# ---- design 1 ----
Fig. 1: design 1, PDN straps and rails
Pins as bars on the die edge.
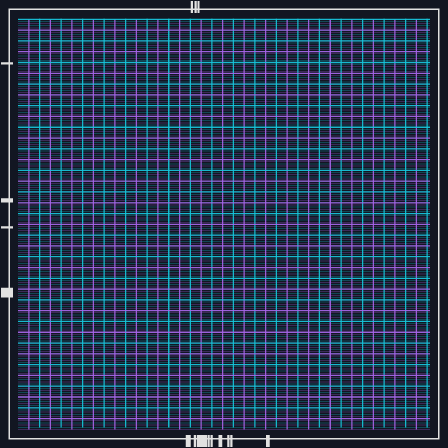
Fig. 2: design 1, metal layers overlaid
Drawn at 1 px/um.
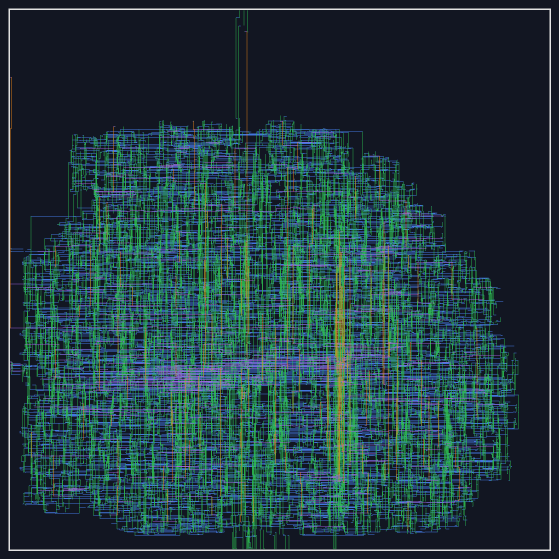
$ cat config.mk
export PLATFORM = sky130hd
export DESIGN_NAME = dual_port_ram
export DESIGN_NICKNAME = d
export VERILOG_FILES = /design/src/rtl/dual_port_ram.sv
export SDC_FILE = /design/constraint.sdc
export NUM_CORES = 2
export LEC_CHECK = 0
export CORE_MARGIN = 10
export CORE_UTILIZATION = 30
export DETAILED_ROUTE_END_ITERATION = 12
export GPL_TIMING_DRIVEN = 1
export HOLD_SLACK_MARGIN = 0.03
export PLACE_DENSITY = 0.47
export SETUP_SLACK_MARGIN = 0.1
export SLEW_MARGIN = 25
export SYNTH_ARGS = -nofsm -noshare
export SYNTH_HDL_FRONTEND = slang
export SYNTH_SLANG_ARGS = --single-unit
$ cat constraint.sdc
create_clock -name clk -period 11.1 [get_ports clk]
set_input_delay 3.33 -clock clk [delete_from_list [all_inputs] [get_ports clk]]
set_output_delay 3.33 -clock clk [all_outputs]
set_load 0.05 [all_outputs]
$ cat src/rtl/dual_port_ram.sv
// Simple dual-port RAM (one write port, one registered read port) that clears
// itself after reset. Define DPRAM_BYPASS_EN for write-first collisions; otherwise collisions are read-first.
module dual_port_ram #(
  parameter  int ADDR_W = 8,
  parameter  int DATA_W = 8,
  localparam int DEPTH  = 2**ADDR_W
) (
  input  logic              clk,
  input  logic              rst,
  input  logic              wr_en,
  input  logic [ADDR_W-1:0] wr_addr,
  input  logic [DATA_W-1:0] data_in,
  input  logic              rd_en,
  input  logic [ADDR_W-1:0] rd_addr,
  output logic [DATA_W-1:0] data_out,
  output logic              rd_valid,
  output logic              ready,
  output logic              access_err
);

  typedef enum logic {INIT, RUN} state_t;

  state_t            state;
  logic [ADDR_W-1:0] clr_addr;
  logic [DATA_W-1:0] mem [DEPTH];

  logic              mem_we;
  logic [ADDR_W-1:0] mem_waddr;
  logic [DATA_W-1:0] mem_wdata;
  logic [DATA_W-1:0] rd_data;

  // One physical write port, shared between the clearing sweep and user writes.
  // A write sampled while rst is low is dropped.
  // NOTE: every always_comb output gets a default first so no latch is inferred.
  always_comb begin
    mem_we    = 1'b0;
    mem_waddr = wr_addr;
    mem_wdata = data_in;
    if (rst) begin
      if (state == INIT) begin
        mem_we    = 1'b1;
        mem_waddr = clr_addr;
        mem_wdata = '0;
      end else if (wr_en) begin
        mem_we = 1'b1;
      end
    end
  end

`ifdef DPRAM_BYPASS_EN
  assign rd_data = (wr_en && (wr_addr == rd_addr)) ? data_in : mem[rd_addr];
`else
  assign rd_data = mem[rd_addr];
`endif

  // NOTE: the array has no reset so it maps onto RAM macros; INIT clears it instead.
  always_ff @(posedge clk) begin
    if (mem_we) mem[mem_waddr] <= mem_wdata;
  end

  // NOTE: sequential state uses non-blocking assignments only.
  always_ff @(posedge clk or negedge rst) begin
    if (!rst) begin
      state      <= INIT;
      clr_addr   <= '0;
      ready      <= 1'b0;
      rd_valid   <= 1'b0;
      data_out   <= '0;
      access_err <= 1'b0;
    end else begin
      unique case (state)
        INIT: begin
          clr_addr   <= clr_addr + 1'b1;
          rd_valid   <= 1'b0;
          access_err <= wr_en | rd_en;
          if (clr_addr == {ADDR_W{1'b1}}) begin
            state <= RUN;
            ready <= 1'b1;
          end
        end
        RUN: begin
          access_err <= 1'b0;
          rd_valid   <= rd_en;
          if (rd_en) data_out <= rd_data;
        end
      endcase
    end
  end

endmodule
==> run notes <==
Physical design

The critical path data arrival time stands at 7.58 ns. The share of total power in sequential cells stands at approximately 53%. The placer congestion estimate stands at 0.8360. Looking at hold timing, the worst path starts from data_out[0]. On met1, the global router reports a usage of 21.36%. STA shows the worst reg2reg path with a cell count of 6.

The register with the most flip-flops in the layout has 2,048 of them. The sequential fraction of the synthesis area stands at between 70% and 80%. The number of sequential cells in the layout stands at 2,068. Among the stages of the critical path, the cell type that occurs most often is buf_4.

The largest share of the power goes to sequential cells. Setup violations remaining at the end of the flow were counted as 0. The first global-routing pass estimated between 300,000 and 400,000 um of wire.

The buffer count excluding the clock tree in the final layout stands at 141. The wire length on met1 stands at approximately 100,000 um. The filler-free cell count of the finished design stands at 7,867. In the routed design, unresolved DRC markers number 0. The net count reported at finish stands at 4,170. Summing every instance area after synthesis gives 80,950 um2. The mean area per synthesized cell stands at 20.07 um2. The flow ran to the end, and the final reports show no timing, DRC or antenna violations. By instance count after routing, the leading logic cell types are 2,048 x edfxtp_1, 342 x mux4_2, 304 x mux2i_1. The part of the total power dissipated in combinational logic stands at 4.7%. For reference, the most critical setup path is categorized as in -> reg.

The worst hold path terminates at data_out[0]. In the final layout, the clock buffer count is 261. The largest registers in the layout are mem: 2048 flops, clr_addr: 8 flops, data_out: 8 flops. The global route stage reports its total congestion overflow as 0. The finished layout cell area stands at 91,820 um2. Power comes to 0.01631 W. The internal power of the cells totals 0.01278 W. The count of flip-flops with a built-in enable after synthesis stands at slightly above 2,000.

Looking at area per cell type in the netlist, the leader is edfxtp_1. The max-slew violation count stands at 0. According to the cell report, the number of logic gates is between 1,500 and 2,000.
About Fig. 1:
| net | colour |
|---|---|
| VSS | purple |
| VDD | cyan |
signal pins: 39
met1 rails: 191
met5 straps: 38
height of the die: 539.5 um
horizontal extent of the die: 539.5 um
Max VDD drop: 0.1681 mV
core region area: 268,400 um2

About Fig. 2:
| layer | colour | wire length |
|---|---|---|
| metal 3 | purple | 12,700 um |
| metal 2 | green | 107 mm |
| metal 1 | blue | 102 mm |
| metal 4 | orange | 7,140 um |
aggregate global-route resource usage: 15.27%
total wirelength of the detailed-routed design: 228,900 um


# ---- design 2 ----
## config.mk

```make
export PLATFORM = sky130hd
export DESIGN_NAME = if_stage_flat
export DESIGN_NICKNAME = d
export VERILOG_FILES = /design/src/rtl/if_pkg.sv /design/src/rtl/if_stage_if.sv /design/src/rtl/if_skid_buf.sv /design/src/rtl/if_stage.sv /design/src/flat_wrapper.sv
export SDC_FILE = /design/constraint.sdc
export NUM_CORES = 1
export LEC_CHECK = 0
export CAP_MARGIN = 20
export CORE_MARGIN = 2
export CORE_UTILIZATION = 25
export DETAILED_ROUTE_END_ITERATION = 12
export DONT_BUFFER_PORTS = 1
export GPL_TIMING_DRIVEN = 0
export PLACE_DENSITY_LB_ADDON = 0.2
export SLEW_MARGIN = 20
export SYNTH_ARGS = -nofsm -noshare
export SYNTH_HDL_FRONTEND = slang
export SYNTH_SLANG_ARGS = --single-unit
```

## constraint.sdc

```tcl
create_clock -name clock -period 2.8 [get_ports clock]
set_input_delay 0.56 -clock clock [delete_from_list [all_inputs] [get_ports clock]]
set_output_delay 0.56 -clock clock [all_outputs]
set_load 0.05 [all_outputs]
```

## src/rtl/if_pkg.sv

```systemverilog
// Shared fetch-stage types and constants; the datapath width is also used by decode.
package if_pkg;

    localparam int IF_W = 8;
    localparam logic [IF_W-1:0] NOP_INST_DEFAULT = 8'h00;

    typedef enum logic [1:0] {
        S_FETCH = 2'd0,
        S_HOLD  = 2'd1,
        S_DRAIN = 2'd2
    } if_state_t;

    typedef struct packed {
        logic [IF_W-1:0] inst;
        logic [IF_W-1:0] pc;
    } if_entry_t;

endpackage

```

## src/rtl/if_stage_if.sv

```systemverilog
// Fetch-stage bus: instruction-memory request/ack port, decode handshake and IF/ID register.
interface if_stage_if;
    import if_pkg::*;

    logic            imem_req;
    logic [IF_W-1:0] imem_addr;
    logic            imem_ack;
    logic [IF_W-1:0] imem_data;
    logic            stall;
    logic            redirect;
    logic [IF_W-1:0] redirect_target;
    logic [IF_W-1:0] inst;
    logic [IF_W-1:0] PCout;
    logic            inst_valid;

    modport master (
        output imem_req, imem_addr, inst, PCout, inst_valid,
        input  imem_ack, imem_data, stall, redirect, redirect_target
    );

    modport slave (
        input  imem_req, imem_addr, inst, PCout, inst_valid,
        output imem_ack, imem_data, stall, redirect, redirect_target
    );

endinterface

```

## src/rtl/if_skid_buf.sv

```systemverilog
// One-entry {inst, pc} holding buffer for a fetch that returns while decode is stalled.
module if_skid_buf
    import if_pkg::*;
(
    input  logic      clock,
    input  logic      reset,
    input  logic      load,
    input  logic      unload,
    input  logic      flush,
    input  if_entry_t din,
    output if_entry_t dout,
    output logic      full
);

    if_entry_t data_q;

    always_ff @(posedge clock) begin
        if (reset) begin
            full   <= 1'b0;
            data_q <= '0;
        end else begin
            if (flush) begin
                full <= 1'b0;
            end else if (load) begin
                full <= 1'b1;
            end else if (unload) begin
                full <= 1'b0;
            end
            if (load) begin
                data_q <= din;
            end
        end
    end

    assign dout = data_q;

endmodule

```

## src/rtl/if_stage.sv

```systemverilog
// Instruction-fetch stage: PC, request/ack memory port and IF/ID register.
// Optional stall/flush statistics counters are built when IF_STALL_CNT_EN is defined.
//
//   state   | meaning
//   S_FETCH | request at PC; load IF/ID or skid on ack
//   S_HOLD  | skid full, no request; wait for decode to free IF/ID
//   S_DRAIN | redirected with request outstanding; wait for ack, drop data
module if_stage
    import if_pkg::*;
#(
    parameter logic [IF_W-1:0] RESET_PC = 8'h00,
    parameter logic [IF_W-1:0] NOP_INST = NOP_INST_DEFAULT
) (
    input  logic          clock,
    input  logic          reset,
    if_stage_if.master    bus
`ifdef IF_STALL_CNT_EN
    ,
    output logic [15:0]   stall_cnt,
    output logic [7:0]    flush_cnt
`endif
);

    if_state_t       state_q, state_d;
    logic [IF_W-1:0] pc_q, pc_d;
    logic [IF_W-1:0] tgt_q, tgt_d;
    logic [IF_W-1:0] inst_q, inst_d;
    logic [IF_W-1:0] pcout_q, pcout_d;
    logic            valid_q, valid_d;

    logic            skid_load, skid_unload, skid_flush, skid_full;
    if_entry_t       skid_din, skid_dout;

    logic            ack_v;
    logic            out_free;

    assign bus.imem_req   = (state_q == S_FETCH) || (state_q == S_DRAIN);
    assign bus.imem_addr  = pc_q;
    assign bus.inst       = inst_q;
    assign bus.PCout      = pcout_q;
    assign bus.inst_valid = valid_q;

    assign ack_v    = bus.imem_ack && bus.imem_req;
    assign out_free = !valid_q || !bus.stall;
    assign skid_din = '{inst: bus.imem_data, pc: pc_q};

    if_skid_buf u_skid (
        .clock  (clock),
        .reset  (reset),
        .load   (skid_load),
        .unload (skid_unload),
        .flush  (skid_flush),
        .din    (skid_din),
        .dout   (skid_dout),
        .full   (skid_full)
    );

    always_ff @(posedge clock) begin
        if (reset) begin
            state_q <= S_FETCH;
            pc_q    <= RESET_PC;
            tgt_q   <= RESET_PC;
            inst_q  <= NOP_INST;
            pcout_q <= '0;
            valid_q <= 1'b0;
        end else begin
            state_q <= state_d;
            pc_q    <= pc_d;
            tgt_q   <= tgt_d;
            inst_q  <= inst_d;
            pcout_q <= pcout_d;
            valid_q <= valid_d;
        end
    end

    always_comb begin
        state_d     = state_q;
        pc_d        = pc_q;
        tgt_d       = tgt_q;
        inst_d      = inst_q;
        pcout_d     = pcout_q;
        valid_d     = valid_q;
        skid_load   = 1'b0;
        skid_unload = 1'b0;
        skid_flush  = 1'b0;

        if (bus.redirect) begin
            valid_d    = 1'b0;
            inst_d     = NOP_INST;
            skid_flush = 1'b1;
            case (state_q)
                S_FETCH: begin
                    // Without an ack the address must stay put until memory answers.
                    if (ack_v) begin
                        pc_d = bus.redirect_target;
                    end else begin
                        tgt_d   = bus.redirect_target;
                        state_d = S_DRAIN;
                    end
                end
                S_DRAIN: begin
                    if (ack_v) begin
                        pc_d    = bus.redirect_target;
                        state_d = S_FETCH;
                    end else begin
                        tgt_d = bus.redirect_target;
                    end
                end
                default: begin
                    pc_d    = bus.redirect_target;
                    state_d = S_FETCH;
                end
            endcase
        end else begin
            case (state_q)
                S_FETCH: begin
                    if (ack_v) begin
                        pc_d = pc_q + 8'd1;
                        if (out_free) begin
                            inst_d  = bus.imem_data;
                            pcout_d = pc_q;
                            valid_d = 1'b1;
                        end else begin
                            skid_load = 1'b1;
                            state_d   = S_HOLD;
                        end
                    end else if (out_free) begin
                        valid_d = 1'b0;
                        inst_d  = NOP_INST;
                    end
                end
                S_HOLD: begin
                    if (out_free) begin
                        inst_d      = skid_dout.inst;
                        pcout_d     = skid_dout.pc;
                        valid_d     = 1'b1;
                        skid_unload = 1'b1;
                        state_d     = S_FETCH;
                    end
                end
                S_DRAIN: begin
                    if (out_free) begin
                        valid_d = 1'b0;
                        inst_d  = NOP_INST;
                    end
                    if (ack_v) begin
                        pc_d    = tgt_q;
                        state_d = S_FETCH;
                    end
                end
                default: begin
                    state_d = S_FETCH;
                end
            endcase
        end
    end

`ifdef IF_STALL_CNT_EN
    // A redirect discards work if IF/ID, the skid or an outstanding request holds something.
    logic discard;
    assign discard = valid_q || skid_full || bus.imem_req;

    always_ff @(posedge clock) begin
        if (reset) begin
            stall_cnt <= '0;
            flush_cnt <= '0;
        end else begin
            if (valid_q && bus.stall && (stall_cnt != 16'hFFFF)) begin
                stall_cnt <= stall_cnt + 16'd1;
            end
            if (bus.redirect && discard && (flush_cnt != 8'hFF)) begin
                flush_cnt <= flush_cnt + 8'd1;
            end
        end
    end
`endif

endmodule

```

## src/flat_wrapper.sv

```systemverilog
// flat-port wrapper written by rule: the top's interface ports become plain ports
module if_stage_flat import if_pkg::*;
#(
    parameter logic [IF_W-1:0] RESET_PC = 8'h00,
    parameter logic [IF_W-1:0] NOP_INST = NOP_INST_DEFAULT
)
  (clock, reset, bus_imem_req, bus_imem_addr, bus_inst, bus_PCout, bus_inst_valid, bus_imem_ack, bus_imem_data, bus_stall, bus_redirect, bus_redirect_target);
  if_stage_if bus_i ();
  input  logic clock;
  input  logic reset;
  output wire logic [$bits(bus_i.imem_req)-1:0] bus_imem_req;
  output wire logic [$bits(bus_i.imem_addr)-1:0] bus_imem_addr;
  output wire logic [$bits(bus_i.inst)-1:0] bus_inst;
  output wire logic [$bits(bus_i.PCout)-1:0] bus_PCout;
  output wire logic [$bits(bus_i.inst_valid)-1:0] bus_inst_valid;
  input wire logic [$bits(bus_i.imem_ack)-1:0] bus_imem_ack;
  input wire logic [$bits(bus_i.imem_data)-1:0] bus_imem_data;
  input wire logic [$bits(bus_i.stall)-1:0] bus_stall;
  input wire logic [$bits(bus_i.redirect)-1:0] bus_redirect;
  input wire logic [$bits(bus_i.redirect_target)-1:0] bus_redirect_target;
  assign bus_imem_req = bus_i.imem_req;
  assign bus_imem_addr = bus_i.imem_addr;
  assign bus_inst = bus_i.inst;
  assign bus_PCout = bus_i.PCout;
  assign bus_inst_valid = bus_i.inst_valid;
  assign bus_i.imem_ack = bus_imem_ack;
  assign bus_i.imem_data = bus_imem_data;
  assign bus_i.stall = bus_stall;
  assign bus_i.redirect = bus_redirect;
  assign bus_i.redirect_target = bus_redirect_target;
  if_stage #(.RESET_PC(RESET_PC), .NOP_INST(NOP_INST)) u_core (.clock(clock), .reset(reset), .bus(bus_i));
endmodule
```

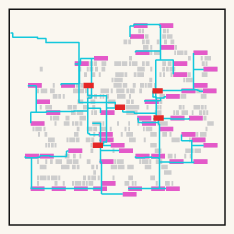
Fig. 3. Clock network drawn from the DEF (design 2).
Drawn at 2 px/um.
[flip-flops] magenta | count: 51
[clock wires] cyan | length: 753 um
[clock drivers] red | count: 5
routed clock nets: 6
clock latency on the worst-skew pair: 0.31 ns
Worst Clk Skew: 0.006905 ns
clock network power: 0.000457 W
clock share of power: 26.8%

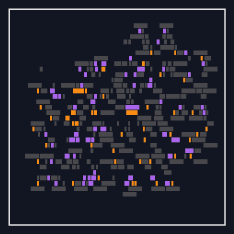
Fig. 4. Selected gate families (design 2).
Drawn at 2 px/um.
| family | colour | cells |
|---|---|---|
| NOR gates | orange | 47 |
| inverting AOI/OAI gates | purple | 59 |

==> run notes <==
Physical design

The clock slew at the register clock pins of the worst setup and hold paths stands at approximately 0.090 ns. The final layout contains 340 nets. The net count of the mapped netlist stands at about 330.

In the final design, more cell area goes to combinational gates than to any other class. The fraction of layout cells with a size suffix above 1 stands at around a tenth. The commonest register cell is dfxtp_1. The run finished with clean final reports. Looking at the setup timing report, the critical path kind is reg -> out. In the synthesized netlist, the cells that appear most often are 51 x dfxtp_1, 39 x nor2_1, 35 x mux2i_1. The H-tree was split into 2 levels. The layout has 8 inverters outside the clock class.

The cell sequence reported for the critical path is inv_1, ha_1, buf_2, or2_2. Leaving out fill and tap cells, the most frequent cells in the layout are 51 x dfxtp_1, 39 x nor2_1, 35 x mux2i_1. The highest metal layer carrying signal wires in the routed design is met4. In this run, placement finished with an instance count of 441. The number of global-route vias before repair was between 2,000 and 2,500. The die is 107.1 um tall. Per the OpenROAD power report, switching power amounts to a little over 0.0006 W. TritonCTS created 5 clock buffers.

The quantity of gates resized following cts stands at 0. TritonCTS built the clock tree. Per the layout area report, the register area comes to 1021 um2.

After technology mapping, the gate count stands at approximately 310. The post-synthesis register bit count stands at 51. The critical path data arrival time stands at 1.69 ns. The script computed the net switching share of total power as 35.81%.

The post-synthesis share of cell area spent on full adders, half adders and majority gates stands at 3.297%. The via density per instance stands at 4.871. The biggest area contributor in the post-synthesis netlist is dfxtp_1.

The worst setup path is captured at an output port. The count of flip-flops with a built-in enable after synthesis stands at 0. The combinational share of cell area stands at 50.54%. After detailed routing, the number of remaining DRC violations is 0.

Entering global routing, the biggest net connects 16 pins. The max-slew violation count stands at 0.

# ---- design 3 ----
Fig. 5: design 3, PDN straps and rails
Drawn at 3 px/um. Pins as bars on the die edge.
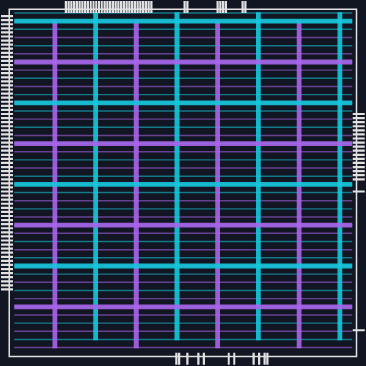
Fig. 6: design 3, clock network drawn from the DEF
Drawn at 2 px/um.
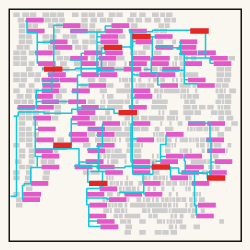
==> src/rtl/rb_write_sched.sv <==
// Write-port scheduler and slot allocator for the 16-entry skip-path Result Buffer.
// Define RB_SCHED_RR_EN for round-robin write arbitration (default: fixed priority Wr0 > Wr1).
module rb_write_sched #(
  parameter int NUM_ENTRIES = 16,
  parameter int IDX_W       = 4,
  parameter int PTR_W       = 2
) (
  input  logic             ClockIn,
  input  logic             AsyncResetIn,
  input  logic             AllocReqIn,
  output logic             AllocGntOut,
  output logic [IDX_W-1:0] AllocIdxOut,
  input  logic             FreeEnIn,
  input  logic [IDX_W-1:0] FreeIdxIn,
  input  logic             Wr0ReqIn,
  input  logic             Wr1ReqIn,
  input  logic [IDX_W-1:0] Wr0IdxIn,
  input  logic [IDX_W-1:0] Wr1IdxIn,
  input  logic [PTR_W-1:0] Wr0PtrIn,
  input  logic [PTR_W-1:0] Wr1PtrIn,
  input  logic [31:0]      Wr0DataIn,
  input  logic [31:0]      Wr1DataIn,
  output logic             Wr0GntOut,
  output logic             Wr1GntOut,
  input  logic             InvReqIn,
  input  logic [PTR_W-1:0] InvPtrIn,
  output logic             InvAckOut,
  output logic             BusyOut,
  output logic             RB_WriteEn,
  output logic             RB_WriteValid,
  output logic [IDX_W-1:0] RB_WriteIdx,
  output logic [PTR_W-1:0] RB_PtrRegId,
  output logic [31:0]      RB_WriteData
);

  typedef enum logic [1:0] {IDLE, SWEEP, DONE} stateT;

  localparam logic [IDX_W-1:0] LastIdx = IDX_W'(NUM_ENTRIES - 1);

  stateT                  state, stateNxt;
  logic [IDX_W-1:0]       swIdx, swIdxNxt;
  logic [PTR_W-1:0]       invPtr, invPtrNxt;
  logic [NUM_ENTRIES-1:0] alloc;
  logic [NUM_ENTRIES-1:0] tagV;
  logic [PTR_W-1:0]       tag [NUM_ENTRIES];

  logic             anyFree;
  logic [IDX_W-1:0] freeIdx;
  logic             wr0Gnt, wr1Gnt;
  logic             sweepHit;
  logic             cmdEn, cmdValid;
  logic [IDX_W-1:0] cmdIdx;
  logic [PTR_W-1:0] cmdPtr;
  logic [31:0]      cmdData;

`ifdef RB_SCHED_RR_EN
  logic rrLast;
`endif

  // Lowest free slot: scanning downward leaves the smallest free index last.
  always_comb begin
    anyFree = 1'b0;
    freeIdx = '0;
    for (int unsigned i = NUM_ENTRIES; i > 0; i--) begin
      if (!alloc[i-1]) begin
        anyFree = 1'b1;
        freeIdx = IDX_W'(i - 1);
      end
    end
  end

  assign AllocGntOut = AllocReqIn && anyFree;
  assign AllocIdxOut = freeIdx;
  assign Wr0GntOut   = wr0Gnt;
  assign Wr1GntOut   = wr1Gnt;
  assign InvAckOut   = (state == DONE);
  assign BusyOut     = (state != IDLE);

  always_comb begin
    stateNxt  = state;
    swIdxNxt  = swIdx;
    invPtrNxt = invPtr;
    wr0Gnt    = 1'b0;
    wr1Gnt    = 1'b0;
    sweepHit  = 1'b0;
    cmdEn     = 1'b0;
    cmdValid  = 1'b0;
    cmdIdx    = '0;
    cmdPtr    = '0;
    cmdData   = '0;
    unique case (state)
      IDLE: begin
        if (InvReqIn) begin
          stateNxt  = SWEEP;
          swIdxNxt  = '0;
          invPtrNxt = InvPtrIn;
        end else begin
`ifdef RB_SCHED_RR_EN
          if (Wr0ReqIn && Wr1ReqIn) begin
            wr0Gnt = rrLast;
            wr1Gnt = !rrLast;
          end else begin
            wr0Gnt = Wr0ReqIn;
            wr1Gnt = Wr1ReqIn;
          end
`else
          wr0Gnt = Wr0ReqIn;
          wr1Gnt = Wr1ReqIn && !Wr0ReqIn;
`endif
          if (wr0Gnt) begin
            cmdEn    = 1'b1;
            cmdValid = 1'b1;
            cmdIdx   = Wr0IdxIn;
            cmdPtr   = Wr0PtrIn;
            cmdData  = Wr0DataIn;
          end else if (wr1Gnt) begin
            cmdEn    = 1'b1;
            cmdValid = 1'b1;
            cmdIdx   = Wr1IdxIn;
            cmdPtr   = Wr1PtrIn;
            cmdData  = Wr1DataIn;
          end
        end
      end
      SWEEP: begin
        if (tagV[swIdx] && (tag[swIdx] == invPtr)) begin
          sweepHit = 1'b1;
          cmdEn    = 1'b1;
          cmdIdx   = swIdx;
          cmdPtr   = invPtr;
        end
        swIdxNxt = swIdx + 1'b1;
        if (swIdx == LastIdx) stateNxt = DONE;
      end
      DONE: stateNxt = IDLE;
      default: stateNxt = IDLE;
    endcase
  end

  always_ff @(posedge ClockIn or negedge AsyncResetIn) begin
    if (!AsyncResetIn) begin
      state         <= IDLE;
      swIdx         <= '0;
      invPtr        <= '0;
      RB_WriteEn    <= 1'b0;
      RB_WriteValid <= 1'b0;
      RB_WriteIdx   <= '0;
      RB_PtrRegId   <= '0;
      RB_WriteData  <= '0;
    end else begin
      state         <= stateNxt;
      swIdx         <= swIdxNxt;
      invPtr        <= invPtrNxt;
      RB_WriteEn    <= cmdEn;
      RB_WriteValid <= cmdValid;
      RB_WriteIdx   <= cmdIdx;
      RB_PtrRegId   <= cmdPtr;
      RB_WriteData  <= cmdData;
    end
  end

`ifdef RB_SCHED_RR_EN
  always_ff @(posedge ClockIn or negedge AsyncResetIn) begin
    if (!AsyncResetIn)  rrLast <= 1'b1;
    else if (wr0Gnt)    rrLast <= 1'b0;
    else if (wr1Gnt)    rrLast <= 1'b1;
  end
`endif

  // Free is applied last so it wins over a same-cycle write tag to the same slot.
  always_ff @(posedge ClockIn or negedge AsyncResetIn) begin
    if (!AsyncResetIn) begin
      alloc <= '0;
      tagV  <= '0;
      for (int unsigned i = 0; i < NUM_ENTRIES; i++) tag[i] <= '0;
    end else begin
      if (AllocGntOut) alloc[AllocIdxOut] <= 1'b1;
      if (cmdEn && cmdValid) begin
        tag[cmdIdx]  <= cmdPtr;
        tagV[cmdIdx] <= 1'b1;
      end
      if (sweepHit) tagV[swIdx] <= 1'b0;
      if (FreeEnIn && alloc[FreeIdxIn]) begin
        alloc[FreeIdxIn] <= 1'b0;
        tagV[FreeIdxIn]  <= 1'b0;
      end
    end
  end

endmodule

==> config.mk <==
export PLATFORM = sky130hd
export DESIGN_NAME = rb_write_sched
export DESIGN_NICKNAME = d
export VERILOG_FILES = /design/src/rtl/rb_write_sched.sv
export SDC_FILE = /design/constraint.sdc
export NUM_CORES = 1
export LEC_CHECK = 0
export CAP_MARGIN = 10
export CORE_UTILIZATION = 42
export DETAILED_ROUTE_END_ITERATION = 10
export MAX_ROUTING_LAYER = met4
export PLACE_DENSITY = 0.7
export SKIP_CTS_REPAIR_TIMING = 1
export SYNTH_ARGS = -nofsm -noshare
export SYNTH_HDL_FRONTEND = slang
export SYNTH_SLANG_ARGS = --single-unit
==> constraint.sdc <==
create_clock -name ClockIn -period 3.7 [get_ports ClockIn]
set_input_delay 0.37 -clock ClockIn [delete_from_list [all_inputs] [get_ports ClockIn]]
set_output_delay 0.37 -clock ClockIn [all_outputs]
set_load 0.02 [all_outputs]
==> run notes <==
Physical design

The run finished with clean final reports. The total routed wirelength stands at 14,310 um. The count of port buffers added during placement stands at 137. In this run, the synthesized area fraction spent on and/or/nand/nor cells is recorded as 12.10%. The area share of the largest cell type after synthesis stands at 52.03%. The count of maximum capacitance violations stands at 0. Clock tree synthesis selected as its root buffer the cell clkbuf_16. With fillers left out, the area of the finished cells amounts to 7201 um2. The placer congestion estimate stands at ~0.95.

In this run, the combinational gates consume 40.9% of the power. The fraction of layout cells with a size suffix above 1 stands at between 10% and 20%. Per the detailed placement report, the placed cell area equals 6917 um2. TritonRoute reported its final design rule violation total as 0. The net switching share of the total power stands at 37.46%.

The post-synthesis share of cell area spent on full adders, half adders and majority gates stands at 0.9292%. The synthesis report names the predominant flop master as dfrtp_1. Routing resource usage on met2 recorded by global route was about 37%.

The sum of negative setup slack stands at 0 ns. The die covers 13,280 um2. The critical path is of the reg -> reg type.

The number of fill cells stands at 1,038. The buffer levels on the longest clock path stands at 2. In the layout the commonest cells are 136 x clkdlybuf4s50_1, 112 x dfrtp_1, 50 x nor2_1. The met1 global-route usage stands at 29.23%. Hold is met by ~0.18 ns. The number of synthesis warnings stands at 0. Recorded from the global router log, the overflow total was 0. The max-slew violation count stands at 0. For reference, the final report shows the hold violation count at 0. The power consumed by sequential cells stands at 0.00171 W.

Row generation in the floorplan step produced 41 rows.
Notes on Fig. 5 above:
| net | colour |
|---|---|
| VSS | purple |
| VDD | cyan |
met4 straps: 8
met1 rails: 42
signal pins: 138
met5 straps: 8

Notes on Fig. 6 above:
[flip-flops] magenta | count: 112
[clock wires] cyan | length: 1,260 um
[clock drivers] red | count: 9
routed clock nets: 10
flops lie: widely spread


# ---- design 4 ----
Fig. 7: design 4, PDN straps and rails
Drawn at 2 px/um. Pins as bars on the die edge.
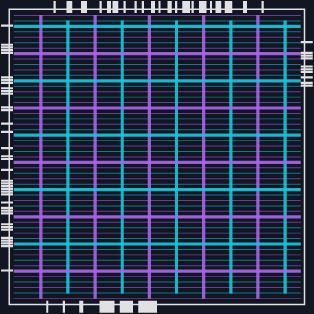
`src/rtl/shift_lane_scheduler_pkg.sv`:
```
// rtl/shift_lane_scheduler_pkg.sv - shared types and constants for the shift lane scheduler
// Purpose: format enum, scheduler state enum and FP16 lane split point.
// Ports: none (package).
package FPALL_pkg;

  typedef enum logic {
    FP32 = 1'b0,
    FP16 = 1'b1
  } fp_fmt_e;

  typedef enum logic {
    ARB  = 1'b0,
    WAIT = 1'b1
  } sched_state_e;

  // Bit position where the FP16 high-lane result starts inside the 26-bit result.
  localparam int FP16_H_LSB = 13;

endpackage

```
`src/rtl/shift_lane_scheduler_barrel_shifter.sv`:
```
// rtl/shift_lane_scheduler_barrel_shifter.sv - combinational dual-format alignment barrel shifter
// Purpose: FP32 mode shifts one 26-bit field; FP16 mode shifts two independent 13-bit fields.
// Ports: fmt (pass format), x (24-bit packed significand), s (8-bit packed shift),
//        r (26-bit result), sticky_h (FP16 high lane), sticky_l (FP32 or FP16 low lane).
module shift_lane_scheduler_barrel_shifter
  import FPALL_pkg::*;
(
  input  fp_fmt_e     fmt,
  input  logic [23:0] x,
  input  logic [7:0]  s,
  output logic [25:0] r,
  output logic        sticky_h,
  output logic        sticky_l
);

  logic [25:0] v32;
  logic [51:0] w32;
  logic [12:0] vh;
  logic [12:0] vl;
  logic [25:0] wh;
  logic [25:0] wl;

  // Each field carries guard bits below the significand; the wide shift keeps the
  // shifted-out bits in the lower half so sticky is a plain OR of that half.
  always_comb begin
    v32      = {x, 2'b00};
    w32      = {v32, 26'd0} >> s[4:0];
    vh       = {x[23:12], 1'b0};
    vl       = {x[11:0], 1'b0};
    wh       = {vh, 13'd0} >> s[7:4];
    wl       = {vl, 13'd0} >> s[3:0];
    r        = '0;
    sticky_h = 1'b0;
    sticky_l = 1'b0;
    if (fmt == FP32) begin
      if (s[4:0] >= 5'd26) begin
        sticky_l = |v32;
      end else begin
        r        = w32[51:26];
        sticky_l = |w32[25:0];
      end
    end else begin
      if (s[7:4] >= 4'd13) begin
        sticky_h = |vh;
      end else begin
        r[25:13] = wh[25:13];
        sticky_h = |wh[12:0];
      end
      if (s[3:0] >= 4'd13) begin
        sticky_l = |vl;
      end else begin
        r[12:0]  = wl[25:13];
        sticky_l = |wl[12:0];
      end
    end
  end

endmodule

```
`src/rtl/shift_lane_scheduler.sv`:
```
// rtl/shift_lane_scheduler.sv - arbitrates FP32 and paired FP16 requests onto one barrel shifter
// Purpose: round-robin FP32/FP16 classes, pair FP16 lanes (bounded wait), register results.
// Ports: req32_* (FP32 request), req16h_* / req16l_* (FP16 lane requests),
//        res_* (registered result with valid/ready handshake).
module shift_lane_scheduler
  import FPALL_pkg::*;
#(
  parameter int TAG_W     = 4,
  parameter int PAIR_WAIT = 3
) (
  input  logic             clk,
  input  logic             rst_n,
  input  logic             req32_valid,
  output logic             req32_ready,
  input  logic [23:0]      req32_x,
  input  logic [4:0]       req32_s,
  input  logic [TAG_W-1:0] req32_tag,
  input  logic             req16h_valid,
  output logic             req16h_ready,
  input  logic [7:0]       req16h_x,
  input  logic [3:0]       req16h_s,
  input  logic [TAG_W-1:0] req16h_tag,
  input  logic             req16l_valid,
  output logic             req16l_ready,
  input  logic [7:0]       req16l_x,
  input  logic [3:0]       req16l_s,
  input  logic [TAG_W-1:0] req16l_tag,
  output logic             res_valid,
  input  logic             res_ready,
  output fp_fmt_e          res_fmt,
  output logic [1:0]       res_lane_mask,
  output logic [25:0]      res_r,
  output logic             res_sticky_h,
  output logic             res_sticky_l,
  output logic [TAG_W-1:0] res_tag32,
  output logic [TAG_W-1:0] res_tag_h,
  output logic [TAG_W-1:0] res_tag_l
);

  localparam int CNT_W = (PAIR_WAIT < 2) ? 1 : $clog2(PAIR_WAIT + 1);
  localparam logic [CNT_W-1:0] WAIT_MAX = CNT_W'(PAIR_WAIT);

  sched_state_e     state;
  logic [CNT_W-1:0] wait_cnt;
  logic             rr_fp32_next;
  logic             hold_is_h;
  logic [7:0]       hold_x;
  logic [3:0]       hold_s;
  logic [TAG_W-1:0] hold_tag;

  logic             slot_free;
  logic             p16;
  logic             both_pending;
  logic             grant32;
  logic             grant16;
  logic             partner_valid;
  logic             issue;
  logic             hold_load;
  fp_fmt_e          iss_fmt;
  logic [1:0]       iss_mask;
  logic [7:0]       h_x, l_x;
  logic [3:0]       h_s, l_s;
  logic [TAG_W-1:0] h_tag, l_tag;
  logic [23:0]      sh_x;
  logic [7:0]       sh_s;
  logic [25:0]      sh_r;
  logic             sh_st_h;
  logic             sh_st_l;

  assign slot_free     = !res_valid || res_ready;
  assign p16           = req16h_valid || req16l_valid;
  assign both_pending  = req32_valid && p16;
  assign grant32       = req32_valid && (!p16 || rr_fp32_next);
  assign grant16       = p16 && (!req32_valid || !rr_fp32_next);
  assign partner_valid = hold_is_h ? req16l_valid : req16h_valid;

  always_comb begin
    issue        = 1'b0;
    hold_load    = 1'b0;
    iss_fmt      = FP32;
    iss_mask     = 2'b00;
    req32_ready  = 1'b0;
    req16h_ready = 1'b0;
    req16l_ready = 1'b0;
    case (state)
      ARB: begin
        if (slot_free) begin
          if (grant32) begin
            issue       = 1'b1;
            iss_mask    = 2'b11;
            req32_ready = 1'b1;
          end else if (grant16) begin
            req16h_ready = req16h_valid;
            req16l_ready = req16l_valid;
            if ((req16h_valid && req16l_valid) || PAIR_WAIT == 0) begin
              issue    = 1'b1;
              iss_fmt  = FP16;
              iss_mask = {req16h_valid, req16l_valid};
            end else begin
              hold_load = 1'b1;
            end
          end
        end
      end
      WAIT: begin
        if (slot_free) begin
          if (partner_valid) begin
            issue        = 1'b1;
            iss_fmt      = FP16;
            iss_mask     = 2'b11;
            req16h_ready = !hold_is_h;
            req16l_ready = hold_is_h;
          end else if (wait_cnt == WAIT_MAX) begin
            issue    = 1'b1;
            iss_fmt  = FP16;
            iss_mask = hold_is_h ? 2'b10 : 2'b01;
          end
        end
      end
      default: ;
    endcase
  end

  // Per-lane FP16 operands: the held lane replaces its port while in WAIT;
  // lanes outside the issue mask are zeroed so they contribute nothing.
  always_comb begin
    h_x   = '0;
    h_s   = '0;
    h_tag = '0;
    l_x   = '0;
    l_s   = '0;
    l_tag = '0;
    if (iss_fmt == FP16) begin
      if (iss_mask[1]) begin
        if (state == WAIT && hold_is_h) begin
          h_x = hold_x; h_s = hold_s; h_tag = hold_tag;
        end else begin
          h_x = req16h_x; h_s = req16h_s; h_tag = req16h_tag;
        end
      end
      if (iss_mask[0]) begin
        if (state == WAIT && !hold_is_h) begin
          l_x = hold_x; l_s = hold_s; l_tag = hold_tag;
        end else begin
          l_x = req16l_x; l_s = req16l_s; l_tag = req16l_tag;
        end
      end
    end
  end

  assign sh_x = (iss_fmt == FP32) ? req32_x : {h_x, 4'b0000, l_x, 4'b0000};
  assign sh_s = (iss_fmt == FP32) ? {3'b000, req32_s} : {h_s, l_s};

  shift_lane_scheduler_barrel_shifter u_shifter (
    .fmt      (iss_fmt),
    .x        (sh_x),
    .s        (sh_s),
    .r        (sh_r),
    .sticky_h (sh_st_h),
    .sticky_l (sh_st_l)
  );

  always_ff @(posedge clk) begin
    if (!rst_n) begin
      state         <= ARB;
      wait_cnt      <= '0;
      rr_fp32_next  <= 1'b1;
      hold_is_h     <= 1'b0;
      hold_x        <= '0;
      hold_s        <= '0;
      hold_tag      <= '0;
      res_valid     <= 1'b0;
      res_fmt       <= FP32;
      res_lane_mask <= 2'b00;
      res_r         <= '0;
      res_sticky_h  <= 1'b0;
      res_sticky_l  <= 1'b0;
      res_tag32     <= '0;
      res_tag_h     <= '0;
      res_tag_l     <= '0;
    end else begin
      if (state == ARB && slot_free && both_pending) begin
        rr_fp32_next <= !rr_fp32_next;
      end
      case (state)
        ARB: begin
          if (hold_load) begin
            state     <= WAIT;
            wait_cnt  <= CNT_W'(1);
            hold_is_h <= req16h_valid;
            hold_x    <= req16h_valid ? req16h_x : req16l_x;
            hold_s    <= req16h_valid ? req16h_s : req16l_s;
            hold_tag  <= req16h_valid ? req16h_tag : req16l_tag;
          end
        end
        WAIT: begin
          if (issue) begin
            state    <= ARB;
            wait_cnt <= '0;
          end else if (wait_cnt != WAIT_MAX) begin
            wait_cnt <= wait_cnt + 1'b1;
          end
        end
        default: state <= ARB;
      endcase
      if (issue) begin
        res_valid     <= 1'b1;
        res_fmt       <= iss_fmt;
        res_lane_mask <= iss_mask;
        res_r         <= {iss_mask[1] ? sh_r[25:FP16_H_LSB] : 13'd0,
                          iss_mask[0] ? sh_r[FP16_H_LSB-1:0] : 13'd0};
        res_sticky_h  <= (iss_fmt == FP16) && iss_mask[1] && sh_st_h;
        res_sticky_l  <= iss_mask[0] && sh_st_l;
        res_tag32     <= (iss_fmt == FP32) ? req32_tag : '0;
        res_tag_h     <= h_tag;
        res_tag_l     <= l_tag;
      end else if (res_ready) begin
        res_valid <= 1'b0;
      end
    end
  end

endmodule

```
`config.mk`:
```
export PLATFORM = sky130hd
export DESIGN_NAME = shift_lane_scheduler
export DESIGN_NICKNAME = d
export VERILOG_FILES = /design/src/rtl/shift_lane_scheduler_pkg.sv /design/src/rtl/shift_lane_scheduler_barrel_shifter.sv /design/src/rtl/shift_lane_scheduler.sv
export SDC_FILE = /design/constraint.sdc
export NUM_CORES = 1
export LEC_CHECK = 0
export ABC_AREA = 1
export CELL_PAD_IN_SITES_DETAIL_PLACEMENT = 2
export CELL_PAD_IN_SITES_GLOBAL_PLACEMENT = 2
export CORE_MARGIN = 1.5
export CORE_UTILIZATION = 28
export DETAILED_ROUTE_END_ITERATION = 8
export GPL_TIMING_DRIVEN = 1
export PLACE_DENSITY_LB_ADDON = 0.1
export SLEW_MARGIN = 40
export SYNTH_ARGS = -nofsm -noshare
export SYNTH_HDL_FRONTEND = slang
export SYNTH_SLANG_ARGS = --single-unit
```
`constraint.sdc`:
```
create_clock -name clk -period 6.6 [get_ports clk]
set_clock_uncertainty 0.05 [all_clocks]
set_input_delay 0.66 -clock clk [delete_from_list [all_inputs] [get_ports clk]]
set_output_delay 0.66 -clock clk [all_outputs]
set_load 0.01 [all_outputs]
```
==> run notes <==
Physical design

The clock period minus worst slack stands at 4.737 ns. For reference, the most critical setup path is categorized as in -> reg. The flip-flop count of the largest register after layout stands at 26.

The flow inserted 270 tap cells. Per the final layout report, the fraction of cells sized above drive strength 1 comes to around 5%. The most critical hold endpoint after final layout shows a slack of 0.4155 ns.

Timing analysis after detailed placement gives a worst setup slack of between 1.5 and 2 ns. The final hold violation count stands at 0. With fillers left out, the area of the finished cells amounts to 7357 um2. The sum of negative setup slack stands at 0 ns.

The total routed wirelength stands at between 20,000 and 30,000 um. The instance tally after logic synthesis stands at 1,049. In the final layout, the fill cell count is about 2,600.

The area share of the largest cell type after synthesis stands at between 20% and 30%. In the final report, the number of pins over their slew limit comes to 0. The mean area per synthesized cell stands at around 5.5 um2. The flow ran to the end, and the final reports show no timing, DRC or antenna violations. The number of sequential cells reported for the layout is ~65. The slew of the pin with the lowest slew margin stands at 0.8277 ns. TritonCTS reports the number of clock sinks as 65.

Once detail routing completed, the nets flagged for antenna violations numbered 0. The main area contributors are nand2_1 27%, dfxtp_1 22%, nand3_1 14%, o21ai_0 6.6%, a21oi_1 5.9%. The area growth from synthesis to layout is 26.86%. At the end of the flow, the number of nets in the layout was 1,191. Of all the cell area in the finished design, the clock network holds 4.201%. Per the layout area report, the combinational gate area comes to 3948 um2.

Headroom to the max-slew limit came out at 44.31%. The critical path starts at req16h_valid. The worst hold path terminates at res_tag_h[1]. Yosys reported that registers with async set or reset make up 0%.
About Fig. 7:
| net | colour |
|---|---|
| VDD | cyan |
| VSS | purple |
met5 straps: 10
met1 rails: 53


# ---- design 5 ----
Fig. 8: design 5, clock network drawn from the DEF
Drawn at 3 px/um.
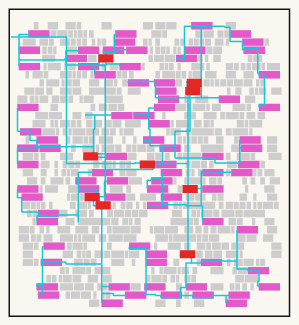
Fig. 9: design 5, metal layers overlaid
Drawn at 4 px/um.
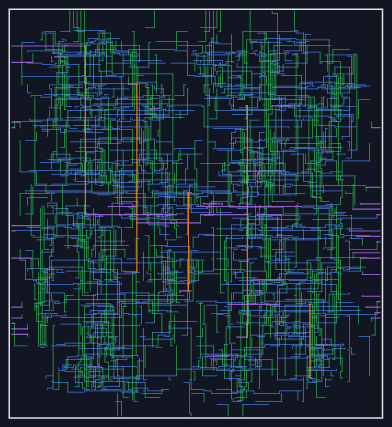
### src/rtl/fsm_req_pkg.sv
// Shared definitions for the requester-side req/gnt client.
package fsm_req_pkg;

    typedef enum logic [1:0] {
        IDLE    = 2'd0,
        REQ     = 2'd1,
        XFER    = 2'd2,
        RELEASE = 2'd3
    } chan_state_e;

    // Arbiter req-to-gnt pipeline depth; grant must stay low this long before reuse.
    localparam int unsigned RELEASE_GAP = 2;

endpackage

### src/rtl/fsm_req_chan.sv
// One requester channel: accepts a burst, requests, holds the grant for N beats,
// then waits for the arbiter to withdraw the grant.
module fsm_req_chan
    import fsm_req_pkg::*;
#(
    parameter int unsigned LEN_W   = 4,
    parameter int unsigned TIMEOUT = 16,
    parameter int unsigned TO_W    = 5
) (
    input  logic             clock,
    input  logic             reset,
    input  logic             cmd_valid,
    input  logic [LEN_W-1:0] cmd_len,
    input  logic             gnt,
    output logic             cmd_ready,
    output logic             req,
    output logic             xfer,
    output logic             done,
    output logic             err
);

    localparam logic [TO_W-1:0]  WAIT_LAST = TO_W'(TIMEOUT - 1);
    localparam logic [TO_W-1:0]  WAIT_MAX  = '1;
    localparam logic [LEN_W-1:0] ONE_BEAT  = LEN_W'(1);
    localparam logic [1:0]       GAP_LAST  = 2'(RELEASE_GAP - 1);

    chan_state_e      state;
    logic [LEN_W-1:0] beats;
    logic [LEN_W-1:0] beat_cnt;
    logic [TO_W-1:0]  wait_cnt;
    logic [1:0]       gap_cnt;
    logic             err_seen;

    assign cmd_ready = (state == IDLE);
    assign req       = (state == REQ) || (state == XFER);
    // A beat only happens while the arbiter is actually granting.
    assign xfer      = (state == XFER) && gnt;

    always_ff @(posedge clock) begin
        if (reset) begin
            state    <= IDLE;
            beats    <= '0;
            beat_cnt <= '0;
            wait_cnt <= '0;
            gap_cnt  <= '0;
            err_seen <= 1'b0;
            done     <= 1'b0;
            err      <= 1'b0;
        end else begin
            done <= 1'b0;
            err  <= 1'b0;
            case (state)
                IDLE: begin
                    if (cmd_valid) begin
                        beats    <= (cmd_len == '0) ? ONE_BEAT : cmd_len;
                        wait_cnt <= '0;
                        err_seen <= 1'b0;
                        state    <= REQ;
                    end
                end
                REQ: begin
                    if (gnt) begin
                        beat_cnt <= beats;
                        state    <= XFER;
                    end else if (wait_cnt == WAIT_LAST) begin
                        err      <= 1'b1;
                        err_seen <= 1'b1;
                        gap_cnt  <= '0;
                        state    <= RELEASE;
                    end else if (wait_cnt != WAIT_MAX) begin
                        wait_cnt <= wait_cnt + TO_W'(1);
                    end
                end
                XFER: begin
                    if (!gnt) begin
                        err      <= 1'b1;
                        err_seen <= 1'b1;
                        gap_cnt  <= '0;
                        state    <= RELEASE;
                    end else begin
                        if (beat_cnt != '0) beat_cnt <= beat_cnt - ONE_BEAT;
                        if (beat_cnt <= ONE_BEAT) begin
                            gap_cnt <= '0;
                            state   <= RELEASE;
                        end
                    end
                end
                RELEASE: begin
                    // Any grant seen restarts the quiet window (covers a late grant after timeout).
                    if (gnt) begin
                        gap_cnt <= '0;
                    end else if (gap_cnt == GAP_LAST) begin
                        done  <= !err_seen;
                        state <= IDLE;
                    end else begin
                        gap_cnt <= gap_cnt + 2'd1;
                    end
                end
                default: state <= IDLE;
            endcase
        end
    end

endmodule

### src/rtl/fsm_req_client.sv
// Four independent requester channels facing the 4-way req/gnt arbiter,
// plus a sticky protocol-violation flag for unexpected or overlapping grants.
module fsm_req_client
    import fsm_req_pkg::*;
#(
    parameter int unsigned LEN_W   = 4,
    parameter int unsigned TIMEOUT = 16,
    parameter int unsigned TO_W    = 5
) (
    input  logic               clock,
    input  logic               reset,
    input  logic [3:0]         cmd_valid,
    input  logic [4*LEN_W-1:0] cmd_len,
    output logic [3:0]         cmd_ready,
    output logic               req_0,
    output logic               req_1,
    output logic               req_2,
    output logic               req_3,
    input  logic               gnt_0,
    input  logic               gnt_1,
    input  logic               gnt_2,
    input  logic               gnt_3,
    output logic [3:0]         xfer,
    output logic [3:0]         done,
    output logic [3:0]         err,
    output logic               proto_err
);

    logic [3:0] gnt_vec;
    logic [3:0] req_vec;
    logic       gnt_idle;
    logic       gnt_multi;

    assign gnt_vec = {gnt_3, gnt_2, gnt_1, gnt_0};
    assign req_0   = req_vec[0];
    assign req_1   = req_vec[1];
    assign req_2   = req_vec[2];
    assign req_3   = req_vec[3];

    for (genvar n = 0; n < 4; n++) begin : g_chan
        fsm_req_chan #(
            .LEN_W  (LEN_W),
            .TIMEOUT(TIMEOUT),
            .TO_W   (TO_W)
        ) u_chan (
            .clock    (clock),
            .reset    (reset),
            .cmd_valid(cmd_valid[n]),
            .cmd_len  (cmd_len[n*LEN_W +: LEN_W]),
            .gnt      (gnt_vec[n]),
            .cmd_ready(cmd_ready[n]),
            .req      (req_vec[n]),
            .xfer     (xfer[n]),
            .done     (done[n]),
            .err      (err[n])
        );
    end

    assign gnt_idle  = |(gnt_vec & cmd_ready);
    // Clearing the lowest set bit leaves something only if two or more grants are high.
    assign gnt_multi = (gnt_vec & (gnt_vec - 4'd1)) != '0;

    always_ff @(posedge clock) begin
        if (reset) begin
            proto_err <= 1'b0;
        end else if (gnt_idle || gnt_multi) begin
            proto_err <= 1'b1;
        end
    end

endmodule

### config.mk
export PLATFORM = sky130hd
export DESIGN_NAME = fsm_req_client
export DESIGN_NICKNAME = d
export VERILOG_FILES = /design/src/rtl/fsm_req_pkg.sv /design/src/rtl/fsm_req_chan.sv /design/src/rtl/fsm_req_client.sv
export SDC_FILE = /design/constraint.sdc
export NUM_CORES = 1
export LEC_CHECK = 0
export CAP_MARGIN = 15
export CORE_ASPECT_RATIO = 1.1
export CORE_MARGIN = 2
export CORE_UTILIZATION = 56
export DETAILED_ROUTE_END_ITERATION = 12
export GPL_TIMING_DRIVEN = 1
export PLACE_DENSITY_LB_ADDON = 0.12
export SLEW_MARGIN = 0
export SYNTH_ARGS = -nofsm -noshare
export SYNTH_HDL_FRONTEND = slang
export SYNTH_HIERARCHICAL = 1
export SYNTH_SLANG_ARGS = --single-unit
### constraint.sdc
create_clock -name clock -period 2.44 [get_ports clock]
set_input_delay 0.366 -clock clock [delete_from_list [all_inputs] [get_ports clock]]
set_output_delay 0.366 -clock clock [all_outputs]
set_load 0.03 [all_outputs]
==> run notes <==
Physical design

CTS placed an instance of clkbuf_8 at the clock tree root. The logs give a warning total of ~56. TritonRoute output was used to compute an average wire per cell of 13.72 um. The synthesis run shows the most used standard cells to be 81 x dfxtp_1, 57 x a21oi_1, 50 x ha_1. The count of port buffers added during placement stands at 46.

The fraction of synthesis flops using an asynchronous set or reset pin stands at 0%. According to the Yosys statistics, the synthesized design has a chip area of 4872 um2. The total routed wirelength stands at 9949 um. The net count of the mapped netlist stands at roughly 640. The cell count along the critical path stands at 3. The number of buffers inserted for hold repair after clock tree synthesis stands at 0. The worst setup path is of the reg -> out kind. Of the total synthesized cell area, the portion taken by AND, OR, NAND and NOR gates is around 23%. The worst setup path is captured at an output port. The filler-free cell count of the finished design stands at 725. The combinational share of cell area stands at 53.59%. Per the post-run analysis, buffers plus inverters along the critical path come to 2. The sequential cells in the finished layout cover a total of 1622 um2. The cell area after technology mapping stands at 4872 um2.

The worst clock skew on the final layout stands at 0.01087 ns. The endpoint of the worst hold path is reported as g_chan[3].u_chan/done. Per the timing report, the most critical flop-to-flop path originates at g_chan[0].u_chan/wait_cnt[0]. The registers reported with the highest flop counts are g_chan.u_chan/wait_cnt: 20 flops, g_chan.u_chan/beat_cnt: 16 flops, g_chan.u_chan/beats: 16 flops.

For reference, the critical path is captured by req_0. The congestion estimate from routability-driven global placement came to 0.8118. The number of sequential cells reported for the layout is 81. The power consumed by sequential cells stands at 0.00180 W.

Grouping non-sequential cells by family puts the most area in AND-OR/OR-AND gates. The slew of the pin with the lowest slew margin stands at 0.5341 ns. The internal power of the cells totals 0.003648 W. The cell sequence reported for the critical path is inv_1, ha_1, clkdlybuf4s50_1. The switching power stands at 0.002714 W. The pin count of the biggest net entering global routing stands at 80. The power density over the cells stands at 1118 nW/um2. The via density per instance stands at between 5 and 6. The initial antenna violation count stands at 0. The clock tree cell share of total cell area stands at 3.674%. CTS reports a maximum clock tree buffer depth of 2. The TritonCTS buffer count stands at 9.

In this run the standard cell core region covers 8408 um2. The number of synthesis warnings stands at 6. TritonCTS built the clock tree. The number of levels in the clock H-tree stands at 3. The flow ran to the end, and the final reports show no timing, DRC or antenna violations.

The launch point of the worst min-delay path is recorded as g_chan[3].u_chan/err_seen. The sequential fraction of the synthesis area stands at 33.28%. The buffer count excluding the clock tree in the final layout stands at between 50 and 60. The detail route stage leaves a number of antenna-violating nets equal to 0. The post-synthesis share of cell area spent on full adders, half adders and majority gates stands at 12.84%. The timing report gives the worst reg2reg path a setup slack of 0.21 ns. The slew check shows that the tightest pin keeps a relative margin of 63.47%. The fraction of the core area occupied by cells at floorplan stands at between 50 and 60%.
About Fig. 8:
[clock wires] cyan | length: 983 um
[clock drivers] red | count: 9
[flip-flops] magenta | count: 81
routed clock nets: 10
flops lie: widely spread
clock latency on the worst-skew pair: 0.35 ns
clock network power: 0.00105 W

About Fig. 9:
| layer | colour | wire length |
|---|---|---|
| metal 4 | orange | 190 um |
| metal 1 | blue | 4,840 um |
| metal 2 | green | 4,650 um |
| metal 3 | purple | 277 um |


# ---- design 6 ----
Fig. 10: design 6, clock nets
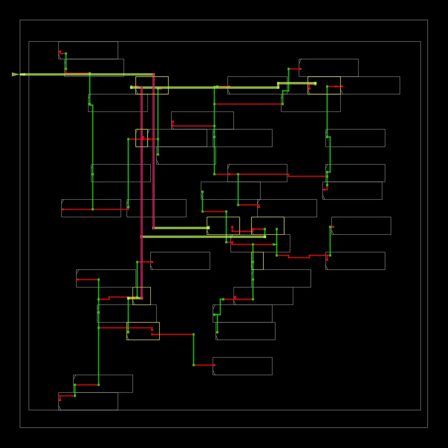
Fig. 11: design 6, PDN straps and rails
Drawn at 6 px/um. Pins as bars on the die edge.
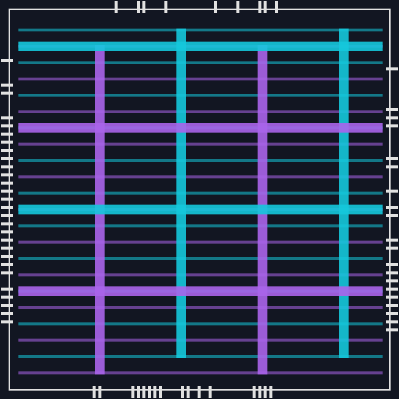
--- config.mk ---
export PLATFORM = sky130hd
export DESIGN_NAME = zxw_dm_arbiter_v_flat
export DESIGN_NICKNAME = d
export VERILOG_FILES = /design/src/rtl/zxw_dm_arbiter_v_if.sv /design/src/rtl/zxw_dm_arbiter_v.sv /design/src/flat_wrapper.sv
export SDC_FILE = /design/constraint.sdc
export NUM_CORES = 1
export LEC_CHECK = 0
export ABC_AREA = 1
export CORE_UTILIZATION = 46
export DETAILED_ROUTE_END_ITERATION = 8
export GPL_ROUTABILITY_DRIVEN = 0
export HOLD_SLACK_MARGIN = 0.08
export MAX_ROUTING_LAYER = met4
export PLACE_DENSITY_LB_ADDON = 0.1
export SYNTH_ARGS = -nofsm -noshare
export SYNTH_HDL_FRONTEND = slang
export SYNTH_SLANG_ARGS = --single-unit
--- constraint.sdc ---
create_clock -name Clock_pin -period 2 [get_ports Clock_pin]
set_input_delay 0.2 -clock Clock_pin [delete_from_list [all_inputs] [get_ports Clock_pin]]
set_output_delay 0.2 -clock Clock_pin [all_outputs]
set_load 0.01 [all_outputs]
--- src/rtl/zxw_dm_arbiter_v_if.sv ---
// Request/acknowledge port between one requester and the data-memory arbiter.
// The requester holds req/we/addr/wdata stable until it sees ack.
// The arbiter returns a one-cycle ack, and rdata is held after the ack.
interface zxw_dm_arbiter_v_if #(
   parameter int AW = 8,
   parameter int DW = 4
);
   logic          req;
   logic          we;
   logic [AW-1:0] addr;
   logic [DW-1:0] wdata;
   logic          ack;
   logic [DW-1:0] rdata;

   modport master (output req, we, addr, wdata, input ack, rdata);
   modport slave  (input req, we, addr, wdata, output ack, rdata);
endinterface

--- src/rtl/zxw_dm_arbiter_v.sv ---
// zxw_dm_arbiter_v: shares the single-port data RAM and the MMIO registers
// between M0 (CPU data port) and M1 (host/loader port).
// Only one transaction is in flight at a time, and each one takes 3 cycles
// (IDLE -> ACC -> DONE).
// The MMIO window at PB_ADDR..DHR_ADDR (0xFC-0xFF) is decoded here, so the
// RAM never sees a write strobe for those addresses.
// Build option ZXW_ARB_FIXED_PRIO_EN: when it is defined, M0 always wins a tie.
// When it is undefined, ties are resolved round-robin using last_gnt.
//
// state | meaning
// IDLE  | wait for a request; latch the granted master's we/addr/wdata
// ACC   | RAM access (the RAM clocks on the falling edge); MMIO update on exit
// DONE  | one-cycle ack to the granted master
module zxw_dm_arbiter_v #(
   parameter int            AW       = 8,
   parameter int            DW       = 4,
   parameter logic [AW-1:0] DHR_ADDR = AW'(8'hFF),
   parameter logic [AW-1:0] DLR_ADDR = AW'(8'hFE),
   parameter logic [AW-1:0] SW_ADDR  = AW'(8'hFD),
   parameter logic [AW-1:0] PB_ADDR  = AW'(8'hFC)
) (
   input  logic                 Clock_pin,
   input  logic                 Resetn_pin,
   zxw_dm_arbiter_v_if.slave    m0,
   zxw_dm_arbiter_v_if.slave    m1,
   output logic [AW-1:0]        ram_addr,
   output logic [DW-1:0]        ram_wdata,
   output logic                 ram_we,
   input  logic [DW-1:0]        ram_rdata,
   input  logic [DW-1:0]        SW_pin,
   input  logic [DW-1:0]        PB_pin,
   output logic [DW-1:0]        DHR_pin,
   output logic [DW-1:0]        DLR_pin
);

   typedef enum logic [1:0] {IDLE, ACC, DONE} state_t;

   state_t        state_q, state_d;
   logic          gnt_q, gnt_d;          // 0 = M0, 1 = M1
   logic          we_q, we_d;
   logic [AW-1:0] addr_q, addr_d;
   logic [DW-1:0] wdata_q, wdata_d;
   logic [DW-1:0] m0_rdata_q, m0_rdata_d;
   logic [DW-1:0] m1_rdata_q, m1_rdata_d;
   logic [DW-1:0] dhr_q, dhr_d;
   logic [DW-1:0] dlr_q, dlr_d;
   logic [DW-1:0] rd_mux;
   logic          is_mmio;
`ifndef ZXW_ARB_FIXED_PRIO_EN
   logic          last_gnt_q, last_gnt_d;
`endif

   assign is_mmio = (addr_q >= PB_ADDR);

   // Read-data source for the latched address; SW/PB are sampled live at the end of ACC.
   always_comb begin
      rd_mux = ram_rdata;
      if (addr_q == DHR_ADDR)      rd_mux = dhr_q;
      else if (addr_q == DLR_ADDR) rd_mux = dlr_q;
      else if (addr_q == SW_ADDR)  rd_mux = SW_pin;
      else if (addr_q == PB_ADDR)  rd_mux = PB_pin;
   end

   // Next-state, grant selection, read latching and MMIO register writes.
   always_comb begin
      state_d    = state_q;
      gnt_d      = gnt_q;
      we_d       = we_q;
      addr_d     = addr_q;
      wdata_d    = wdata_q;
      m0_rdata_d = m0_rdata_q;
      m1_rdata_d = m1_rdata_q;
      dhr_d      = dhr_q;
      dlr_d      = dlr_q;
`ifndef ZXW_ARB_FIXED_PRIO_EN
      last_gnt_d = last_gnt_q;
`endif
      case (state_q)
         IDLE: begin
            if (m0.req || m1.req) begin
`ifdef ZXW_ARB_FIXED_PRIO_EN
               gnt_d = !m0.req;
`else
               gnt_d = (m0.req && m1.req) ? !last_gnt_q : m1.req;
`endif
               we_d    = gnt_d ? m1.we    : m0.we;
               addr_d  = gnt_d ? m1.addr  : m0.addr;
               wdata_d = gnt_d ? m1.wdata : m0.wdata;
               state_d = ACC;
            end
         end
         ACC: begin
            if (!we_q) begin
               if (gnt_q) m1_rdata_d = rd_mux;
               else       m0_rdata_d = rd_mux;
            end else begin
               if (addr_q == DHR_ADDR) dhr_d = wdata_q;
               if (addr_q == DLR_ADDR) dlr_d = wdata_q;
            end
`ifndef ZXW_ARB_FIXED_PRIO_EN
            last_gnt_d = gnt_q;
`endif
            state_d = DONE;
         end
         DONE:    state_d = IDLE;
         default: state_d = IDLE;
      endcase
   end

   // State and datapath registers; reset leaves last_gnt = M1 so that M0 wins the first tie.
   always_ff @(posedge Clock_pin or negedge Resetn_pin) begin
      if (!Resetn_pin) begin
         state_q    <= IDLE;
         gnt_q      <= 1'b0;
         we_q       <= 1'b0;
         addr_q     <= '0;
         wdata_q    <= '0;
         m0_rdata_q <= '0;
         m1_rdata_q <= '0;
         dhr_q      <= '0;
         dlr_q      <= '0;
`ifndef ZXW_ARB_FIXED_PRIO_EN
         last_gnt_q <= 1'b1;
`endif
      end else begin
         state_q    <= state_d;
         gnt_q      <= gnt_d;
         we_q       <= we_d;
         addr_q     <= addr_d;
         wdata_q    <= wdata_d;
         m0_rdata_q <= m0_rdata_d;
         m1_rdata_q <= m1_rdata_d;
         dhr_q      <= dhr_d;
         dlr_q      <= dlr_d;
`ifndef ZXW_ARB_FIXED_PRIO_EN
         last_gnt_q <= last_gnt_d;
`endif
      end
   end

   // Outputs are decoded from registers only, so reset clears them immediately.
   always_comb begin
      ram_addr  = addr_q;
      ram_wdata = wdata_q;
      ram_we    = (state_q == ACC) && we_q && !is_mmio;
      m0.ack    = (state_q == DONE) && !gnt_q;
      m1.ack    = (state_q == DONE) &&  gnt_q;
      m0.rdata  = m0_rdata_q;
      m1.rdata  = m1_rdata_q;
      DHR_pin   = dhr_q;
      DLR_pin   = dlr_q;
   end

endmodule

--- src/flat_wrapper.sv ---
// flat-port wrapper written by rule: the top's interface ports become plain ports
module zxw_dm_arbiter_v_flat 
#(
   parameter int            AW       = 8,
   parameter int            DW       = 4,
   parameter logic [AW-1:0] DHR_ADDR = AW'(8'hFF),
   parameter logic [AW-1:0] DLR_ADDR = AW'(8'hFE),
   parameter logic [AW-1:0] SW_ADDR  = AW'(8'hFD),
   parameter logic [AW-1:0] PB_ADDR  = AW'(8'hFC)
)
  (Clock_pin, Resetn_pin, ram_addr, ram_wdata, ram_we, ram_rdata, SW_pin, PB_pin, DHR_pin, DLR_pin, m0_req, m0_we, m0_addr, m0_wdata, m0_ack, m0_rdata, m1_req, m1_we, m1_addr, m1_wdata, m1_ack, m1_rdata);
  zxw_dm_arbiter_v_if #(.AW(AW), .DW(DW)) m0_i ();
  zxw_dm_arbiter_v_if #(.AW(AW), .DW(DW)) m1_i ();
  input  logic Clock_pin;
  input  logic Resetn_pin;
  output logic [AW-1:0] ram_addr;
  output logic [DW-1:0] ram_wdata;
  output logic ram_we;
  input  logic [DW-1:0] ram_rdata;
  input  logic [DW-1:0] SW_pin;
  input  logic [DW-1:0] PB_pin;
  output logic [DW-1:0] DHR_pin;
  output logic [DW-1:0] DLR_pin;
  input wire logic [$bits(m0_i.req)-1:0] m0_req;
  input wire logic [$bits(m0_i.we)-1:0] m0_we;
  input wire logic [$bits(m0_i.addr)-1:0] m0_addr;
  input wire logic [$bits(m0_i.wdata)-1:0] m0_wdata;
  output wire logic [$bits(m0_i.ack)-1:0] m0_ack;
  output wire logic [$bits(m0_i.rdata)-1:0] m0_rdata;
  input wire logic [$bits(m1_i.req)-1:0] m1_req;
  input wire logic [$bits(m1_i.we)-1:0] m1_we;
  input wire logic [$bits(m1_i.addr)-1:0] m1_addr;
  input wire logic [$bits(m1_i.wdata)-1:0] m1_wdata;
  output wire logic [$bits(m1_i.ack)-1:0] m1_ack;
  output wire logic [$bits(m1_i.rdata)-1:0] m1_rdata;
  assign m0_i.req = m0_req;
  assign m0_i.we = m0_we;
  assign m0_i.addr = m0_addr;
  assign m0_i.wdata = m0_wdata;
  assign m0_ack = m0_i.ack;
  assign m0_rdata = m0_i.rdata;
  assign m1_i.req = m1_req;
  assign m1_i.we = m1_we;
  assign m1_i.addr = m1_addr;
  assign m1_i.wdata = m1_wdata;
  assign m1_ack = m1_i.ack;
  assign m1_rdata = m1_i.rdata;
  zxw_dm_arbiter_v #(.AW(AW), .DW(DW), .DHR_ADDR(DHR_ADDR), .DLR_ADDR(DLR_ADDR), .SW_ADDR(SW_ADDR), .PB_ADDR(PB_ADDR)) u_core (.Clock_pin(Clock_pin), .Resetn_pin(Resetn_pin), .m0(m0_i), .m1(m1_i), .ram_addr(ram_addr), .ram_wdata(ram_wdata), .ram_we(ram_we), .ram_rdata(ram_rdata), .SW_pin(SW_pin), .PB_pin(PB_pin), .DHR_pin(DHR_pin), .DLR_pin(DLR_pin));
endmodule
==> run notes <==
Physical design

The run finished with clean final reports. TritonCTS built the clock tree. The final report gives the core utilization as approximately 75%. During synthesis, Yosys emitted a total of 0 warnings. Sorting the Yosys area breakdown by cell type puts at the top dfrtp_1. Multiplexer cells account for 0% of the synthesized area. Per the GRT log, the top usage layer is met2. After synthesis the cells add up to 1722 um2.

The synthesized netlist has a Yosys-reported chip area of 1722 um2. Per the timing report, the most critical flop-to-flop path originates at u_core.state_q[1]. The internal power summed over all cells stands at 0.001872 W.

Among the non-sequential cells, simple AND/OR/NAND/NOR gates take the most area. Yosys attributes the largest share of cell area to dfrtp_1 47%, nand2_1 19%, o21ai_0 5.5%, inv_1 3.7%, nor2_1 3.3%. The clock network takes up 3.338% of total cell area after layout. By area, the class that comes first in the final layout consists of registers. The instance tally after logic synthesis stands at 222. Per the timing report, the achievable frequency comes out to about 580 MHz. OpenROAD reports that the post-layout worst path occupies 86.72% of the period. The finished layout cell area stands at 2586 um2.

Per the OpenROAD power report, leakage power amounts to 1.188 nW. The TritonCTS buffer count stands at 5. The cell count of the worst reg-to-reg path stands at 5.

Checking hold timing, the worst path is listed with class in -> async. The quantity of gates resized following cts stands at 1. The vertical die dimension stands at 63.18 um. The fraction of layout cells with a size suffix above 1 stands at 10.63%. Yosys instantiated no cell more often than nand2_1. Headroom to the max-slew limit came out at 66.31%.

The xor/xnor share of the synthesized area stands at 0%. The post-route DRC violation count stands at 0. Once iteration 0 of detailed routing completed, the report listed 63 DRC markers. The stage logs contain a warning count of 26.

Counting only logic cells after layout, the most numerous master is nand2_1. The combinational share of cell area stands at 30.48%. Per the detail_route report, vias per standard cell equal 4.873. The global-route track usage on met2 stands at 38.31%. In this run the top signal layer used is met4.

The signal on the critical path passes through nor3_1, clkdlybuf4s50_1. Detailed routing placed a total of between 1500 and 2000 um of wire on met2. Of the total synthesized cell area, the portion taken by AND-OR and OR-AND cells is 11.19%.
Notes on Fig. 10 above:
Worst Clk Skew: 0.007193 ns
clock latency on the worst-skew pair: 0.29 ns

Notes on Fig. 11 above:
| net | colour |
|---|---|
| VSS | purple |
| VDD | cyan |
signal pins: 73
met1 rails: 22
met5 straps: 4
met4 straps: 4


# ---- design 7 ----
--- src/rtl/single_ifetch.sv ---
// Instruction-fetch sequencer: PC latch, variable-latency imem read, decode handshake.
// Optional IFETCH_TIMEOUT_EN: faults when an imem read waits 255 cycles without ack.
module single_ifetch #(
   parameter logic [31:0] RESET_VEC = 32'h0000_0000,
   parameter logic [31:0] PC_STEP   = 32'd4
) (
   input  logic        clk,
   input  logic        rst,
   input  logic [31:0] i_pc,
   input  logic        i_mem_ack,
   input  logic [31:0] i_mem_rdata,
   input  logic        i_inst_ready,
   input  logic        i_redirect,
   input  logic [31:0] i_redirect_pc,
   output logic        o_mem_req,
   output logic [31:0] o_mem_addr,
   output logic [31:0] o_inst,
   output logic [31:0] o_inst_pc,
   output logic        o_inst_valid,
   output logic        o_pc_we,
   output logic [31:0] o_next_pc,
   output logic        o_fault
);

   typedef enum logic [2:0] {
      S_REQ,
      S_WAIT,
      S_VALID,
      S_DRAIN,
      S_FAULT
   } state_t;

   state_t      state;
   state_t      state_nx;
   logic [31:0] addr_q;
   logic        misal;
   logic        redir;
   logic        accept;
   logic        capture;
   logic        timeout;

   assign misal = addr_q[1:0] != 2'b00;

   // a misaligned address faults before any redirect can retarget it
   assign redir = i_redirect && state != S_FAULT
               && !(state == S_REQ && misal);

   assign accept = state == S_VALID && i_inst_ready && !i_redirect;

   assign capture = i_mem_ack && !i_redirect
                 && (state == S_WAIT || (state == S_REQ && !misal));

`ifdef IFETCH_TIMEOUT_EN
   logic [7:0] wait_cnt;

   // held at zero outside WAIT so every WAIT entry starts from 0
   always_ff @(posedge clk or posedge rst) begin
      if (rst)
         wait_cnt <= 8'd0;
      else if (state != S_WAIT)
         wait_cnt <= 8'd0;
      else
         wait_cnt <= wait_cnt + 8'd1;
   end

   assign timeout = wait_cnt == 8'hFE;
`else
   assign timeout = 1'b0;
`endif

   always_ff @(posedge clk or posedge rst) begin
      if (rst)
         state <= S_REQ;
      else
         state <= state_nx;
   end

   always_comb begin
      state_nx = state;
      unique case (state)
         S_REQ: begin
            if (misal)
               state_nx = S_FAULT;
            else if (i_redirect)
               state_nx = S_REQ;
            else if (i_mem_ack)
               state_nx = S_VALID;
            else
               state_nx = S_WAIT;
         end
         S_WAIT: begin
            if (i_redirect)
               state_nx = i_mem_ack ? S_REQ : S_DRAIN;
            else if (i_mem_ack)
               state_nx = S_VALID;
            else if (timeout)
               state_nx = S_FAULT;
         end
         S_VALID: begin
            if (i_redirect || i_inst_ready)
               state_nx = S_REQ;
         end
         S_DRAIN: begin
            if (i_mem_ack)
               state_nx = S_REQ;
         end
         S_FAULT: state_nx = S_FAULT;
         default: state_nx = S_FAULT;
      endcase
   end

   always_comb begin
      o_mem_req  = 1'b0;
      o_fault    = 1'b0;
      o_mem_addr = addr_q;
      unique case (state)
         S_REQ: begin
            o_mem_req = !misal && !rst;
            o_fault   = misal;
         end
         S_WAIT:  o_mem_req = !rst;
         S_FAULT: o_fault   = 1'b1;
         default: o_mem_req = 1'b0;
      endcase
   end

   always_ff @(posedge clk or posedge rst) begin
      if (rst) begin
         addr_q       <= RESET_VEC;
         o_inst       <= 32'd0;
         o_inst_pc    <= 32'd0;
         o_inst_valid <= 1'b0;
         o_pc_we      <= 1'b0;
         o_next_pc    <= 32'd0;
      end else begin
         o_pc_we <= 1'b0;
         if (redir) begin
            o_pc_we      <= 1'b1;
            o_next_pc    <= i_redirect_pc;
            addr_q       <= i_redirect_pc;
            o_inst_valid <= 1'b0;
         end else if (accept) begin
            o_pc_we      <= 1'b1;
            o_next_pc    <= o_inst_pc + PC_STEP;
            addr_q       <= o_inst_pc + PC_STEP;
            o_inst_valid <= 1'b0;
         end else if (capture) begin
            o_inst       <= i_mem_rdata;
            o_inst_pc    <= addr_q;
            o_inst_valid <= 1'b1;
         end
      end
   end

   // the PC register must hold the strobed value one cycle after the strobe
   logic        chk_q;
   logic [31:0] pc_exp;

   always_ff @(posedge clk or posedge rst) begin
      if (rst) begin
         chk_q  <= 1'b0;
         pc_exp <= RESET_VEC;
      end else begin
         chk_q <= o_pc_we;
         if (o_pc_we)
            pc_exp <= o_next_pc;
      end
   end

   a_pc_track: assert property (
      @(posedge clk) disable iff (rst) chk_q |-> i_pc == pc_exp
   );

endmodule

--- config.mk ---
export PLATFORM = sky130hd
export DESIGN_NAME = single_ifetch
export DESIGN_NICKNAME = d
export VERILOG_FILES = /design/src/rtl/single_ifetch.sv
export SDC_FILE = /design/constraint.sdc
export NUM_CORES = 1
export LEC_CHECK = 0
export ABC_AREA = 1
export CORE_UTILIZATION = 40
export DETAILED_ROUTE_END_ITERATION = 8
export PLACE_DENSITY = 0.76
export SKIP_CTS_REPAIR_TIMING = 1
export SLEW_MARGIN = 20
export SYNTH_ARGS = -nofsm -noshare
export SYNTH_HDL_FRONTEND = slang
export SYNTH_SLANG_ARGS = --single-unit
--- constraint.sdc ---
create_clock -name clk -period 10.4 [get_ports clk]
set_input_delay 2.08 -clock clk [delete_from_list [all_inputs] [get_ports clk]]
set_output_delay 2.08 -clock clk [all_outputs]
set_load 0.05 [all_outputs]
==> run notes <==
Physical design

The flow ran to the end, and the final reports show no timing, DRC or antenna violations. The launch point of the worst min-delay path is recorded as o_inst[17]. RePlAce ended its routability-driven mode at a weighted congestion of 0.8337. The timing report attributes the biggest portion of critical-path delay to buffers and inverters. The fraction of the core area occupied by cells at floorplan stands at approximately 41%. Among all cell types in the netlist, the one instantiated most often is nand2_1. The pin count of the biggest net entering global routing stands at 68. The flow inserted 176 tap cells. The met3 track demand over resource stands at 5.843%. The capture point of the critical path was reported as o_mem_req. Clock cells make up 3.797% of the layout cell area.

The clock network latency to the later pin of the worst-skew pair stands at 0.35 ns. The tool warning count stands at 58. Setup total negative slack on the finished layout was measured at 0 ns. The overall overflow remaining after global route stands at 0. The post-route total power stands at about 0.0018 W. The required time of the critical path stands at 8.32 ns. Port buffering added 200 buffers. The hold-critical path depth stands at 2. The largest incremental delay on the critical path stands at 0.82 ns.

Counting flops with an async set or reset pin after synthesis yields a share of 100.0%. The area recorded from the Yosys report for this design is approximately 5500 um2. The detailed router put a total of 6725 um of wire on met1. The worst slew margin relative to its limit stands at 33.83%. The area overhead of the layout relative to synthesis stands at 38.75%. The number of levels in the clock H-tree stands at 3. In the final layout, the clock buffer count is 13. The flow reported a cell area power density of 240.4 nW/um2. After floorplanning, the core was divided into 42 placement rows.

The tightest hold margin stands at ~0.47 ns. The placeable core region stands at 13,300 um2. After the last flow step, the layout net total stands at between 900 and 1,000. STA lists the maximum fanout along the critical path as 2. The switching power stands at 0.0008737 W. Counting buffers and inverters, the worst setup path is 3 cells deep. The pre-CTS setup slack stands at 4.805 ns. The most critical setup path has its startpoint at rst. The worst clock skew on the final layout stands at 0.008458 ns. The power attributed to combinational cells stands at 0.000927 W. Global routing put the most usage on met2. For this run, combinational gates with multiple inputs come to 515. The part of the total power dissipated in combinational logic stands at between 50 and 60%. Sorting the synthesized cells by how often they occur yields 268 x nand2_1, 101 x dfrtp_1, 91 x nand3_1.
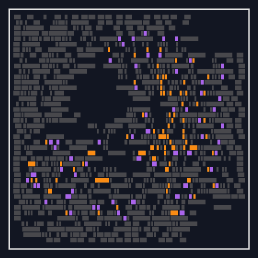
Fig. 12. Selected gate families (design 7).
Drawn at 2 px/um.
| family | colour | cells |
|---|---|---|
| NOR gates | orange | 73 |
| inverting AOI/OAI gates | purple | 61 |
multi-input logic portion of the cell area: 30.56%
filler-free cell count of the finished design: 1,069
Commonest Layout Cell: nand2_1


# ---- design 8 ----
Fig. 13: design 8, selected gate families
Drawn at 4 px/um.
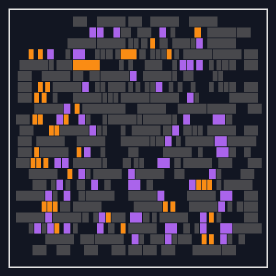
Fig. 14: design 8, PDN straps and rails
Drawn at 6 px/um. Pins as bars on the die edge.
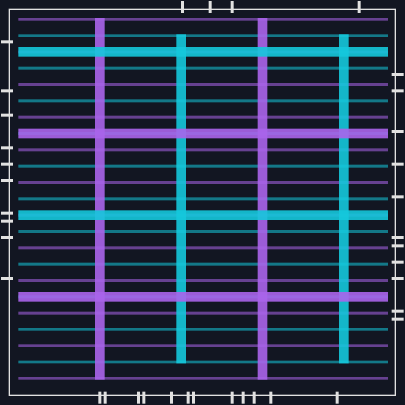
**config.mk**
```make
export PLATFORM = sky130hd
export DESIGN_NAME = rca_shift_add_mult
export DESIGN_NICKNAME = d
export VERILOG_FILES = /design/src/rtl/rca_shift_add_mult.sv
export SDC_FILE = /design/constraint.sdc
export NUM_CORES = 1
export LEC_CHECK = 0
export ABC_AREA = 1
export CAP_MARGIN = 20
export CORE_UTILIZATION = 54
export CTS_BUF_LIST = sky130_fd_sc_hd__clkbuf_4
export DETAILED_ROUTE_END_ITERATION = 8
export GPL_TIMING_DRIVEN = 1
export PLACE_DENSITY_LB_ADDON = 0.08
export SLEW_MARGIN = 20
export SYNTH_ARGS = -nofsm -noshare
export SYNTH_HDL_FRONTEND = slang
export SYNTH_SLANG_ARGS = --single-unit
```
**constraint.sdc**
```tcl
create_clock -name clk -period 4.2 [get_ports clk]
set_clock_uncertainty 0.15 [all_clocks]
set_input_delay 0.63 -clock clk [delete_from_list [all_inputs] [get_ports clk]]
set_output_delay 0.63 -clock clk [all_outputs]
set_load 0.02 [all_outputs]
```
**src/rtl/rca_shift_add_mult.sv**
```systemverilog
`default_nettype none
// ============================================================================
// Module      : rca_shift_add_mult (with helper rca_Nbit)
// Description : Sequential unsigned N x N multiplier. One shift-and-add step
//               per clock around a single shared N-bit ripple-carry adder.
//               Start/busy/done handshake; 2N-bit registered product.
// Revision    : 1.0 - initial release
// ============================================================================

// ----------------------------------------------------------------------------
// rca_Nbit : plain N-bit ripple-carry adder built from full-adder cells.
// ----------------------------------------------------------------------------
module rca_Nbit #(
  parameter int N = 8
) (
  input  logic [N-1:0] i_a,
  input  logic [N-1:0] i_b,
  input  logic         i_cin,
  output logic [N-1:0] o_sum,
  output logic         o_cout
);

  // w_c[i] is the carry into bit i; w_c[N] is the final carry-out.
  logic [N:0] w_c;

  assign w_c[0] = i_cin;

  genvar gi;
  generate
    for (gi = 0; gi < N; gi++) begin : g_bit
      assign o_sum[gi]  = i_a[gi] ^ i_b[gi] ^ w_c[gi];
      assign w_c[gi+1]  = (i_a[gi] & i_b[gi]) | (w_c[gi] & (i_a[gi] ^ i_b[gi]));
    end
  endgenerate

  assign o_cout = w_c[N];

endmodule

// ----------------------------------------------------------------------------
// rca_shift_add_mult : shift-and-add controller around one rca_Nbit.
// ----------------------------------------------------------------------------
module rca_shift_add_mult #(
  parameter int N = 8
) (
  input  logic           clk,
  input  logic           rst,
  input  logic           start,
  input  logic [N-1:0]   a,
  input  logic [N-1:0]   b,
  output logic           busy,
  output logic           done,
  output logic [2*N-1:0] product
);

  // Counter must hold the value N itself, hence N+1 codes.
  localparam int CW = $clog2(N + 1);

  typedef enum logic [1:0] {
    S_IDLE = 2'd0,
    S_RUN  = 2'd1,
    S_DONE = 2'd2
  } state_t;

  state_t           r_state;
  logic [N-1:0]     r_m;        // multiplicand
  logic [N-1:0]     r_a;        // accumulator (upper half of partial product)
  logic [N-1:0]     r_q;        // multiplier, shifted out LSB-first
  logic [CW-1:0]    r_count;    // remaining add/shift steps
  logic [2*N-1:0]   r_product;
  logic             r_busy;
  logic             r_done;

  logic [N-1:0]     w_addend;
  logic [N-1:0]     w_sum;
  logic             w_cout;
  logic [N-1:0]     w_a_next;
  logic [N-1:0]     w_q_next;

  // Add the multiplicand only when the current multiplier bit is set.
  assign w_addend = r_q[0] ? r_m : '0;

  rca_Nbit #(.N(N)) u_rca (
    .i_a    (r_a),
    .i_b    (w_addend),
    .i_cin  (1'b0),
    .o_sum  (w_sum),
    .o_cout (w_cout)
  );

  // Right shift of {C, S, Q}: the carry-out becomes the new accumulator MSB,
  // so nothing is lost even when every step carries.
  assign w_a_next = {w_cout, w_sum[N-1:1]};
  assign w_q_next = {w_sum[0], r_q[N-1:1]};

  // Controller and datapath registers: load on start, step in RUN, pulse done.
  always_ff @(posedge clk) begin
    if (rst) begin
      r_state   <= S_IDLE;
      r_m       <= '0;
      r_a       <= '0;
      r_q       <= '0;
      r_count   <= '0;
      r_product <= '0;
      r_busy    <= 1'b0;
      r_done    <= 1'b0;
    end else begin
      case (r_state)
        S_IDLE: begin
          r_done <= 1'b0;
          if (start) begin
            r_m     <= a;
            r_q     <= b;
            r_a     <= '0;
            r_count <= CW'(N);
            r_state <= S_RUN;
            r_busy  <= 1'b1;
          end else begin
            r_busy  <= 1'b0;
          end
        end

        S_RUN: begin
          r_a     <= w_a_next;
          r_q     <= w_q_next;
          r_count <= r_count - CW'(1);
          if (r_count == CW'(1)) begin
            r_product <= {w_a_next, w_q_next};
            r_state   <= S_DONE;
            r_busy    <= 1'b0;
            r_done    <= 1'b1;
          end else begin
            r_busy    <= 1'b1;
            r_done    <= 1'b0;
          end
        end

        S_DONE: begin
          // A start seen here is deliberately dropped; host re-issues in IDLE.
          r_state <= S_IDLE;
          r_busy  <= 1'b0;
          r_done  <= 1'b0;
        end

        default: begin
          r_state <= S_IDLE;
          r_busy  <= 1'b0;
          r_done  <= 1'b0;
        end
      endcase
    end
  end

  assign busy    = r_busy;
  assign done    = r_done;
  assign product = r_product;

endmodule
`default_nettype wire

```
==> run notes <==
Physical design

The area taken by flip-flops and latches stands at 960.9 um2. Wires add up to 3960 um. Note that the worst hold path type here is reg -> reg.

In the final design, more cell area goes to registers than to any other class. The count of port buffers added during placement stands at 36. The worst setup path is captured at a register. The number of post-CTS setup repair buffers stands at 0. The warning tally printed by Yosys for this design is 0. The filler-free cell count of the finished design stands at 338. The detail route stage leaves a number of antenna-violating nets equal to 0. The number of iterations in the first detailed-routing pass stands at 4.

The post-synthesis share of cell area spent on full adders, half adders and majority gates stands at 8.529%. The cell area after technology mapping stands at 2083 um2. The worst hold path terminates at r_a[7]. During I/O placement, the number of pins put on the boundary was 37.

The critical path is of the reg -> reg type. STA puts the critical path data arrival time at between 3 and 4 ns. The layer flagged by global routing as most heavily used is met1. Detailed placement finished with a half-perimeter wire length of roughly 2600 um. The multi-input combinational cells in the finished layout cover a total of 949.7 um2. Routing resource usage on met3 recorded by global route was 4.821%. There are 48 flip-flops and latches. Yosys reports that the most numerous cell types are 48 x dfxtp_1, 40 x nand2_1, 34 x nor2_1. The placer congestion estimate stands at 0.8211.

The sequential power reported by the tool is 0.000494 W. The net switching share of the total power stands at 25.98%. In this run the standard cell core region covers 3689 um2. The run finished with clean final reports. In the final layout, the fill cell count is 339. The count of maximum capacitance violations stands at 0. After synthesis, the mean cell area works out to ~8.1 um2. Setup repair after global routing left no endpoint under its margin.

Final hold analysis gives a worst-case slack of 0.3238 ns. TritonCTS built the clock tree. The power report puts the leakage power at between 1 and 1.5 nW. The DRC marker count from the first detailed-route iteration stands at between 100 and 150.

The kind of cell with the highest combined delay along the critical path is adder cells. The total number of multi-input combinational cells stands at 168. In this run, the clock network consumes 29.8% of the power. The synthesized design contains 0 enable-type register cells. Once placement completed, the tool counted placed cells totaling 330.

Hold-check failures listed in the final report amount to 0. Once the floorplan was initialized, standard cells occupied ~56% of the core. The number of levels in the clock H-tree stands at 2. By instance count, the leading cell after synthesis is dfxtp_1.

Looking at the worst setup and hold paths, the clock pins of their registers show a slew of 0.14 ns. Among all stages on the critical path, the largest delay is contributed by dfxtp_1. The sequential fraction of the synthesis area stands at 46.13%.
Notes on Fig. 13 above:
| family | colour | cells | where |
|---|---|---|---|
| NOR gates | orange | 37 | widely spread |
| inverting AOI/OAI gates | purple | 54 | widely spread |

Notes on Fig. 14 above:
| net | colour |
|---|---|
| VDD | cyan |
| VSS | purple |
met4 straps: 4
rows: 22
met1 rails: 23
signal pins: 37
met5 straps: 4


# ---- design 9 ----
Fig. 15: design 9, clock nets
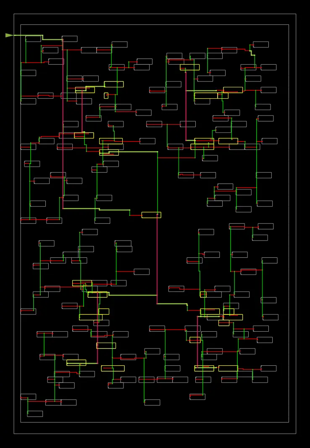
Fig. 16: design 9, selected gate families
Drawn at 1.5 px/um.
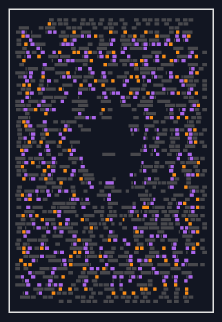
### config.mk
export PLATFORM = sky130hd
export DESIGN_NAME = id_ex_hazard_stage
export DESIGN_NICKNAME = d
export VERILOG_FILES = /design/src/rtl/id_ex_hazard_stage.sv
export SDC_FILE = /design/constraint.sdc
export NUM_CORES = 1
export LEC_CHECK = 0
export ABC_CLOCK_PERIOD_IN_PS = 2240
export CORE_AREA = 3 3 132 198
export DETAILED_ROUTE_END_ITERATION = 8
export DIE_AREA = 0 0 135 201
export PLACE_DENSITY_LB_ADDON = 0.08
export SLEW_MARGIN = 20
export SYNTH_ARGS = -nofsm -noshare
export SYNTH_HDL_FRONTEND = slang
export SYNTH_SLANG_ARGS = --single-unit
### constraint.sdc
create_clock -name clk -period 2.24 [get_ports clk]
set_input_delay 0.224 -clock clk [delete_from_list [all_inputs] [get_ports clk]]
set_output_delay 0.224 -clock clk [all_outputs]
set_load 0.02 [all_outputs]
### src/rtl/id_ex_hazard_stage.sv
// ID/EX pipeline register with load-use hazard detection, flush and hold handling.
// Optional saturating stall/flush performance counters under `HAZARD_PERF_CNT_EN.
module id_ex_hazard_stage #(
   parameter int unsigned XLEN    = 32,
   parameter int unsigned ALUOP_W = 4
) (
   input  logic               clk,
   input  logic               rst,
   input  logic               id_valid,
   input  logic [XLEN-1:0]    id_pc,
   input  logic [XLEN-1:0]    id_rs1_data,
   input  logic [XLEN-1:0]    id_rs2_data,
   input  logic [XLEN-1:0]    id_imm,
   input  logic [4:0]         id_rs1,
   input  logic [4:0]         id_rs2,
   input  logic [4:0]         id_rd,
   input  logic               id_uses_rs1,
   input  logic               id_uses_rs2,
   input  logic               id_regwrite,
   input  logic               id_memread,
   input  logic               id_memwrite,
   input  logic               id_memtoreg,
   input  logic               id_alusrc,
   input  logic               id_branch,
   input  logic [ALUOP_W-1:0] id_aluop,
   input  logic               ex_flush,
   input  logic               ex_hold,
   output logic               stall,
   output logic               ID_EX_valid,
   output logic [XLEN-1:0]    ID_EX_pc,
   output logic [XLEN-1:0]    ID_EX_rs1_data,
   output logic [XLEN-1:0]    ID_EX_rs2_data,
   output logic [XLEN-1:0]    ID_EX_imm,
   output logic [4:0]         ID_EX_rd_reg1,
   output logic [4:0]         ID_EX_rd_reg2,
   output logic [4:0]         ID_EX_wr_reg,
   output logic               ID_EX_regwrite,
   output logic               ID_EX_memread,
   output logic               ID_EX_memwrite,
   output logic               ID_EX_memtoreg,
   output logic               ID_EX_alusrc,
   output logic               ID_EX_branch,
   output logic [ALUOP_W-1:0] ID_EX_aluop
`ifdef HAZARD_PERF_CNT_EN
   ,
   output logic [31:0]        perf_stall_cnt,
   output logic [31:0]        perf_flush_cnt
`endif
);

   typedef struct packed {
      logic               valid;
      logic [XLEN-1:0]    pc;
      logic [XLEN-1:0]    rs1_data;
      logic [XLEN-1:0]    rs2_data;
      logic [XLEN-1:0]    imm;
      logic [4:0]         rs1;
      logic [4:0]         rs2;
      logic [4:0]         rd;
      logic               regwrite;
      logic               memread;
      logic               memwrite;
      logic               memtoreg;
      logic               alusrc;
      logic               branch;
      logic [ALUOP_W-1:0] aluop;
   } stage_t;

   stage_t stage_q, stage_d;
   logic   load_use;

   assign load_use = id_valid & stage_q.valid & stage_q.memread & (stage_q.rd != 5'd0) &
                     ((id_uses_rs1 & (id_rs1 == stage_q.rd)) |
                      (id_uses_rs2 & (id_rs2 == stage_q.rd)));

   // A flush discards the ID instruction, so it also cancels a pending load-use stall.
   assign stall = ex_hold | (load_use & ~ex_flush);

   always_comb begin
      stage_d = stage_q;
      if (!ex_hold) begin
         if (ex_flush || load_use) begin
            stage_d = '0;
         end else begin
            stage_d.valid    = id_valid;
            stage_d.pc       = id_pc;
            stage_d.rs1_data = id_rs1_data;
            stage_d.rs2_data = id_rs2_data;
            stage_d.imm      = id_imm;
            stage_d.rs1      = id_rs1;
            stage_d.rs2      = id_rs2;
            stage_d.rd       = id_rd;
            stage_d.regwrite = id_regwrite & id_valid;
            stage_d.memread  = id_memread  & id_valid;
            stage_d.memwrite = id_memwrite & id_valid;
            stage_d.memtoreg = id_memtoreg & id_valid;
            stage_d.alusrc   = id_alusrc   & id_valid;
            stage_d.branch   = id_branch   & id_valid;
            stage_d.aluop    = id_aluop    & {ALUOP_W{id_valid}};
         end
      end
   end

   always_ff @(posedge clk) begin
      if (rst) begin
         stage_q <= '0;
      end else begin
         stage_q <= stage_d;
      end
   end

   assign ID_EX_valid    = stage_q.valid;
   assign ID_EX_pc       = stage_q.pc;
   assign ID_EX_rs1_data = stage_q.rs1_data;
   assign ID_EX_rs2_data = stage_q.rs2_data;
   assign ID_EX_imm      = stage_q.imm;
   assign ID_EX_rd_reg1  = stage_q.rs1;
   assign ID_EX_rd_reg2  = stage_q.rs2;
   assign ID_EX_wr_reg   = stage_q.rd;
   assign ID_EX_regwrite = stage_q.regwrite;
   assign ID_EX_memread  = stage_q.memread;
   assign ID_EX_memwrite = stage_q.memwrite;
   assign ID_EX_memtoreg = stage_q.memtoreg;
   assign ID_EX_alusrc   = stage_q.alusrc;
   assign ID_EX_branch   = stage_q.branch;
   assign ID_EX_aluop    = stage_q.aluop;

`ifdef HAZARD_PERF_CNT_EN
   logic [31:0] stall_cnt_q, stall_cnt_d;
   logic [31:0] flush_cnt_q, flush_cnt_d;

   always_comb begin
      stall_cnt_d = stall_cnt_q;
      flush_cnt_d = flush_cnt_q;
      if (!ex_hold) begin
         if (load_use && !ex_flush && (stall_cnt_q != '1)) stall_cnt_d = stall_cnt_q + 32'd1;
         if (ex_flush && (flush_cnt_q != '1))              flush_cnt_d = flush_cnt_q + 32'd1;
      end
   end

   always_ff @(posedge clk) begin
      if (rst) begin
         stall_cnt_q <= '0;
         flush_cnt_q <= '0;
      end else begin
         stall_cnt_q <= stall_cnt_d;
         flush_cnt_q <= flush_cnt_d;
      end
   end

   assign perf_stall_cnt = stall_cnt_q;
   assign perf_flush_cnt = flush_cnt_q;
`endif

endmodule

==> run notes <==
Physical design

The report counts max-capacitance violations totalling 0. The required time of the critical path stands at 2.02 ns. The slew check shows that the tightest pin keeps a relative margin of 65.06%. The maximum clock rate stands at 460.4 MHz. Dividing the detail-routed via count by the number of cells gives between 5 and 6. The power report lists cell-internal power as 0.005935 W. On the final layout, the worst hold slack is about 0.48 ns. The vertical die dimension reported for this design is 201 um.

The number of diodes added for antenna fixing stands at 1. The slew of the pin with the lowest slew margin stands at 0.5241 ns. Per STA, the highest per-stage delay on the worst path measures 0.57 ns. Cells with a size suffix above 1 make up 7.276% of the layout. Once layout is done, the placed cells without fillers occupy ~12,000 um2. In this run, flip-flops and latches consume 37.3% of the power. The chip occupies 27,140 um2.

TritonCTS built the clock tree. The sequential fraction of the synthesis area stands at 35.92%. The global routing stage identified its most utilized layer as met2. The mean area per synthesized cell stands at 9.169 um2. Leaving out fill and tap cells, the most frequent cells in the layout are 312 x clkdlybuf4s50_1, 154 x a22oi_1, 153 x nand2_1. Per report_power, the Combinational row totals 0.00189 W. The worst setup path is launched from a register. The buffer count excluding the clock tree in the final layout stands at about 350. STA reports a reg2reg setup slack of between 0.3 and 0.4 ns. The clock tree cell share of total cell area stands at 5.358%. The horizontal die dimension stands at 135 um. The synthesized netlist occupies a cell area of 8582 um2. The leakage power stands at about 4.6 nW. The number of buffers inserted for hold repair after clock tree synthesis stands at 0.

The placement report lists the number of port buffers as 314. TritonCTS reports the number of clock sinks as roughly 150. The number of sequential cells in the layout stands at 154. The synthesis report lists the most area-consuming cells as dfxtp_1 36%, o221ai_1 15%, a22oi_1 13%, nor3b_1 13%, nand2_1 6.7%. The biggest slice of the total power is consumed by clock. STA lists the endpoint of the worst register-to-register path as ID_EX_rs2_data[27].

The total number of multi-input combinational cells stands at 651. The aoi/oai-family share of the synthesized area stands at 28.97%. The power drawn by the clock network stands at 0.00326 W.

The xor/xnor share of the synthesized area stands at roughly 1.0%. Among the non-sequential cells, AND-OR/OR-AND gates take the most area. For this run, the leading register cell type out of synthesis is dfxtp_1. In the final routing, the length of wire on met1 measures 12,940 um.

The number of nets with antenna violations after detailed routing stands at 0. The area overhead of the layout relative to synthesis stands at 42.85%. For reference, the most critical setup path is categorized as reg -> out. The pre-CTS setup slack stands at 0.2164 ns. The area taken by multi-input logic gates stands at 4541 um2.

During tapcell insertion the tool placed 324 well taps. The total cell area at the placement stage stands at 11,560 um2. The flow ran to the end, and the final reports show no timing, DRC or antenna violations. The number of global-route vias before repair was 8,583. The critical path data arrival time stands at 1.95 ns.

The global routing report lists met2 layer usage as 36.33%. The met1 global-route usage stands at 27.78%. The placeable core region stands at 24,440 um2.

Summed over all nets, wire length on met2 after detailed routing comes to 15,470 um. The initial antenna violation count is 1. For this run, the total global-route usage over all layers was measured as 22.10%. The tool warning count stands at 26. The total routed wirelength stands at 31,300 um. Among all stages on the critical path, the largest delay is contributed by or4_4. Listed in order, past its start point the critical path passes or4_4, o21ai_4, nor2_1, a21o_1, buf_4. After synthesis the netlist holds a flip-flop and latch count of 154.

The longest clock path from root to sink contains 2 buffers. The initial utilization of the core area, before any placement, comes to approximately a third. In this run the clock root is driven by a clkbuf_16. The clock period minus worst slack stands at 2.172 ns.

The routed design uses 2324 um of met3 wire. The fraction of synthesized area in multiplexers stands at 1.312%. The power consumed by sequential cells stands at 0.00307 W.
About Fig. 15:
clock buf count: 22
clock latency on the worst-skew pair: 0.43 ns
number of CTS-inserted buffers: 17
Worst Clk Skew: 0.01018 ns

About Fig. 16:
| family | colour | cells | where |
|---|---|---|---|
| inverting AOI/OAI gates | purple | 310 | widely spread |
| NOR gates | orange | 146 | widely spread |
Commonest Layout Cell: clkdlybuf4s50_1
multi-input logic portion of the cell area: 37.04%
filler-free cell count of the finished design: 1,507


# ---- design 10 ----
Fig. 17: design 10, clock nets
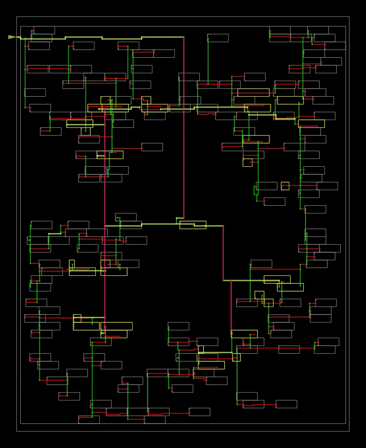
$ cat config.mk
export PLATFORM = sky130hd
export DESIGN_NAME = pu_mb_sched
export DESIGN_NICKNAME = d
export VERILOG_FILES = /design/src/rtl/pu_mb_sched.sv
export SDC_FILE = /design/constraint.sdc
export NUM_CORES = 1
export LEC_CHECK = 0
export ABC_CLOCK_PERIOD_IN_PS = 5200
export CORE_ASPECT_RATIO = 1.25
export CORE_UTILIZATION = 45
export DETAILED_ROUTE_END_ITERATION = 12
export PLACE_DENSITY = 0.67
export SLEW_MARGIN = 20
export SYNTH_ARGS = -nofsm -noshare
export SYNTH_HDL_FRONTEND = slang
export SYNTH_SLANG_ARGS = --single-unit
$ cat constraint.sdc
create_clock -name clk -period 5.2 [get_ports clk]
set_input_delay 1.56 -clock clk [delete_from_list [all_inputs] [get_ports clk]]
set_output_delay 1.56 -clock clk [all_outputs]
set_load 0.02 [all_outputs]
$ cat src/rtl/pu_mb_sched.sv
// pu_mb_sched: multi-bank open-page DDR command scheduler with
// per-bank tRCD/tRP timers, write-starvation arbitration, read/write
// turnaround and a CL/CWL SerDes data-window shift register.
// Ports: clk, rst (sync, active-high); rd_/wr_adrs + rd_/wr_mt FWFT
// queue heads; rd_en/wr_en comb pops; C_S, adrs_out, valid,
// rw_mux_sel registered command side; SerDes_en/sel, busy data side.
module pu_mb_sched #(
  parameter int NB        = 4,
  parameter int COL_W     = 10,
  parameter int ROW_W     = 16,
  parameter int CL        = 4,
  parameter int CWL       = 3,
  parameter int BL        = 4,
  parameter int t_act     = 8,
  parameter int t_pre     = 8,
  parameter int TURN      = 2,
  parameter int WR_STARVE = 8
) (
  input  logic        clk,
  input  logic        rst,
  input  logic [31:0] rd_adrs,
  input  logic [31:0] wr_adrs,
  input  logic        rd_mt,
  input  logic        wr_mt,
  output logic        rd_en,
  output logic        wr_en,
  output logic [3:0]  C_S,
  output logic [31:0] adrs_out,
  output logic        valid,
  output logic        rw_mux_sel,
  output logic        SerDes_en,
  output logic        SerDes_sel,
  output logic        busy
);

  localparam int BW   = $clog2(NB);
  localparam int TMAX = (t_act > t_pre) ? t_act : t_pre;
  localparam int TW   = $clog2(TMAX + 1);
  localparam int CW   = $clog2(BL + TURN + 1);
  localparam int SW   = $clog2(WR_STARVE + 1);
  localparam int D    = ((CL > CWL) ? CL : CWL) + BL;

  localparam logic [D-1:0] BURST = D'((1 << BL) - 1);
  localparam logic [D-1:0] RMASK = BURST << CL;
  localparam logic [D-1:0] WMASK = BURST << CWL;

  typedef enum logic [3:0] {
    CMD_NOP = 4'd0,
    CMD_ACT = 4'd1,
    CMD_PRE = 4'd2,
    CMD_RD  = 4'd3,
    CMD_WR  = 4'd4
  } cmd_e;

  cmd_e              cmd_q, cmd_d;
  logic [31:0]       adrs_q, adrs_d;
  logic              valid_q, valid_d;
  logic              dir_q, dir_d;
  logic [NB-1:0]     open_q, open_d;
  logic [ROW_W-1:0]  row_q [NB];
  logic [ROW_W-1:0]  row_d [NB];
  logic [TW-1:0]     tmr_q [NB];
  logic [TW-1:0]     tmr_d [NB];
  logic [CW-1:0]     cas_q, cas_d;
  logic [CW-1:0]     turn_q, turn_d;
  logic [SW-1:0]     stv_q, stv_d;
  logic [D-1:0]      en_q, en_d;
  logic [D-1:0]      sel_q, sel_d;

  logic              cand_wr, cand_v;
  logic [31:0]       cadr;
  logic [BW-1:0]     cbank;
  logic [ROW_W-1:0]  crow;
  logic              col_ok, col_go;

  assign cand_wr = !wr_mt && (rd_mt || stv_q == SW'(WR_STARVE));
  assign cand_v  = cand_wr || !rd_mt;
  assign cadr    = cand_wr ? wr_adrs : rd_adrs;
  assign cbank   = cadr[COL_W +: BW];
  assign crow    = cadr[COL_W+BW +: ROW_W];

  // cas_q spaces same-direction bursts (tCCD); turn_q is the
  // longer gap a direction change must additionally wait out.
  assign col_ok = (cas_q == '0) &&
                  ((cand_wr == dir_q) || (turn_q == '0));

  always_comb begin
    cmd_d   = CMD_NOP;
    adrs_d  = adrs_q;
    valid_d = 1'b0;
    dir_d   = dir_q;
    open_d  = open_q;
    row_d   = row_q;
    stv_d   = stv_q;
    col_go  = 1'b0;
    cas_d   = (cas_q != '0) ? cas_q - CW'(1) : '0;
    turn_d  = (turn_q != '0) ? turn_q - CW'(1) : '0;
    en_d    = en_q >> 1;
    sel_d   = sel_q >> 1;
    for (int b = 0; b < NB; b++) begin
      tmr_d[b] = (tmr_q[b] != '0) ? tmr_q[b] - TW'(1) : '0;
    end
    // A busy bank stalls the candidate; no fallback to the other queue.
    if (cand_v && tmr_q[cbank] == '0) begin
      unique case (1'b1)
        !open_q[cbank]: begin
          cmd_d         = CMD_ACT;
          open_d[cbank] = 1'b1;
          row_d[cbank]  = crow;
          tmr_d[cbank]  = TW'(t_act - 1);
        end
        open_q[cbank] && row_q[cbank] != crow
          && cas_q == '0: begin
          cmd_d         = CMD_PRE;
          open_d[cbank] = 1'b0;
          tmr_d[cbank]  = TW'(t_pre - 1);
        end
        open_q[cbank] && row_q[cbank] == crow
          && col_ok: begin
          col_go  = 1'b1;
          cmd_d   = cand_wr ? CMD_WR : CMD_RD;
          adrs_d  = cadr;
          valid_d = 1'b1;
          dir_d   = cand_wr;
          cas_d   = CW'(BL - 1);
          turn_d  = CW'(BL + TURN - 1);
          en_d    = en_d | (cand_wr ? WMASK : RMASK);
          sel_d   = sel_d | (cand_wr ? WMASK : '0);
          if (cand_wr) begin
            stv_d = '0;
          end else if (!wr_mt && stv_q != SW'(WR_STARVE)) begin
            stv_d = stv_q + SW'(1);
          end
        end
        default: ;
      endcase
    end
  end

  always_ff @(posedge clk) begin
    if (rst) begin
      cmd_q   <= CMD_NOP;
      adrs_q  <= '0;
      valid_q <= 1'b0;
      dir_q   <= 1'b0;
      open_q  <= '0;
      cas_q   <= '0;
      turn_q  <= '0;
      stv_q   <= '0;
      en_q    <= '0;
      sel_q   <= '0;
      for (int b = 0; b < NB; b++) begin
        row_q[b] <= '0;
        tmr_q[b] <= '0;
      end
    end else begin
      cmd_q   <= cmd_d;
      adrs_q  <= adrs_d;
      valid_q <= valid_d;
      dir_q   <= dir_d;
      open_q  <= open_d;
      cas_q   <= cas_d;
      turn_q  <= turn_d;
      stv_q   <= stv_d;
      en_q    <= en_d;
      sel_q   <= sel_d;
      row_q   <= row_d;
      tmr_q   <= tmr_d;
    end
  end

  assign rd_en      = col_go && !cand_wr && !rst;
  assign wr_en      = col_go && cand_wr && !rst;
  assign C_S        = cmd_q;
  assign adrs_out   = adrs_q;
  assign valid      = valid_q;
  assign rw_mux_sel = dir_q;
  assign SerDes_en  = en_q[0];
  assign SerDes_sel = sel_q[0];
  assign busy       = |en_q;

endmodule

==> run notes <==
Physical design

The commonest register cell is dfxtp_1. In this run the standard cell core region covers 15,760 um2. In this run, power in the clock network comes to 0.00122 W. Summing internal, switching and leakage power gives ~0.0031 W. The max-slew violation count stands at 0. In this run the most used layer during global routing was met2. Sorting the synthesized cells by area gives the leading types as dfxtp_1 40%, a211oi_1 6.8%, mux2i_1 4.6%, a311oi_1 4.4%, nor2_1 4.4%. The hold-critical path depth stands at 1. The checks that failed: negative setup slack. The OpenROAD report gives the critical path a required time of 3.64 ns. The flow ran to the end, but the final reports show violations. Per the synthesis report, the dominant area consumer among library cells is dfxtp_1.

The final setup violation count stands at 2. The final setup slack of the worst path stands at -0.3796 ns. The non-clock inverter count in the final layout stands at 15. The largest fanout on the critical path stands at 9. The biggest slice of the total power is consumed by sequential cells. In this run the full chip footprint comes out at 16,840 um2.

The xor/xnor share of the synthesized area stands at approximately 2.0%. The detail route stage leaves a number of antenna-violating nets equal to 0. Of all the cell area in the finished design, non-clock buffers hold 20.08%. Input and output buffers added on the ports amount to 109. For this run the top cell type by instance count after synthesis was dfxtp_1.
About Fig. 17:
Seq Cell Count: 146
Worst Clk Skew: 0.01002 ns
number of CTS-inserted buffers: 17


# ---- design 11 ----
Fig. 18: design 11, selected gate families
Drawn at 2 px/um.
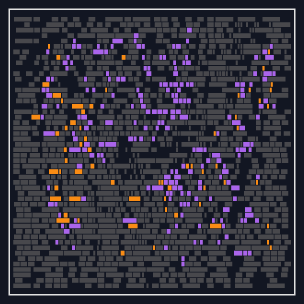
Fig. 19: design 11, clock nets
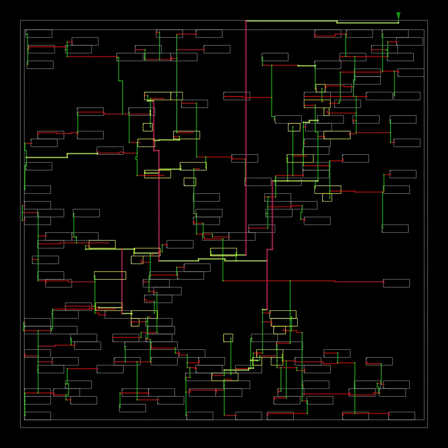
[config.mk]
export PLATFORM = sky130hd
export DESIGN_NAME = mem_access_unit
export DESIGN_NICKNAME = d
export VERILOG_FILES = /design/src/rtl/selector_pkg.sv /design/src/rtl/mem_access_unit_lane_align.sv /design/src/rtl/mem_access_unit.sv
export SDC_FILE = /design/constraint.sdc
export NUM_CORES = 1
export LEC_CHECK = 0
export CAP_MARGIN = 10
export CORE_UTILIZATION = 46
export CTS_BUF_LIST = sky130_fd_sc_hd__clkbuf_8 sky130_fd_sc_hd__clkbuf_16
export CTS_CLUSTER_DIAMETER = 50
export DETAILED_ROUTE_END_ITERATION = 8
export PLACE_DENSITY = 0.74
export SLEW_MARGIN = 0
export SYNTH_ARGS = -nofsm -noshare
export SYNTH_HDL_FRONTEND = slang
export SYNTH_HIERARCHICAL = 1
export SYNTH_SLANG_ARGS = --single-unit
[constraint.sdc]
create_clock -name clk -period 1.95 [get_ports clk]
set_input_delay 0.195 -clock clk [delete_from_list [all_inputs] [get_ports clk]]
set_output_delay 0.195 -clock clk [all_outputs]
set_load 0.02 [all_outputs]
[src/rtl/selector_pkg.sv]
// selector: shared decoder selector types for the memory stage.
// Holds load/store kind enums, the mem_access_unit FSM state enum,
// byte-enable constants, and the alignment helpers used by mem_access_unit.
package selector;

    // Load kind produced by the main decoder
    typedef enum logic [2:0] {
        MEM_READ_NCARE       = 3'd0,
        MEM_READ_BYTE        = 3'd1,
        MEM_READ_HALF        = 3'd2,
        MEM_READ_WORD        = 3'd3,
        MEM_READ_UNSIGN_BYTE = 3'd4,
        MEM_READ_UNSIGN_HALF = 3'd5,
        MEM_READ_LWL         = 3'd6,
        MEM_READ_LWR         = 3'd7
    } mem_read_type;

    // Store kind produced by the main decoder
    typedef enum logic [2:0] {
        MEM_WRITE_NCARE = 3'd0,
        MEM_WRITE_BYTE  = 3'd1,
        MEM_WRITE_HALF  = 3'd2,
        MEM_WRITE_WORD  = 3'd3,
        MEM_WRITE_SWL   = 3'd4,
        MEM_WRITE_SWR   = 3'd5
    } mem_write_type;

    // mem_access_unit control states
    typedef enum logic [1:0] {
        IDLE = 2'd0,
        REQ  = 2'd1,
        DONE = 2'd2
    } mem_access_state;

    localparam logic [3:0] BE_NONE = 4'b0000;
    localparam logic [3:0] BE_ALL  = 4'b1111;

    // True when a HALF access sits on an odd byte or a WORD access is not word aligned.
    // The write kind passed in must already be NCARE when a load wins priority.
    function automatic logic is_misaligned(input mem_read_type rd,
                                           input mem_write_type wr,
                                           input logic [1:0] b);
        logic mis;
        mis = 1'b0;
        case (rd)
            MEM_READ_HALF, MEM_READ_UNSIGN_HALF: mis = b[0];
            MEM_READ_WORD:                       mis = (b != 2'd0);
            MEM_READ_NCARE: begin
                case (wr)
                    MEM_WRITE_HALF: mis = b[0];
                    MEM_WRITE_WORD: mis = (b != 2'd0);
                    default:        mis = 1'b0;
                endcase
            end
            default: mis = 1'b0;
        endcase
        return mis;
    endfunction

    // Byte offset with the offending low bits cleared: HALF keeps b[1], WORD uses 0.
    function automatic logic [1:0] force_align(input mem_read_type rd,
                                               input mem_write_type wr,
                                               input logic [1:0] b);
        logic [1:0] fb;
        fb = b;
        case (rd)
            MEM_READ_HALF, MEM_READ_UNSIGN_HALF: fb = {b[1], 1'b0};
            MEM_READ_WORD:                       fb = 2'd0;
            MEM_READ_NCARE: begin
                case (wr)
                    MEM_WRITE_HALF: fb = {b[1], 1'b0};
                    MEM_WRITE_WORD: fb = 2'd0;
                    default:        fb = b;
                endcase
            end
            default: fb = b;
        endcase
        return fb;
    endfunction

endpackage

[src/rtl/mem_access_unit_lane_align.sv]
// mem_lane_align: combinational byte-lane steering for the memory stage.
// Store side turns (kind, offset, rt) into byte enables and lane data;
// load side turns (kind, offset, bus word, rt) into the writeback value.
module mem_lane_align
    import selector::*;
(
    input  mem_write_type i_st_type,
    input  logic [1:0]    i_st_b,
    input  logic [31:0]   i_st_rt,
    output logic [3:0]    o_st_be,
    output logic [31:0]   o_st_wdata,
    input  mem_read_type  i_ld_type,
    input  logic [1:0]    i_ld_b,
    input  logic [31:0]   i_ld_m,
    input  logic [31:0]   i_ld_rt,
    output logic [31:0]   o_ld_rdata
);

    logic [7:0]  w_byte;
    logic [15:0] w_half;

    assign w_byte = i_ld_m[{i_ld_b, 3'b000} +: 8];
    assign w_half = i_ld_m[{i_ld_b[1], 4'b0000} +: 16];

    // Store lane steering: byte enables and replicated / shifted data
    always_comb begin
        // NOTE: every output gets a default first so no path leaves it unassigned (no latch).
        o_st_be    = BE_NONE;
        o_st_wdata = 32'd0;
        case (i_st_type)
            MEM_WRITE_BYTE: begin
                o_st_be    = 4'b0001 << i_st_b;
                o_st_wdata = {4{i_st_rt[7:0]}};
            end
            MEM_WRITE_HALF: begin
                o_st_be    = 4'b0011 << i_st_b;
                o_st_wdata = {2{i_st_rt[15:0]}};
            end
            MEM_WRITE_WORD: begin
                o_st_be    = BE_ALL;
                o_st_wdata = i_st_rt;
            end
            MEM_WRITE_SWL: begin
                case (i_st_b)
                    2'd0:    begin o_st_be = 4'b0001; o_st_wdata = {24'd0, i_st_rt[31:24]}; end
                    2'd1:    begin o_st_be = 4'b0011; o_st_wdata = {16'd0, i_st_rt[31:16]}; end
                    2'd2:    begin o_st_be = 4'b0111; o_st_wdata = {8'd0,  i_st_rt[31:8]};  end
                    default: begin o_st_be = 4'b1111; o_st_wdata = i_st_rt;                 end
                endcase
            end
            MEM_WRITE_SWR: begin
                case (i_st_b)
                    2'd0:    begin o_st_be = 4'b1111; o_st_wdata = i_st_rt;                 end
                    2'd1:    begin o_st_be = 4'b1110; o_st_wdata = {i_st_rt[23:0], 8'd0};  end
                    2'd2:    begin o_st_be = 4'b1100; o_st_wdata = {i_st_rt[15:0], 16'd0}; end
                    default: begin o_st_be = 4'b1000; o_st_wdata = {i_st_rt[7:0], 24'd0};  end
                endcase
            end
            default: begin
                o_st_be    = BE_NONE;
                o_st_wdata = 32'd0;
            end
        endcase
    end

    // Load extraction: extend sub-word loads, merge LWL/LWR with rt
    always_comb begin
        o_ld_rdata = i_ld_m;
        case (i_ld_type)
            MEM_READ_BYTE:        o_ld_rdata = {{24{w_byte[7]}}, w_byte};
            MEM_READ_UNSIGN_BYTE: o_ld_rdata = {24'd0, w_byte};
            MEM_READ_HALF:        o_ld_rdata = {{16{w_half[15]}}, w_half};
            MEM_READ_UNSIGN_HALF: o_ld_rdata = {16'd0, w_half};
            MEM_READ_WORD:        o_ld_rdata = i_ld_m;
            MEM_READ_LWL: begin
                case (i_ld_b)
                    2'd0:    o_ld_rdata = {i_ld_m[7:0],  i_ld_rt[23:0]};
                    2'd1:    o_ld_rdata = {i_ld_m[15:0], i_ld_rt[15:0]};
                    2'd2:    o_ld_rdata = {i_ld_m[23:0], i_ld_rt[7:0]};
                    default: o_ld_rdata = i_ld_m;
                endcase
            end
            MEM_READ_LWR: begin
                case (i_ld_b)
                    2'd0:    o_ld_rdata = i_ld_m;
                    2'd1:    o_ld_rdata = {i_ld_rt[31:24], i_ld_m[31:8]};
                    2'd2:    o_ld_rdata = {i_ld_rt[31:16], i_ld_m[31:16]};
                    default: o_ld_rdata = {i_ld_rt[31:8],  i_ld_m[31:24]};
                endcase
            end
            default: o_ld_rdata = i_ld_m;
        endcase
    end

endmodule

[src/rtl/mem_access_unit.sv]
// mem_access_unit: memory-stage load/store engine with a req/ready word bus.
// Captures the request on accept, drives registered bus outputs, and returns
// the extended/merged load word with a one-cycle done pulse.
// Optional feature macro: MEM_ALIGN_CHECK_EN (misaligned accesses raise
// addr_error and skip the bus; otherwise the low offset bits are ignored).
module mem_access_unit
    import selector::*;
#(
    parameter int ADDR_W = 32
) (
    input  logic              clk,
    input  logic              rst_n,
    input  logic              start,
    input  mem_read_type      read_type,
    input  mem_write_type     write_type,
    input  logic [ADDR_W-1:0] addr,
    input  logic [31:0]       rt_value,
    output logic              bus_req,
    output logic              bus_we,
    output logic [ADDR_W-1:0] bus_addr,
    output logic [3:0]        bus_be,
    output logic [31:0]       bus_wdata,
    input  logic              bus_ready,
    input  logic [31:0]       bus_rdata,
    output logic              busy,
    output logic              done,
    output logic [31:0]       rdata,
    output logic              addr_error
);

    mem_access_state r_state;
    mem_read_type    r_rd_type;
    logic [1:0]      r_b;
    logic [31:0]     r_rt;
    logic            r_is_load;

    mem_write_type   w_wr_eff;
    logic            w_is_load;
    logic            w_none;
    logic            w_misaligned;
    logic [1:0]      w_b_eff;
    logic [3:0]      w_st_be;
    logic [31:0]     w_st_wdata;
    logic [31:0]     w_ld_rdata;

    // A load wins over a simultaneous store
    assign w_is_load = (read_type != MEM_READ_NCARE);
    assign w_wr_eff  = w_is_load ? MEM_WRITE_NCARE : write_type;
    assign w_none    = !w_is_load && (write_type == MEM_WRITE_NCARE);

`ifdef MEM_ALIGN_CHECK_EN
    assign w_misaligned = is_misaligned(read_type, w_wr_eff, addr[1:0]);
    assign w_b_eff      = addr[1:0];
`else
    assign w_misaligned = 1'b0;
    assign w_b_eff      = force_align(read_type, w_wr_eff, addr[1:0]);
`endif

    mem_lane_align u_lane_align (
        .i_st_type  (w_wr_eff),
        .i_st_b     (w_b_eff),
        .i_st_rt    (rt_value),
        .o_st_be    (w_st_be),
        .o_st_wdata (w_st_wdata),
        .i_ld_type  (r_rd_type),
        .i_ld_b     (r_b),
        .i_ld_m     (bus_rdata),
        .i_ld_rt    (r_rt),
        .o_ld_rdata (w_ld_rdata)
    );

    // Control FSM with request capture and registered bus / status outputs
    always_ff @(posedge clk or negedge rst_n) begin
        if (!rst_n) begin
            r_state    <= IDLE;
            r_rd_type  <= MEM_READ_NCARE;
            r_b        <= 2'd0;
            r_rt       <= 32'd0;
            r_is_load  <= 1'b0;
            bus_req    <= 1'b0;
            bus_we     <= 1'b0;
            bus_addr   <= '0;
            bus_be     <= BE_NONE;
            bus_wdata  <= 32'd0;
            busy       <= 1'b0;
            done       <= 1'b0;
            rdata      <= 32'd0;
            addr_error <= 1'b0;
        end else begin
            // NOTE: non-blocking assignments so every register updates from pre-edge values.
            case (r_state)
                IDLE: begin
                    if (start) begin
                        r_rd_type <= read_type;
                        r_b       <= w_b_eff;
                        r_rt      <= rt_value;
                        r_is_load <= w_is_load;
                        if (w_misaligned || w_none) begin
                            r_state    <= DONE;
                            done       <= 1'b1;
                            addr_error <= w_misaligned;
                        end else begin
                            r_state   <= REQ;
                            bus_req   <= 1'b1;
                            busy      <= 1'b1;
                            bus_we    <= !w_is_load;
                            bus_addr  <= {addr[ADDR_W-1:2], 2'b00};
                            bus_be    <= w_is_load ? BE_ALL : w_st_be;
                            bus_wdata <= w_is_load ? 32'd0 : w_st_wdata;
                        end
                    end
                end
                REQ: begin
                    if (bus_ready) begin
                        r_state <= DONE;
                        bus_req <= 1'b0;
                        busy    <= 1'b0;
                        done    <= 1'b1;
                        if (r_is_load) begin
                            rdata <= w_ld_rdata;
                        end
                    end
                end
                DONE: begin
                    r_state    <= IDLE;
                    done       <= 1'b0;
                    addr_error <= 1'b0;
                end
                default: begin
                    r_state <= IDLE;
                end
            endcase
        end
    end

endmodule

==> run notes <==
Physical design

The area taken by flip-flops and latches stands at 3533 um2. The largest registers in the layout are bus_wdata: 32 flops, r_rt: 32 flops, rdata: 32 flops. The highest layer touched by signal routing is met4. Among the non-sequential cells, AND-OR/OR-AND gates take the most area. Per the GRT log, the top usage layer is met2. In the final layout, multi-input gates take up 37.93% of the cell area.

The buffer count excluding the clock tree in the final layout stands at 438. In this run the worst setup path begins at r_rd_type[1]. The share of the core area taken by cells at floorplan is 47.55%. The layout buffering overhead excluding clock cells stands at 30.24%. The part of the total power dissipated in combinational logic stands at 54.0%. From the final report, the count of setup violators was given as 20. The run finished, with violations left. The initial antenna violation count was 0. The largest share of the power goes to combinational logic. In this run the most critical hold path is launched from read_type[0]. In the Yosys report, the sequential cells make up 39.14% of the chip area.

After floorplanning, the core was sized to cover between 15,000 and 20,000 um2. After synthesis, the share of flip-flops with an asynchronous set or reset is 100.0%. The fraction of synthesized area in multiplexers stands at between 10% and 20%.

The non-clock inverter count in the final layout stands at 15. TritonCTS built the clock tree. The combinational power reported by the tool is ~0.0095 W. The final reports fail on negative setup slack. The number of standard cells reported by yosys stands at 947. Max fanout on the critical path was recorded as 8. The critical path data arrival time stands at 2.37 ns. STA puts the critical path data required time at 2.27 ns.

The instance tally after logic synthesis stands at about 950. The number of clock buffer instances in the layout stands at 17. The number of buffers inserted for hold repair after clock tree synthesis stands at 1.

Before CTS, the worst setup slack after placement is -0.9260 ns. The placer congestion estimate stands at 1.055. For reference, XOR and XNOR gates occupy 0.1943% of the area reported after synthesis. Hold analysis lists the worst path endpoint as r_rd_type[0]. The count of port buffers added during placement stands at 207.

The power consumed by sequential cells stands at 0.00471 W. The via density per instance stands at 6.188. 211 I/O pins were placed. The area overhead of the layout relative to synthesis stands at 57.40%.

Per the final report, max-transition violations number 0. Among cell families on the critical path, the largest total delay comes from AND-OR/OR-AND gates. The buffer levels on the longest clock path stands at 2. The wire length of the first global-routing pass stands at 56,450 um. The horizontal die dimension stands at 142.0 um. The number of iterations in the first detailed-routing pass stands at 8. Across all stage logs, warnings added up to 29. In the post-synthesis netlist, the cell with the most instances is nand2_1. The overall overflow remaining after global route stands at 0. The tree is rooted in a clkbuf_16. The DRC violation total left in the routed layout is recorded as 0. The net count reported at finish stands at approximately 1,400. The worst slew margin relative to its limit stands at between 60% and 70%. Total global-route track usage over all layers is 37.45%. The die area stands at 20,160 um2. The clock slew at the register clock pins of the worst setup and hold paths stands at ~0.070 ns. The wire length on met1 stands at 14,640 um. After synthesis, the mean cell area works out to 9.518 um2. Per the timing report, the most critical flop-to-flop path finishes at rdata[3]. Counting instances, the worst hold path has a depth of 4.

Across all setup checks in the final design, the least slack found is -0.09988 ns. The tool flagged a number of max-cap violations equal to 0. The global-route track usage on met2 stands at between 60 and 70%.

The total cell area at the placement stage stands at 12,850 um2. The tightest hold path in the finished design has a slack of 0.1123 ns. Per the synthesis report, the AND-OR/OR-AND share of the synthesized area is 23.85%.

Summing all multi-input logic gate instances after layout gives about 5400 um2.
About Fig. 18:
| family | colour | cells |
|---|---|---|
| inverting AOI/OAI gates | purple | 207 |
| NOR gates | orange | 64 |

About Fig. 19:
Seq Cell Count: 141
clock latency on the worst-skew pair: 0.44 ns
Worst Clk Skew: 0.01187 ns
number of CTS-inserted buffers: 17



## Gallery

PDN straps and rails.
shot_01.png
Drawn at 4 px/um. Pins as bars on the die edge.
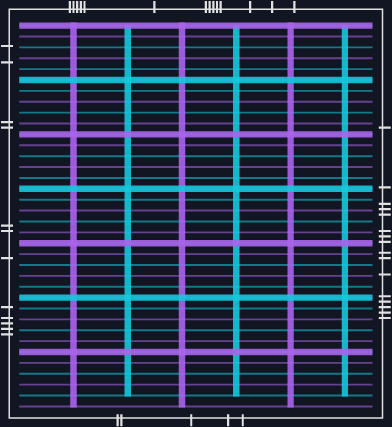
shot_02.png
Drawn at 3 px/um. Pins as bars on the die edge.
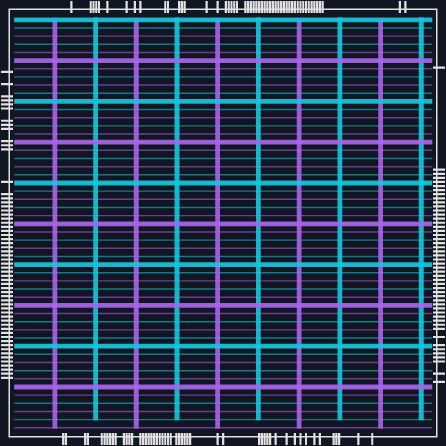
shot_03.png
Drawn at 2 px/um. Pins as bars on the die edge.
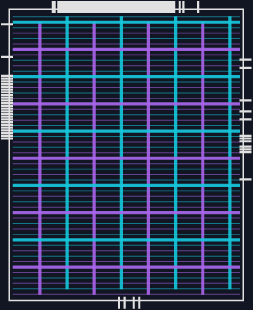
shot_04.png
Drawn at 2 px/um. Pins as bars on the die edge.
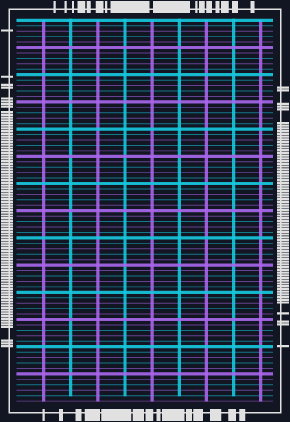
shot_05.png
Drawn at 3 px/um. Pins as bars on the die edge.
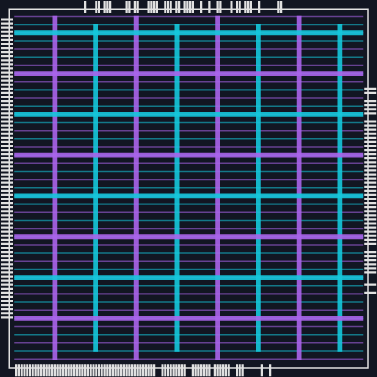
shot_06.png
Drawn at 3 px/um. Pins as bars on the die edge.
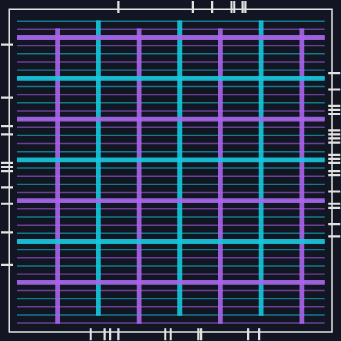
| picture | from |
|---|---|
| shot_04.png | design 9 |
| shot_06.png | design 2 |
| shot_01.png | design 5 |
| shot_02.png | design 11 |
| shot_05.png | design 7 |
| shot_03.png | design 10 |
The one with the smallest die is shot_01.png.
The one with the largest die is shot_04.png.


==> layout pictures side by side <==
Metal layers overlaid.
picture 1
Drawn at 3 px/um.
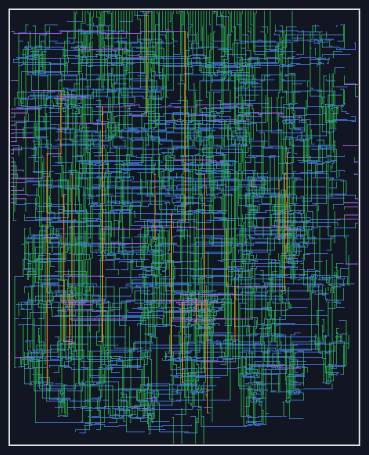
picture 2
Drawn at 8 px/um.
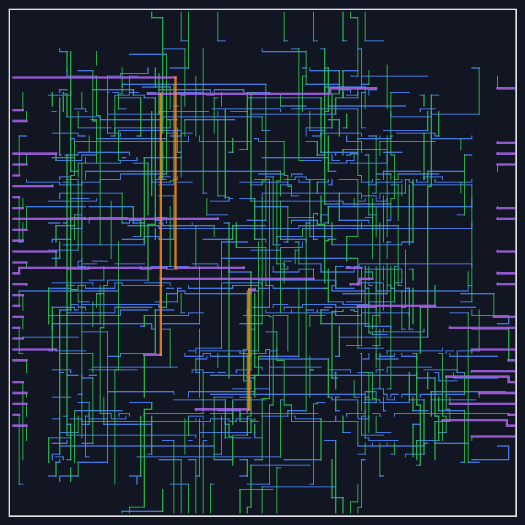
picture 3
Drawn at 8 px/um.
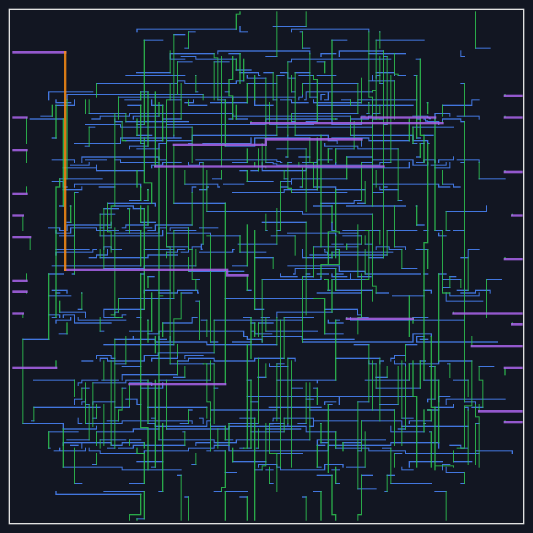
picture 4
Drawn at 4 px/um.
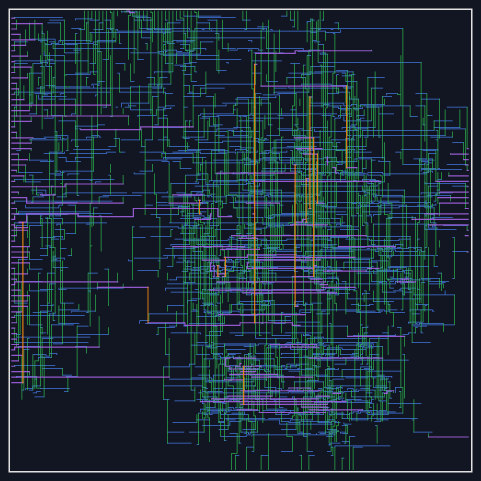
picture 5
Drawn at 2 px/um.
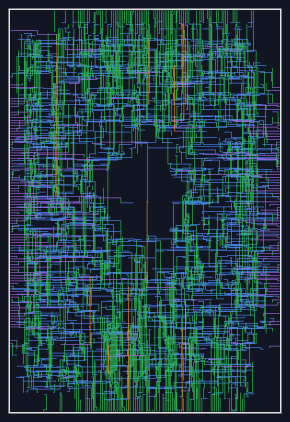
picture 6
Drawn at 3 px/um.
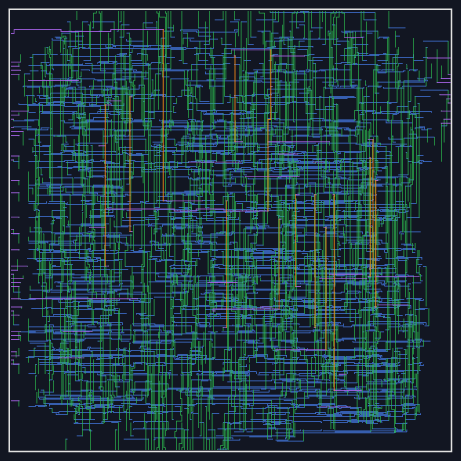
| from | picture |
|---|---|
| design 4 | picture 6 |
| design 10 | picture 1 |
| design 3 | picture 4 |
| design 8 | picture 3 |
| design 6 | picture 2 |
| design 9 | picture 5 |
- largest die: picture 5
- most wire: picture 5

Power and IR drop assume default switching activity.
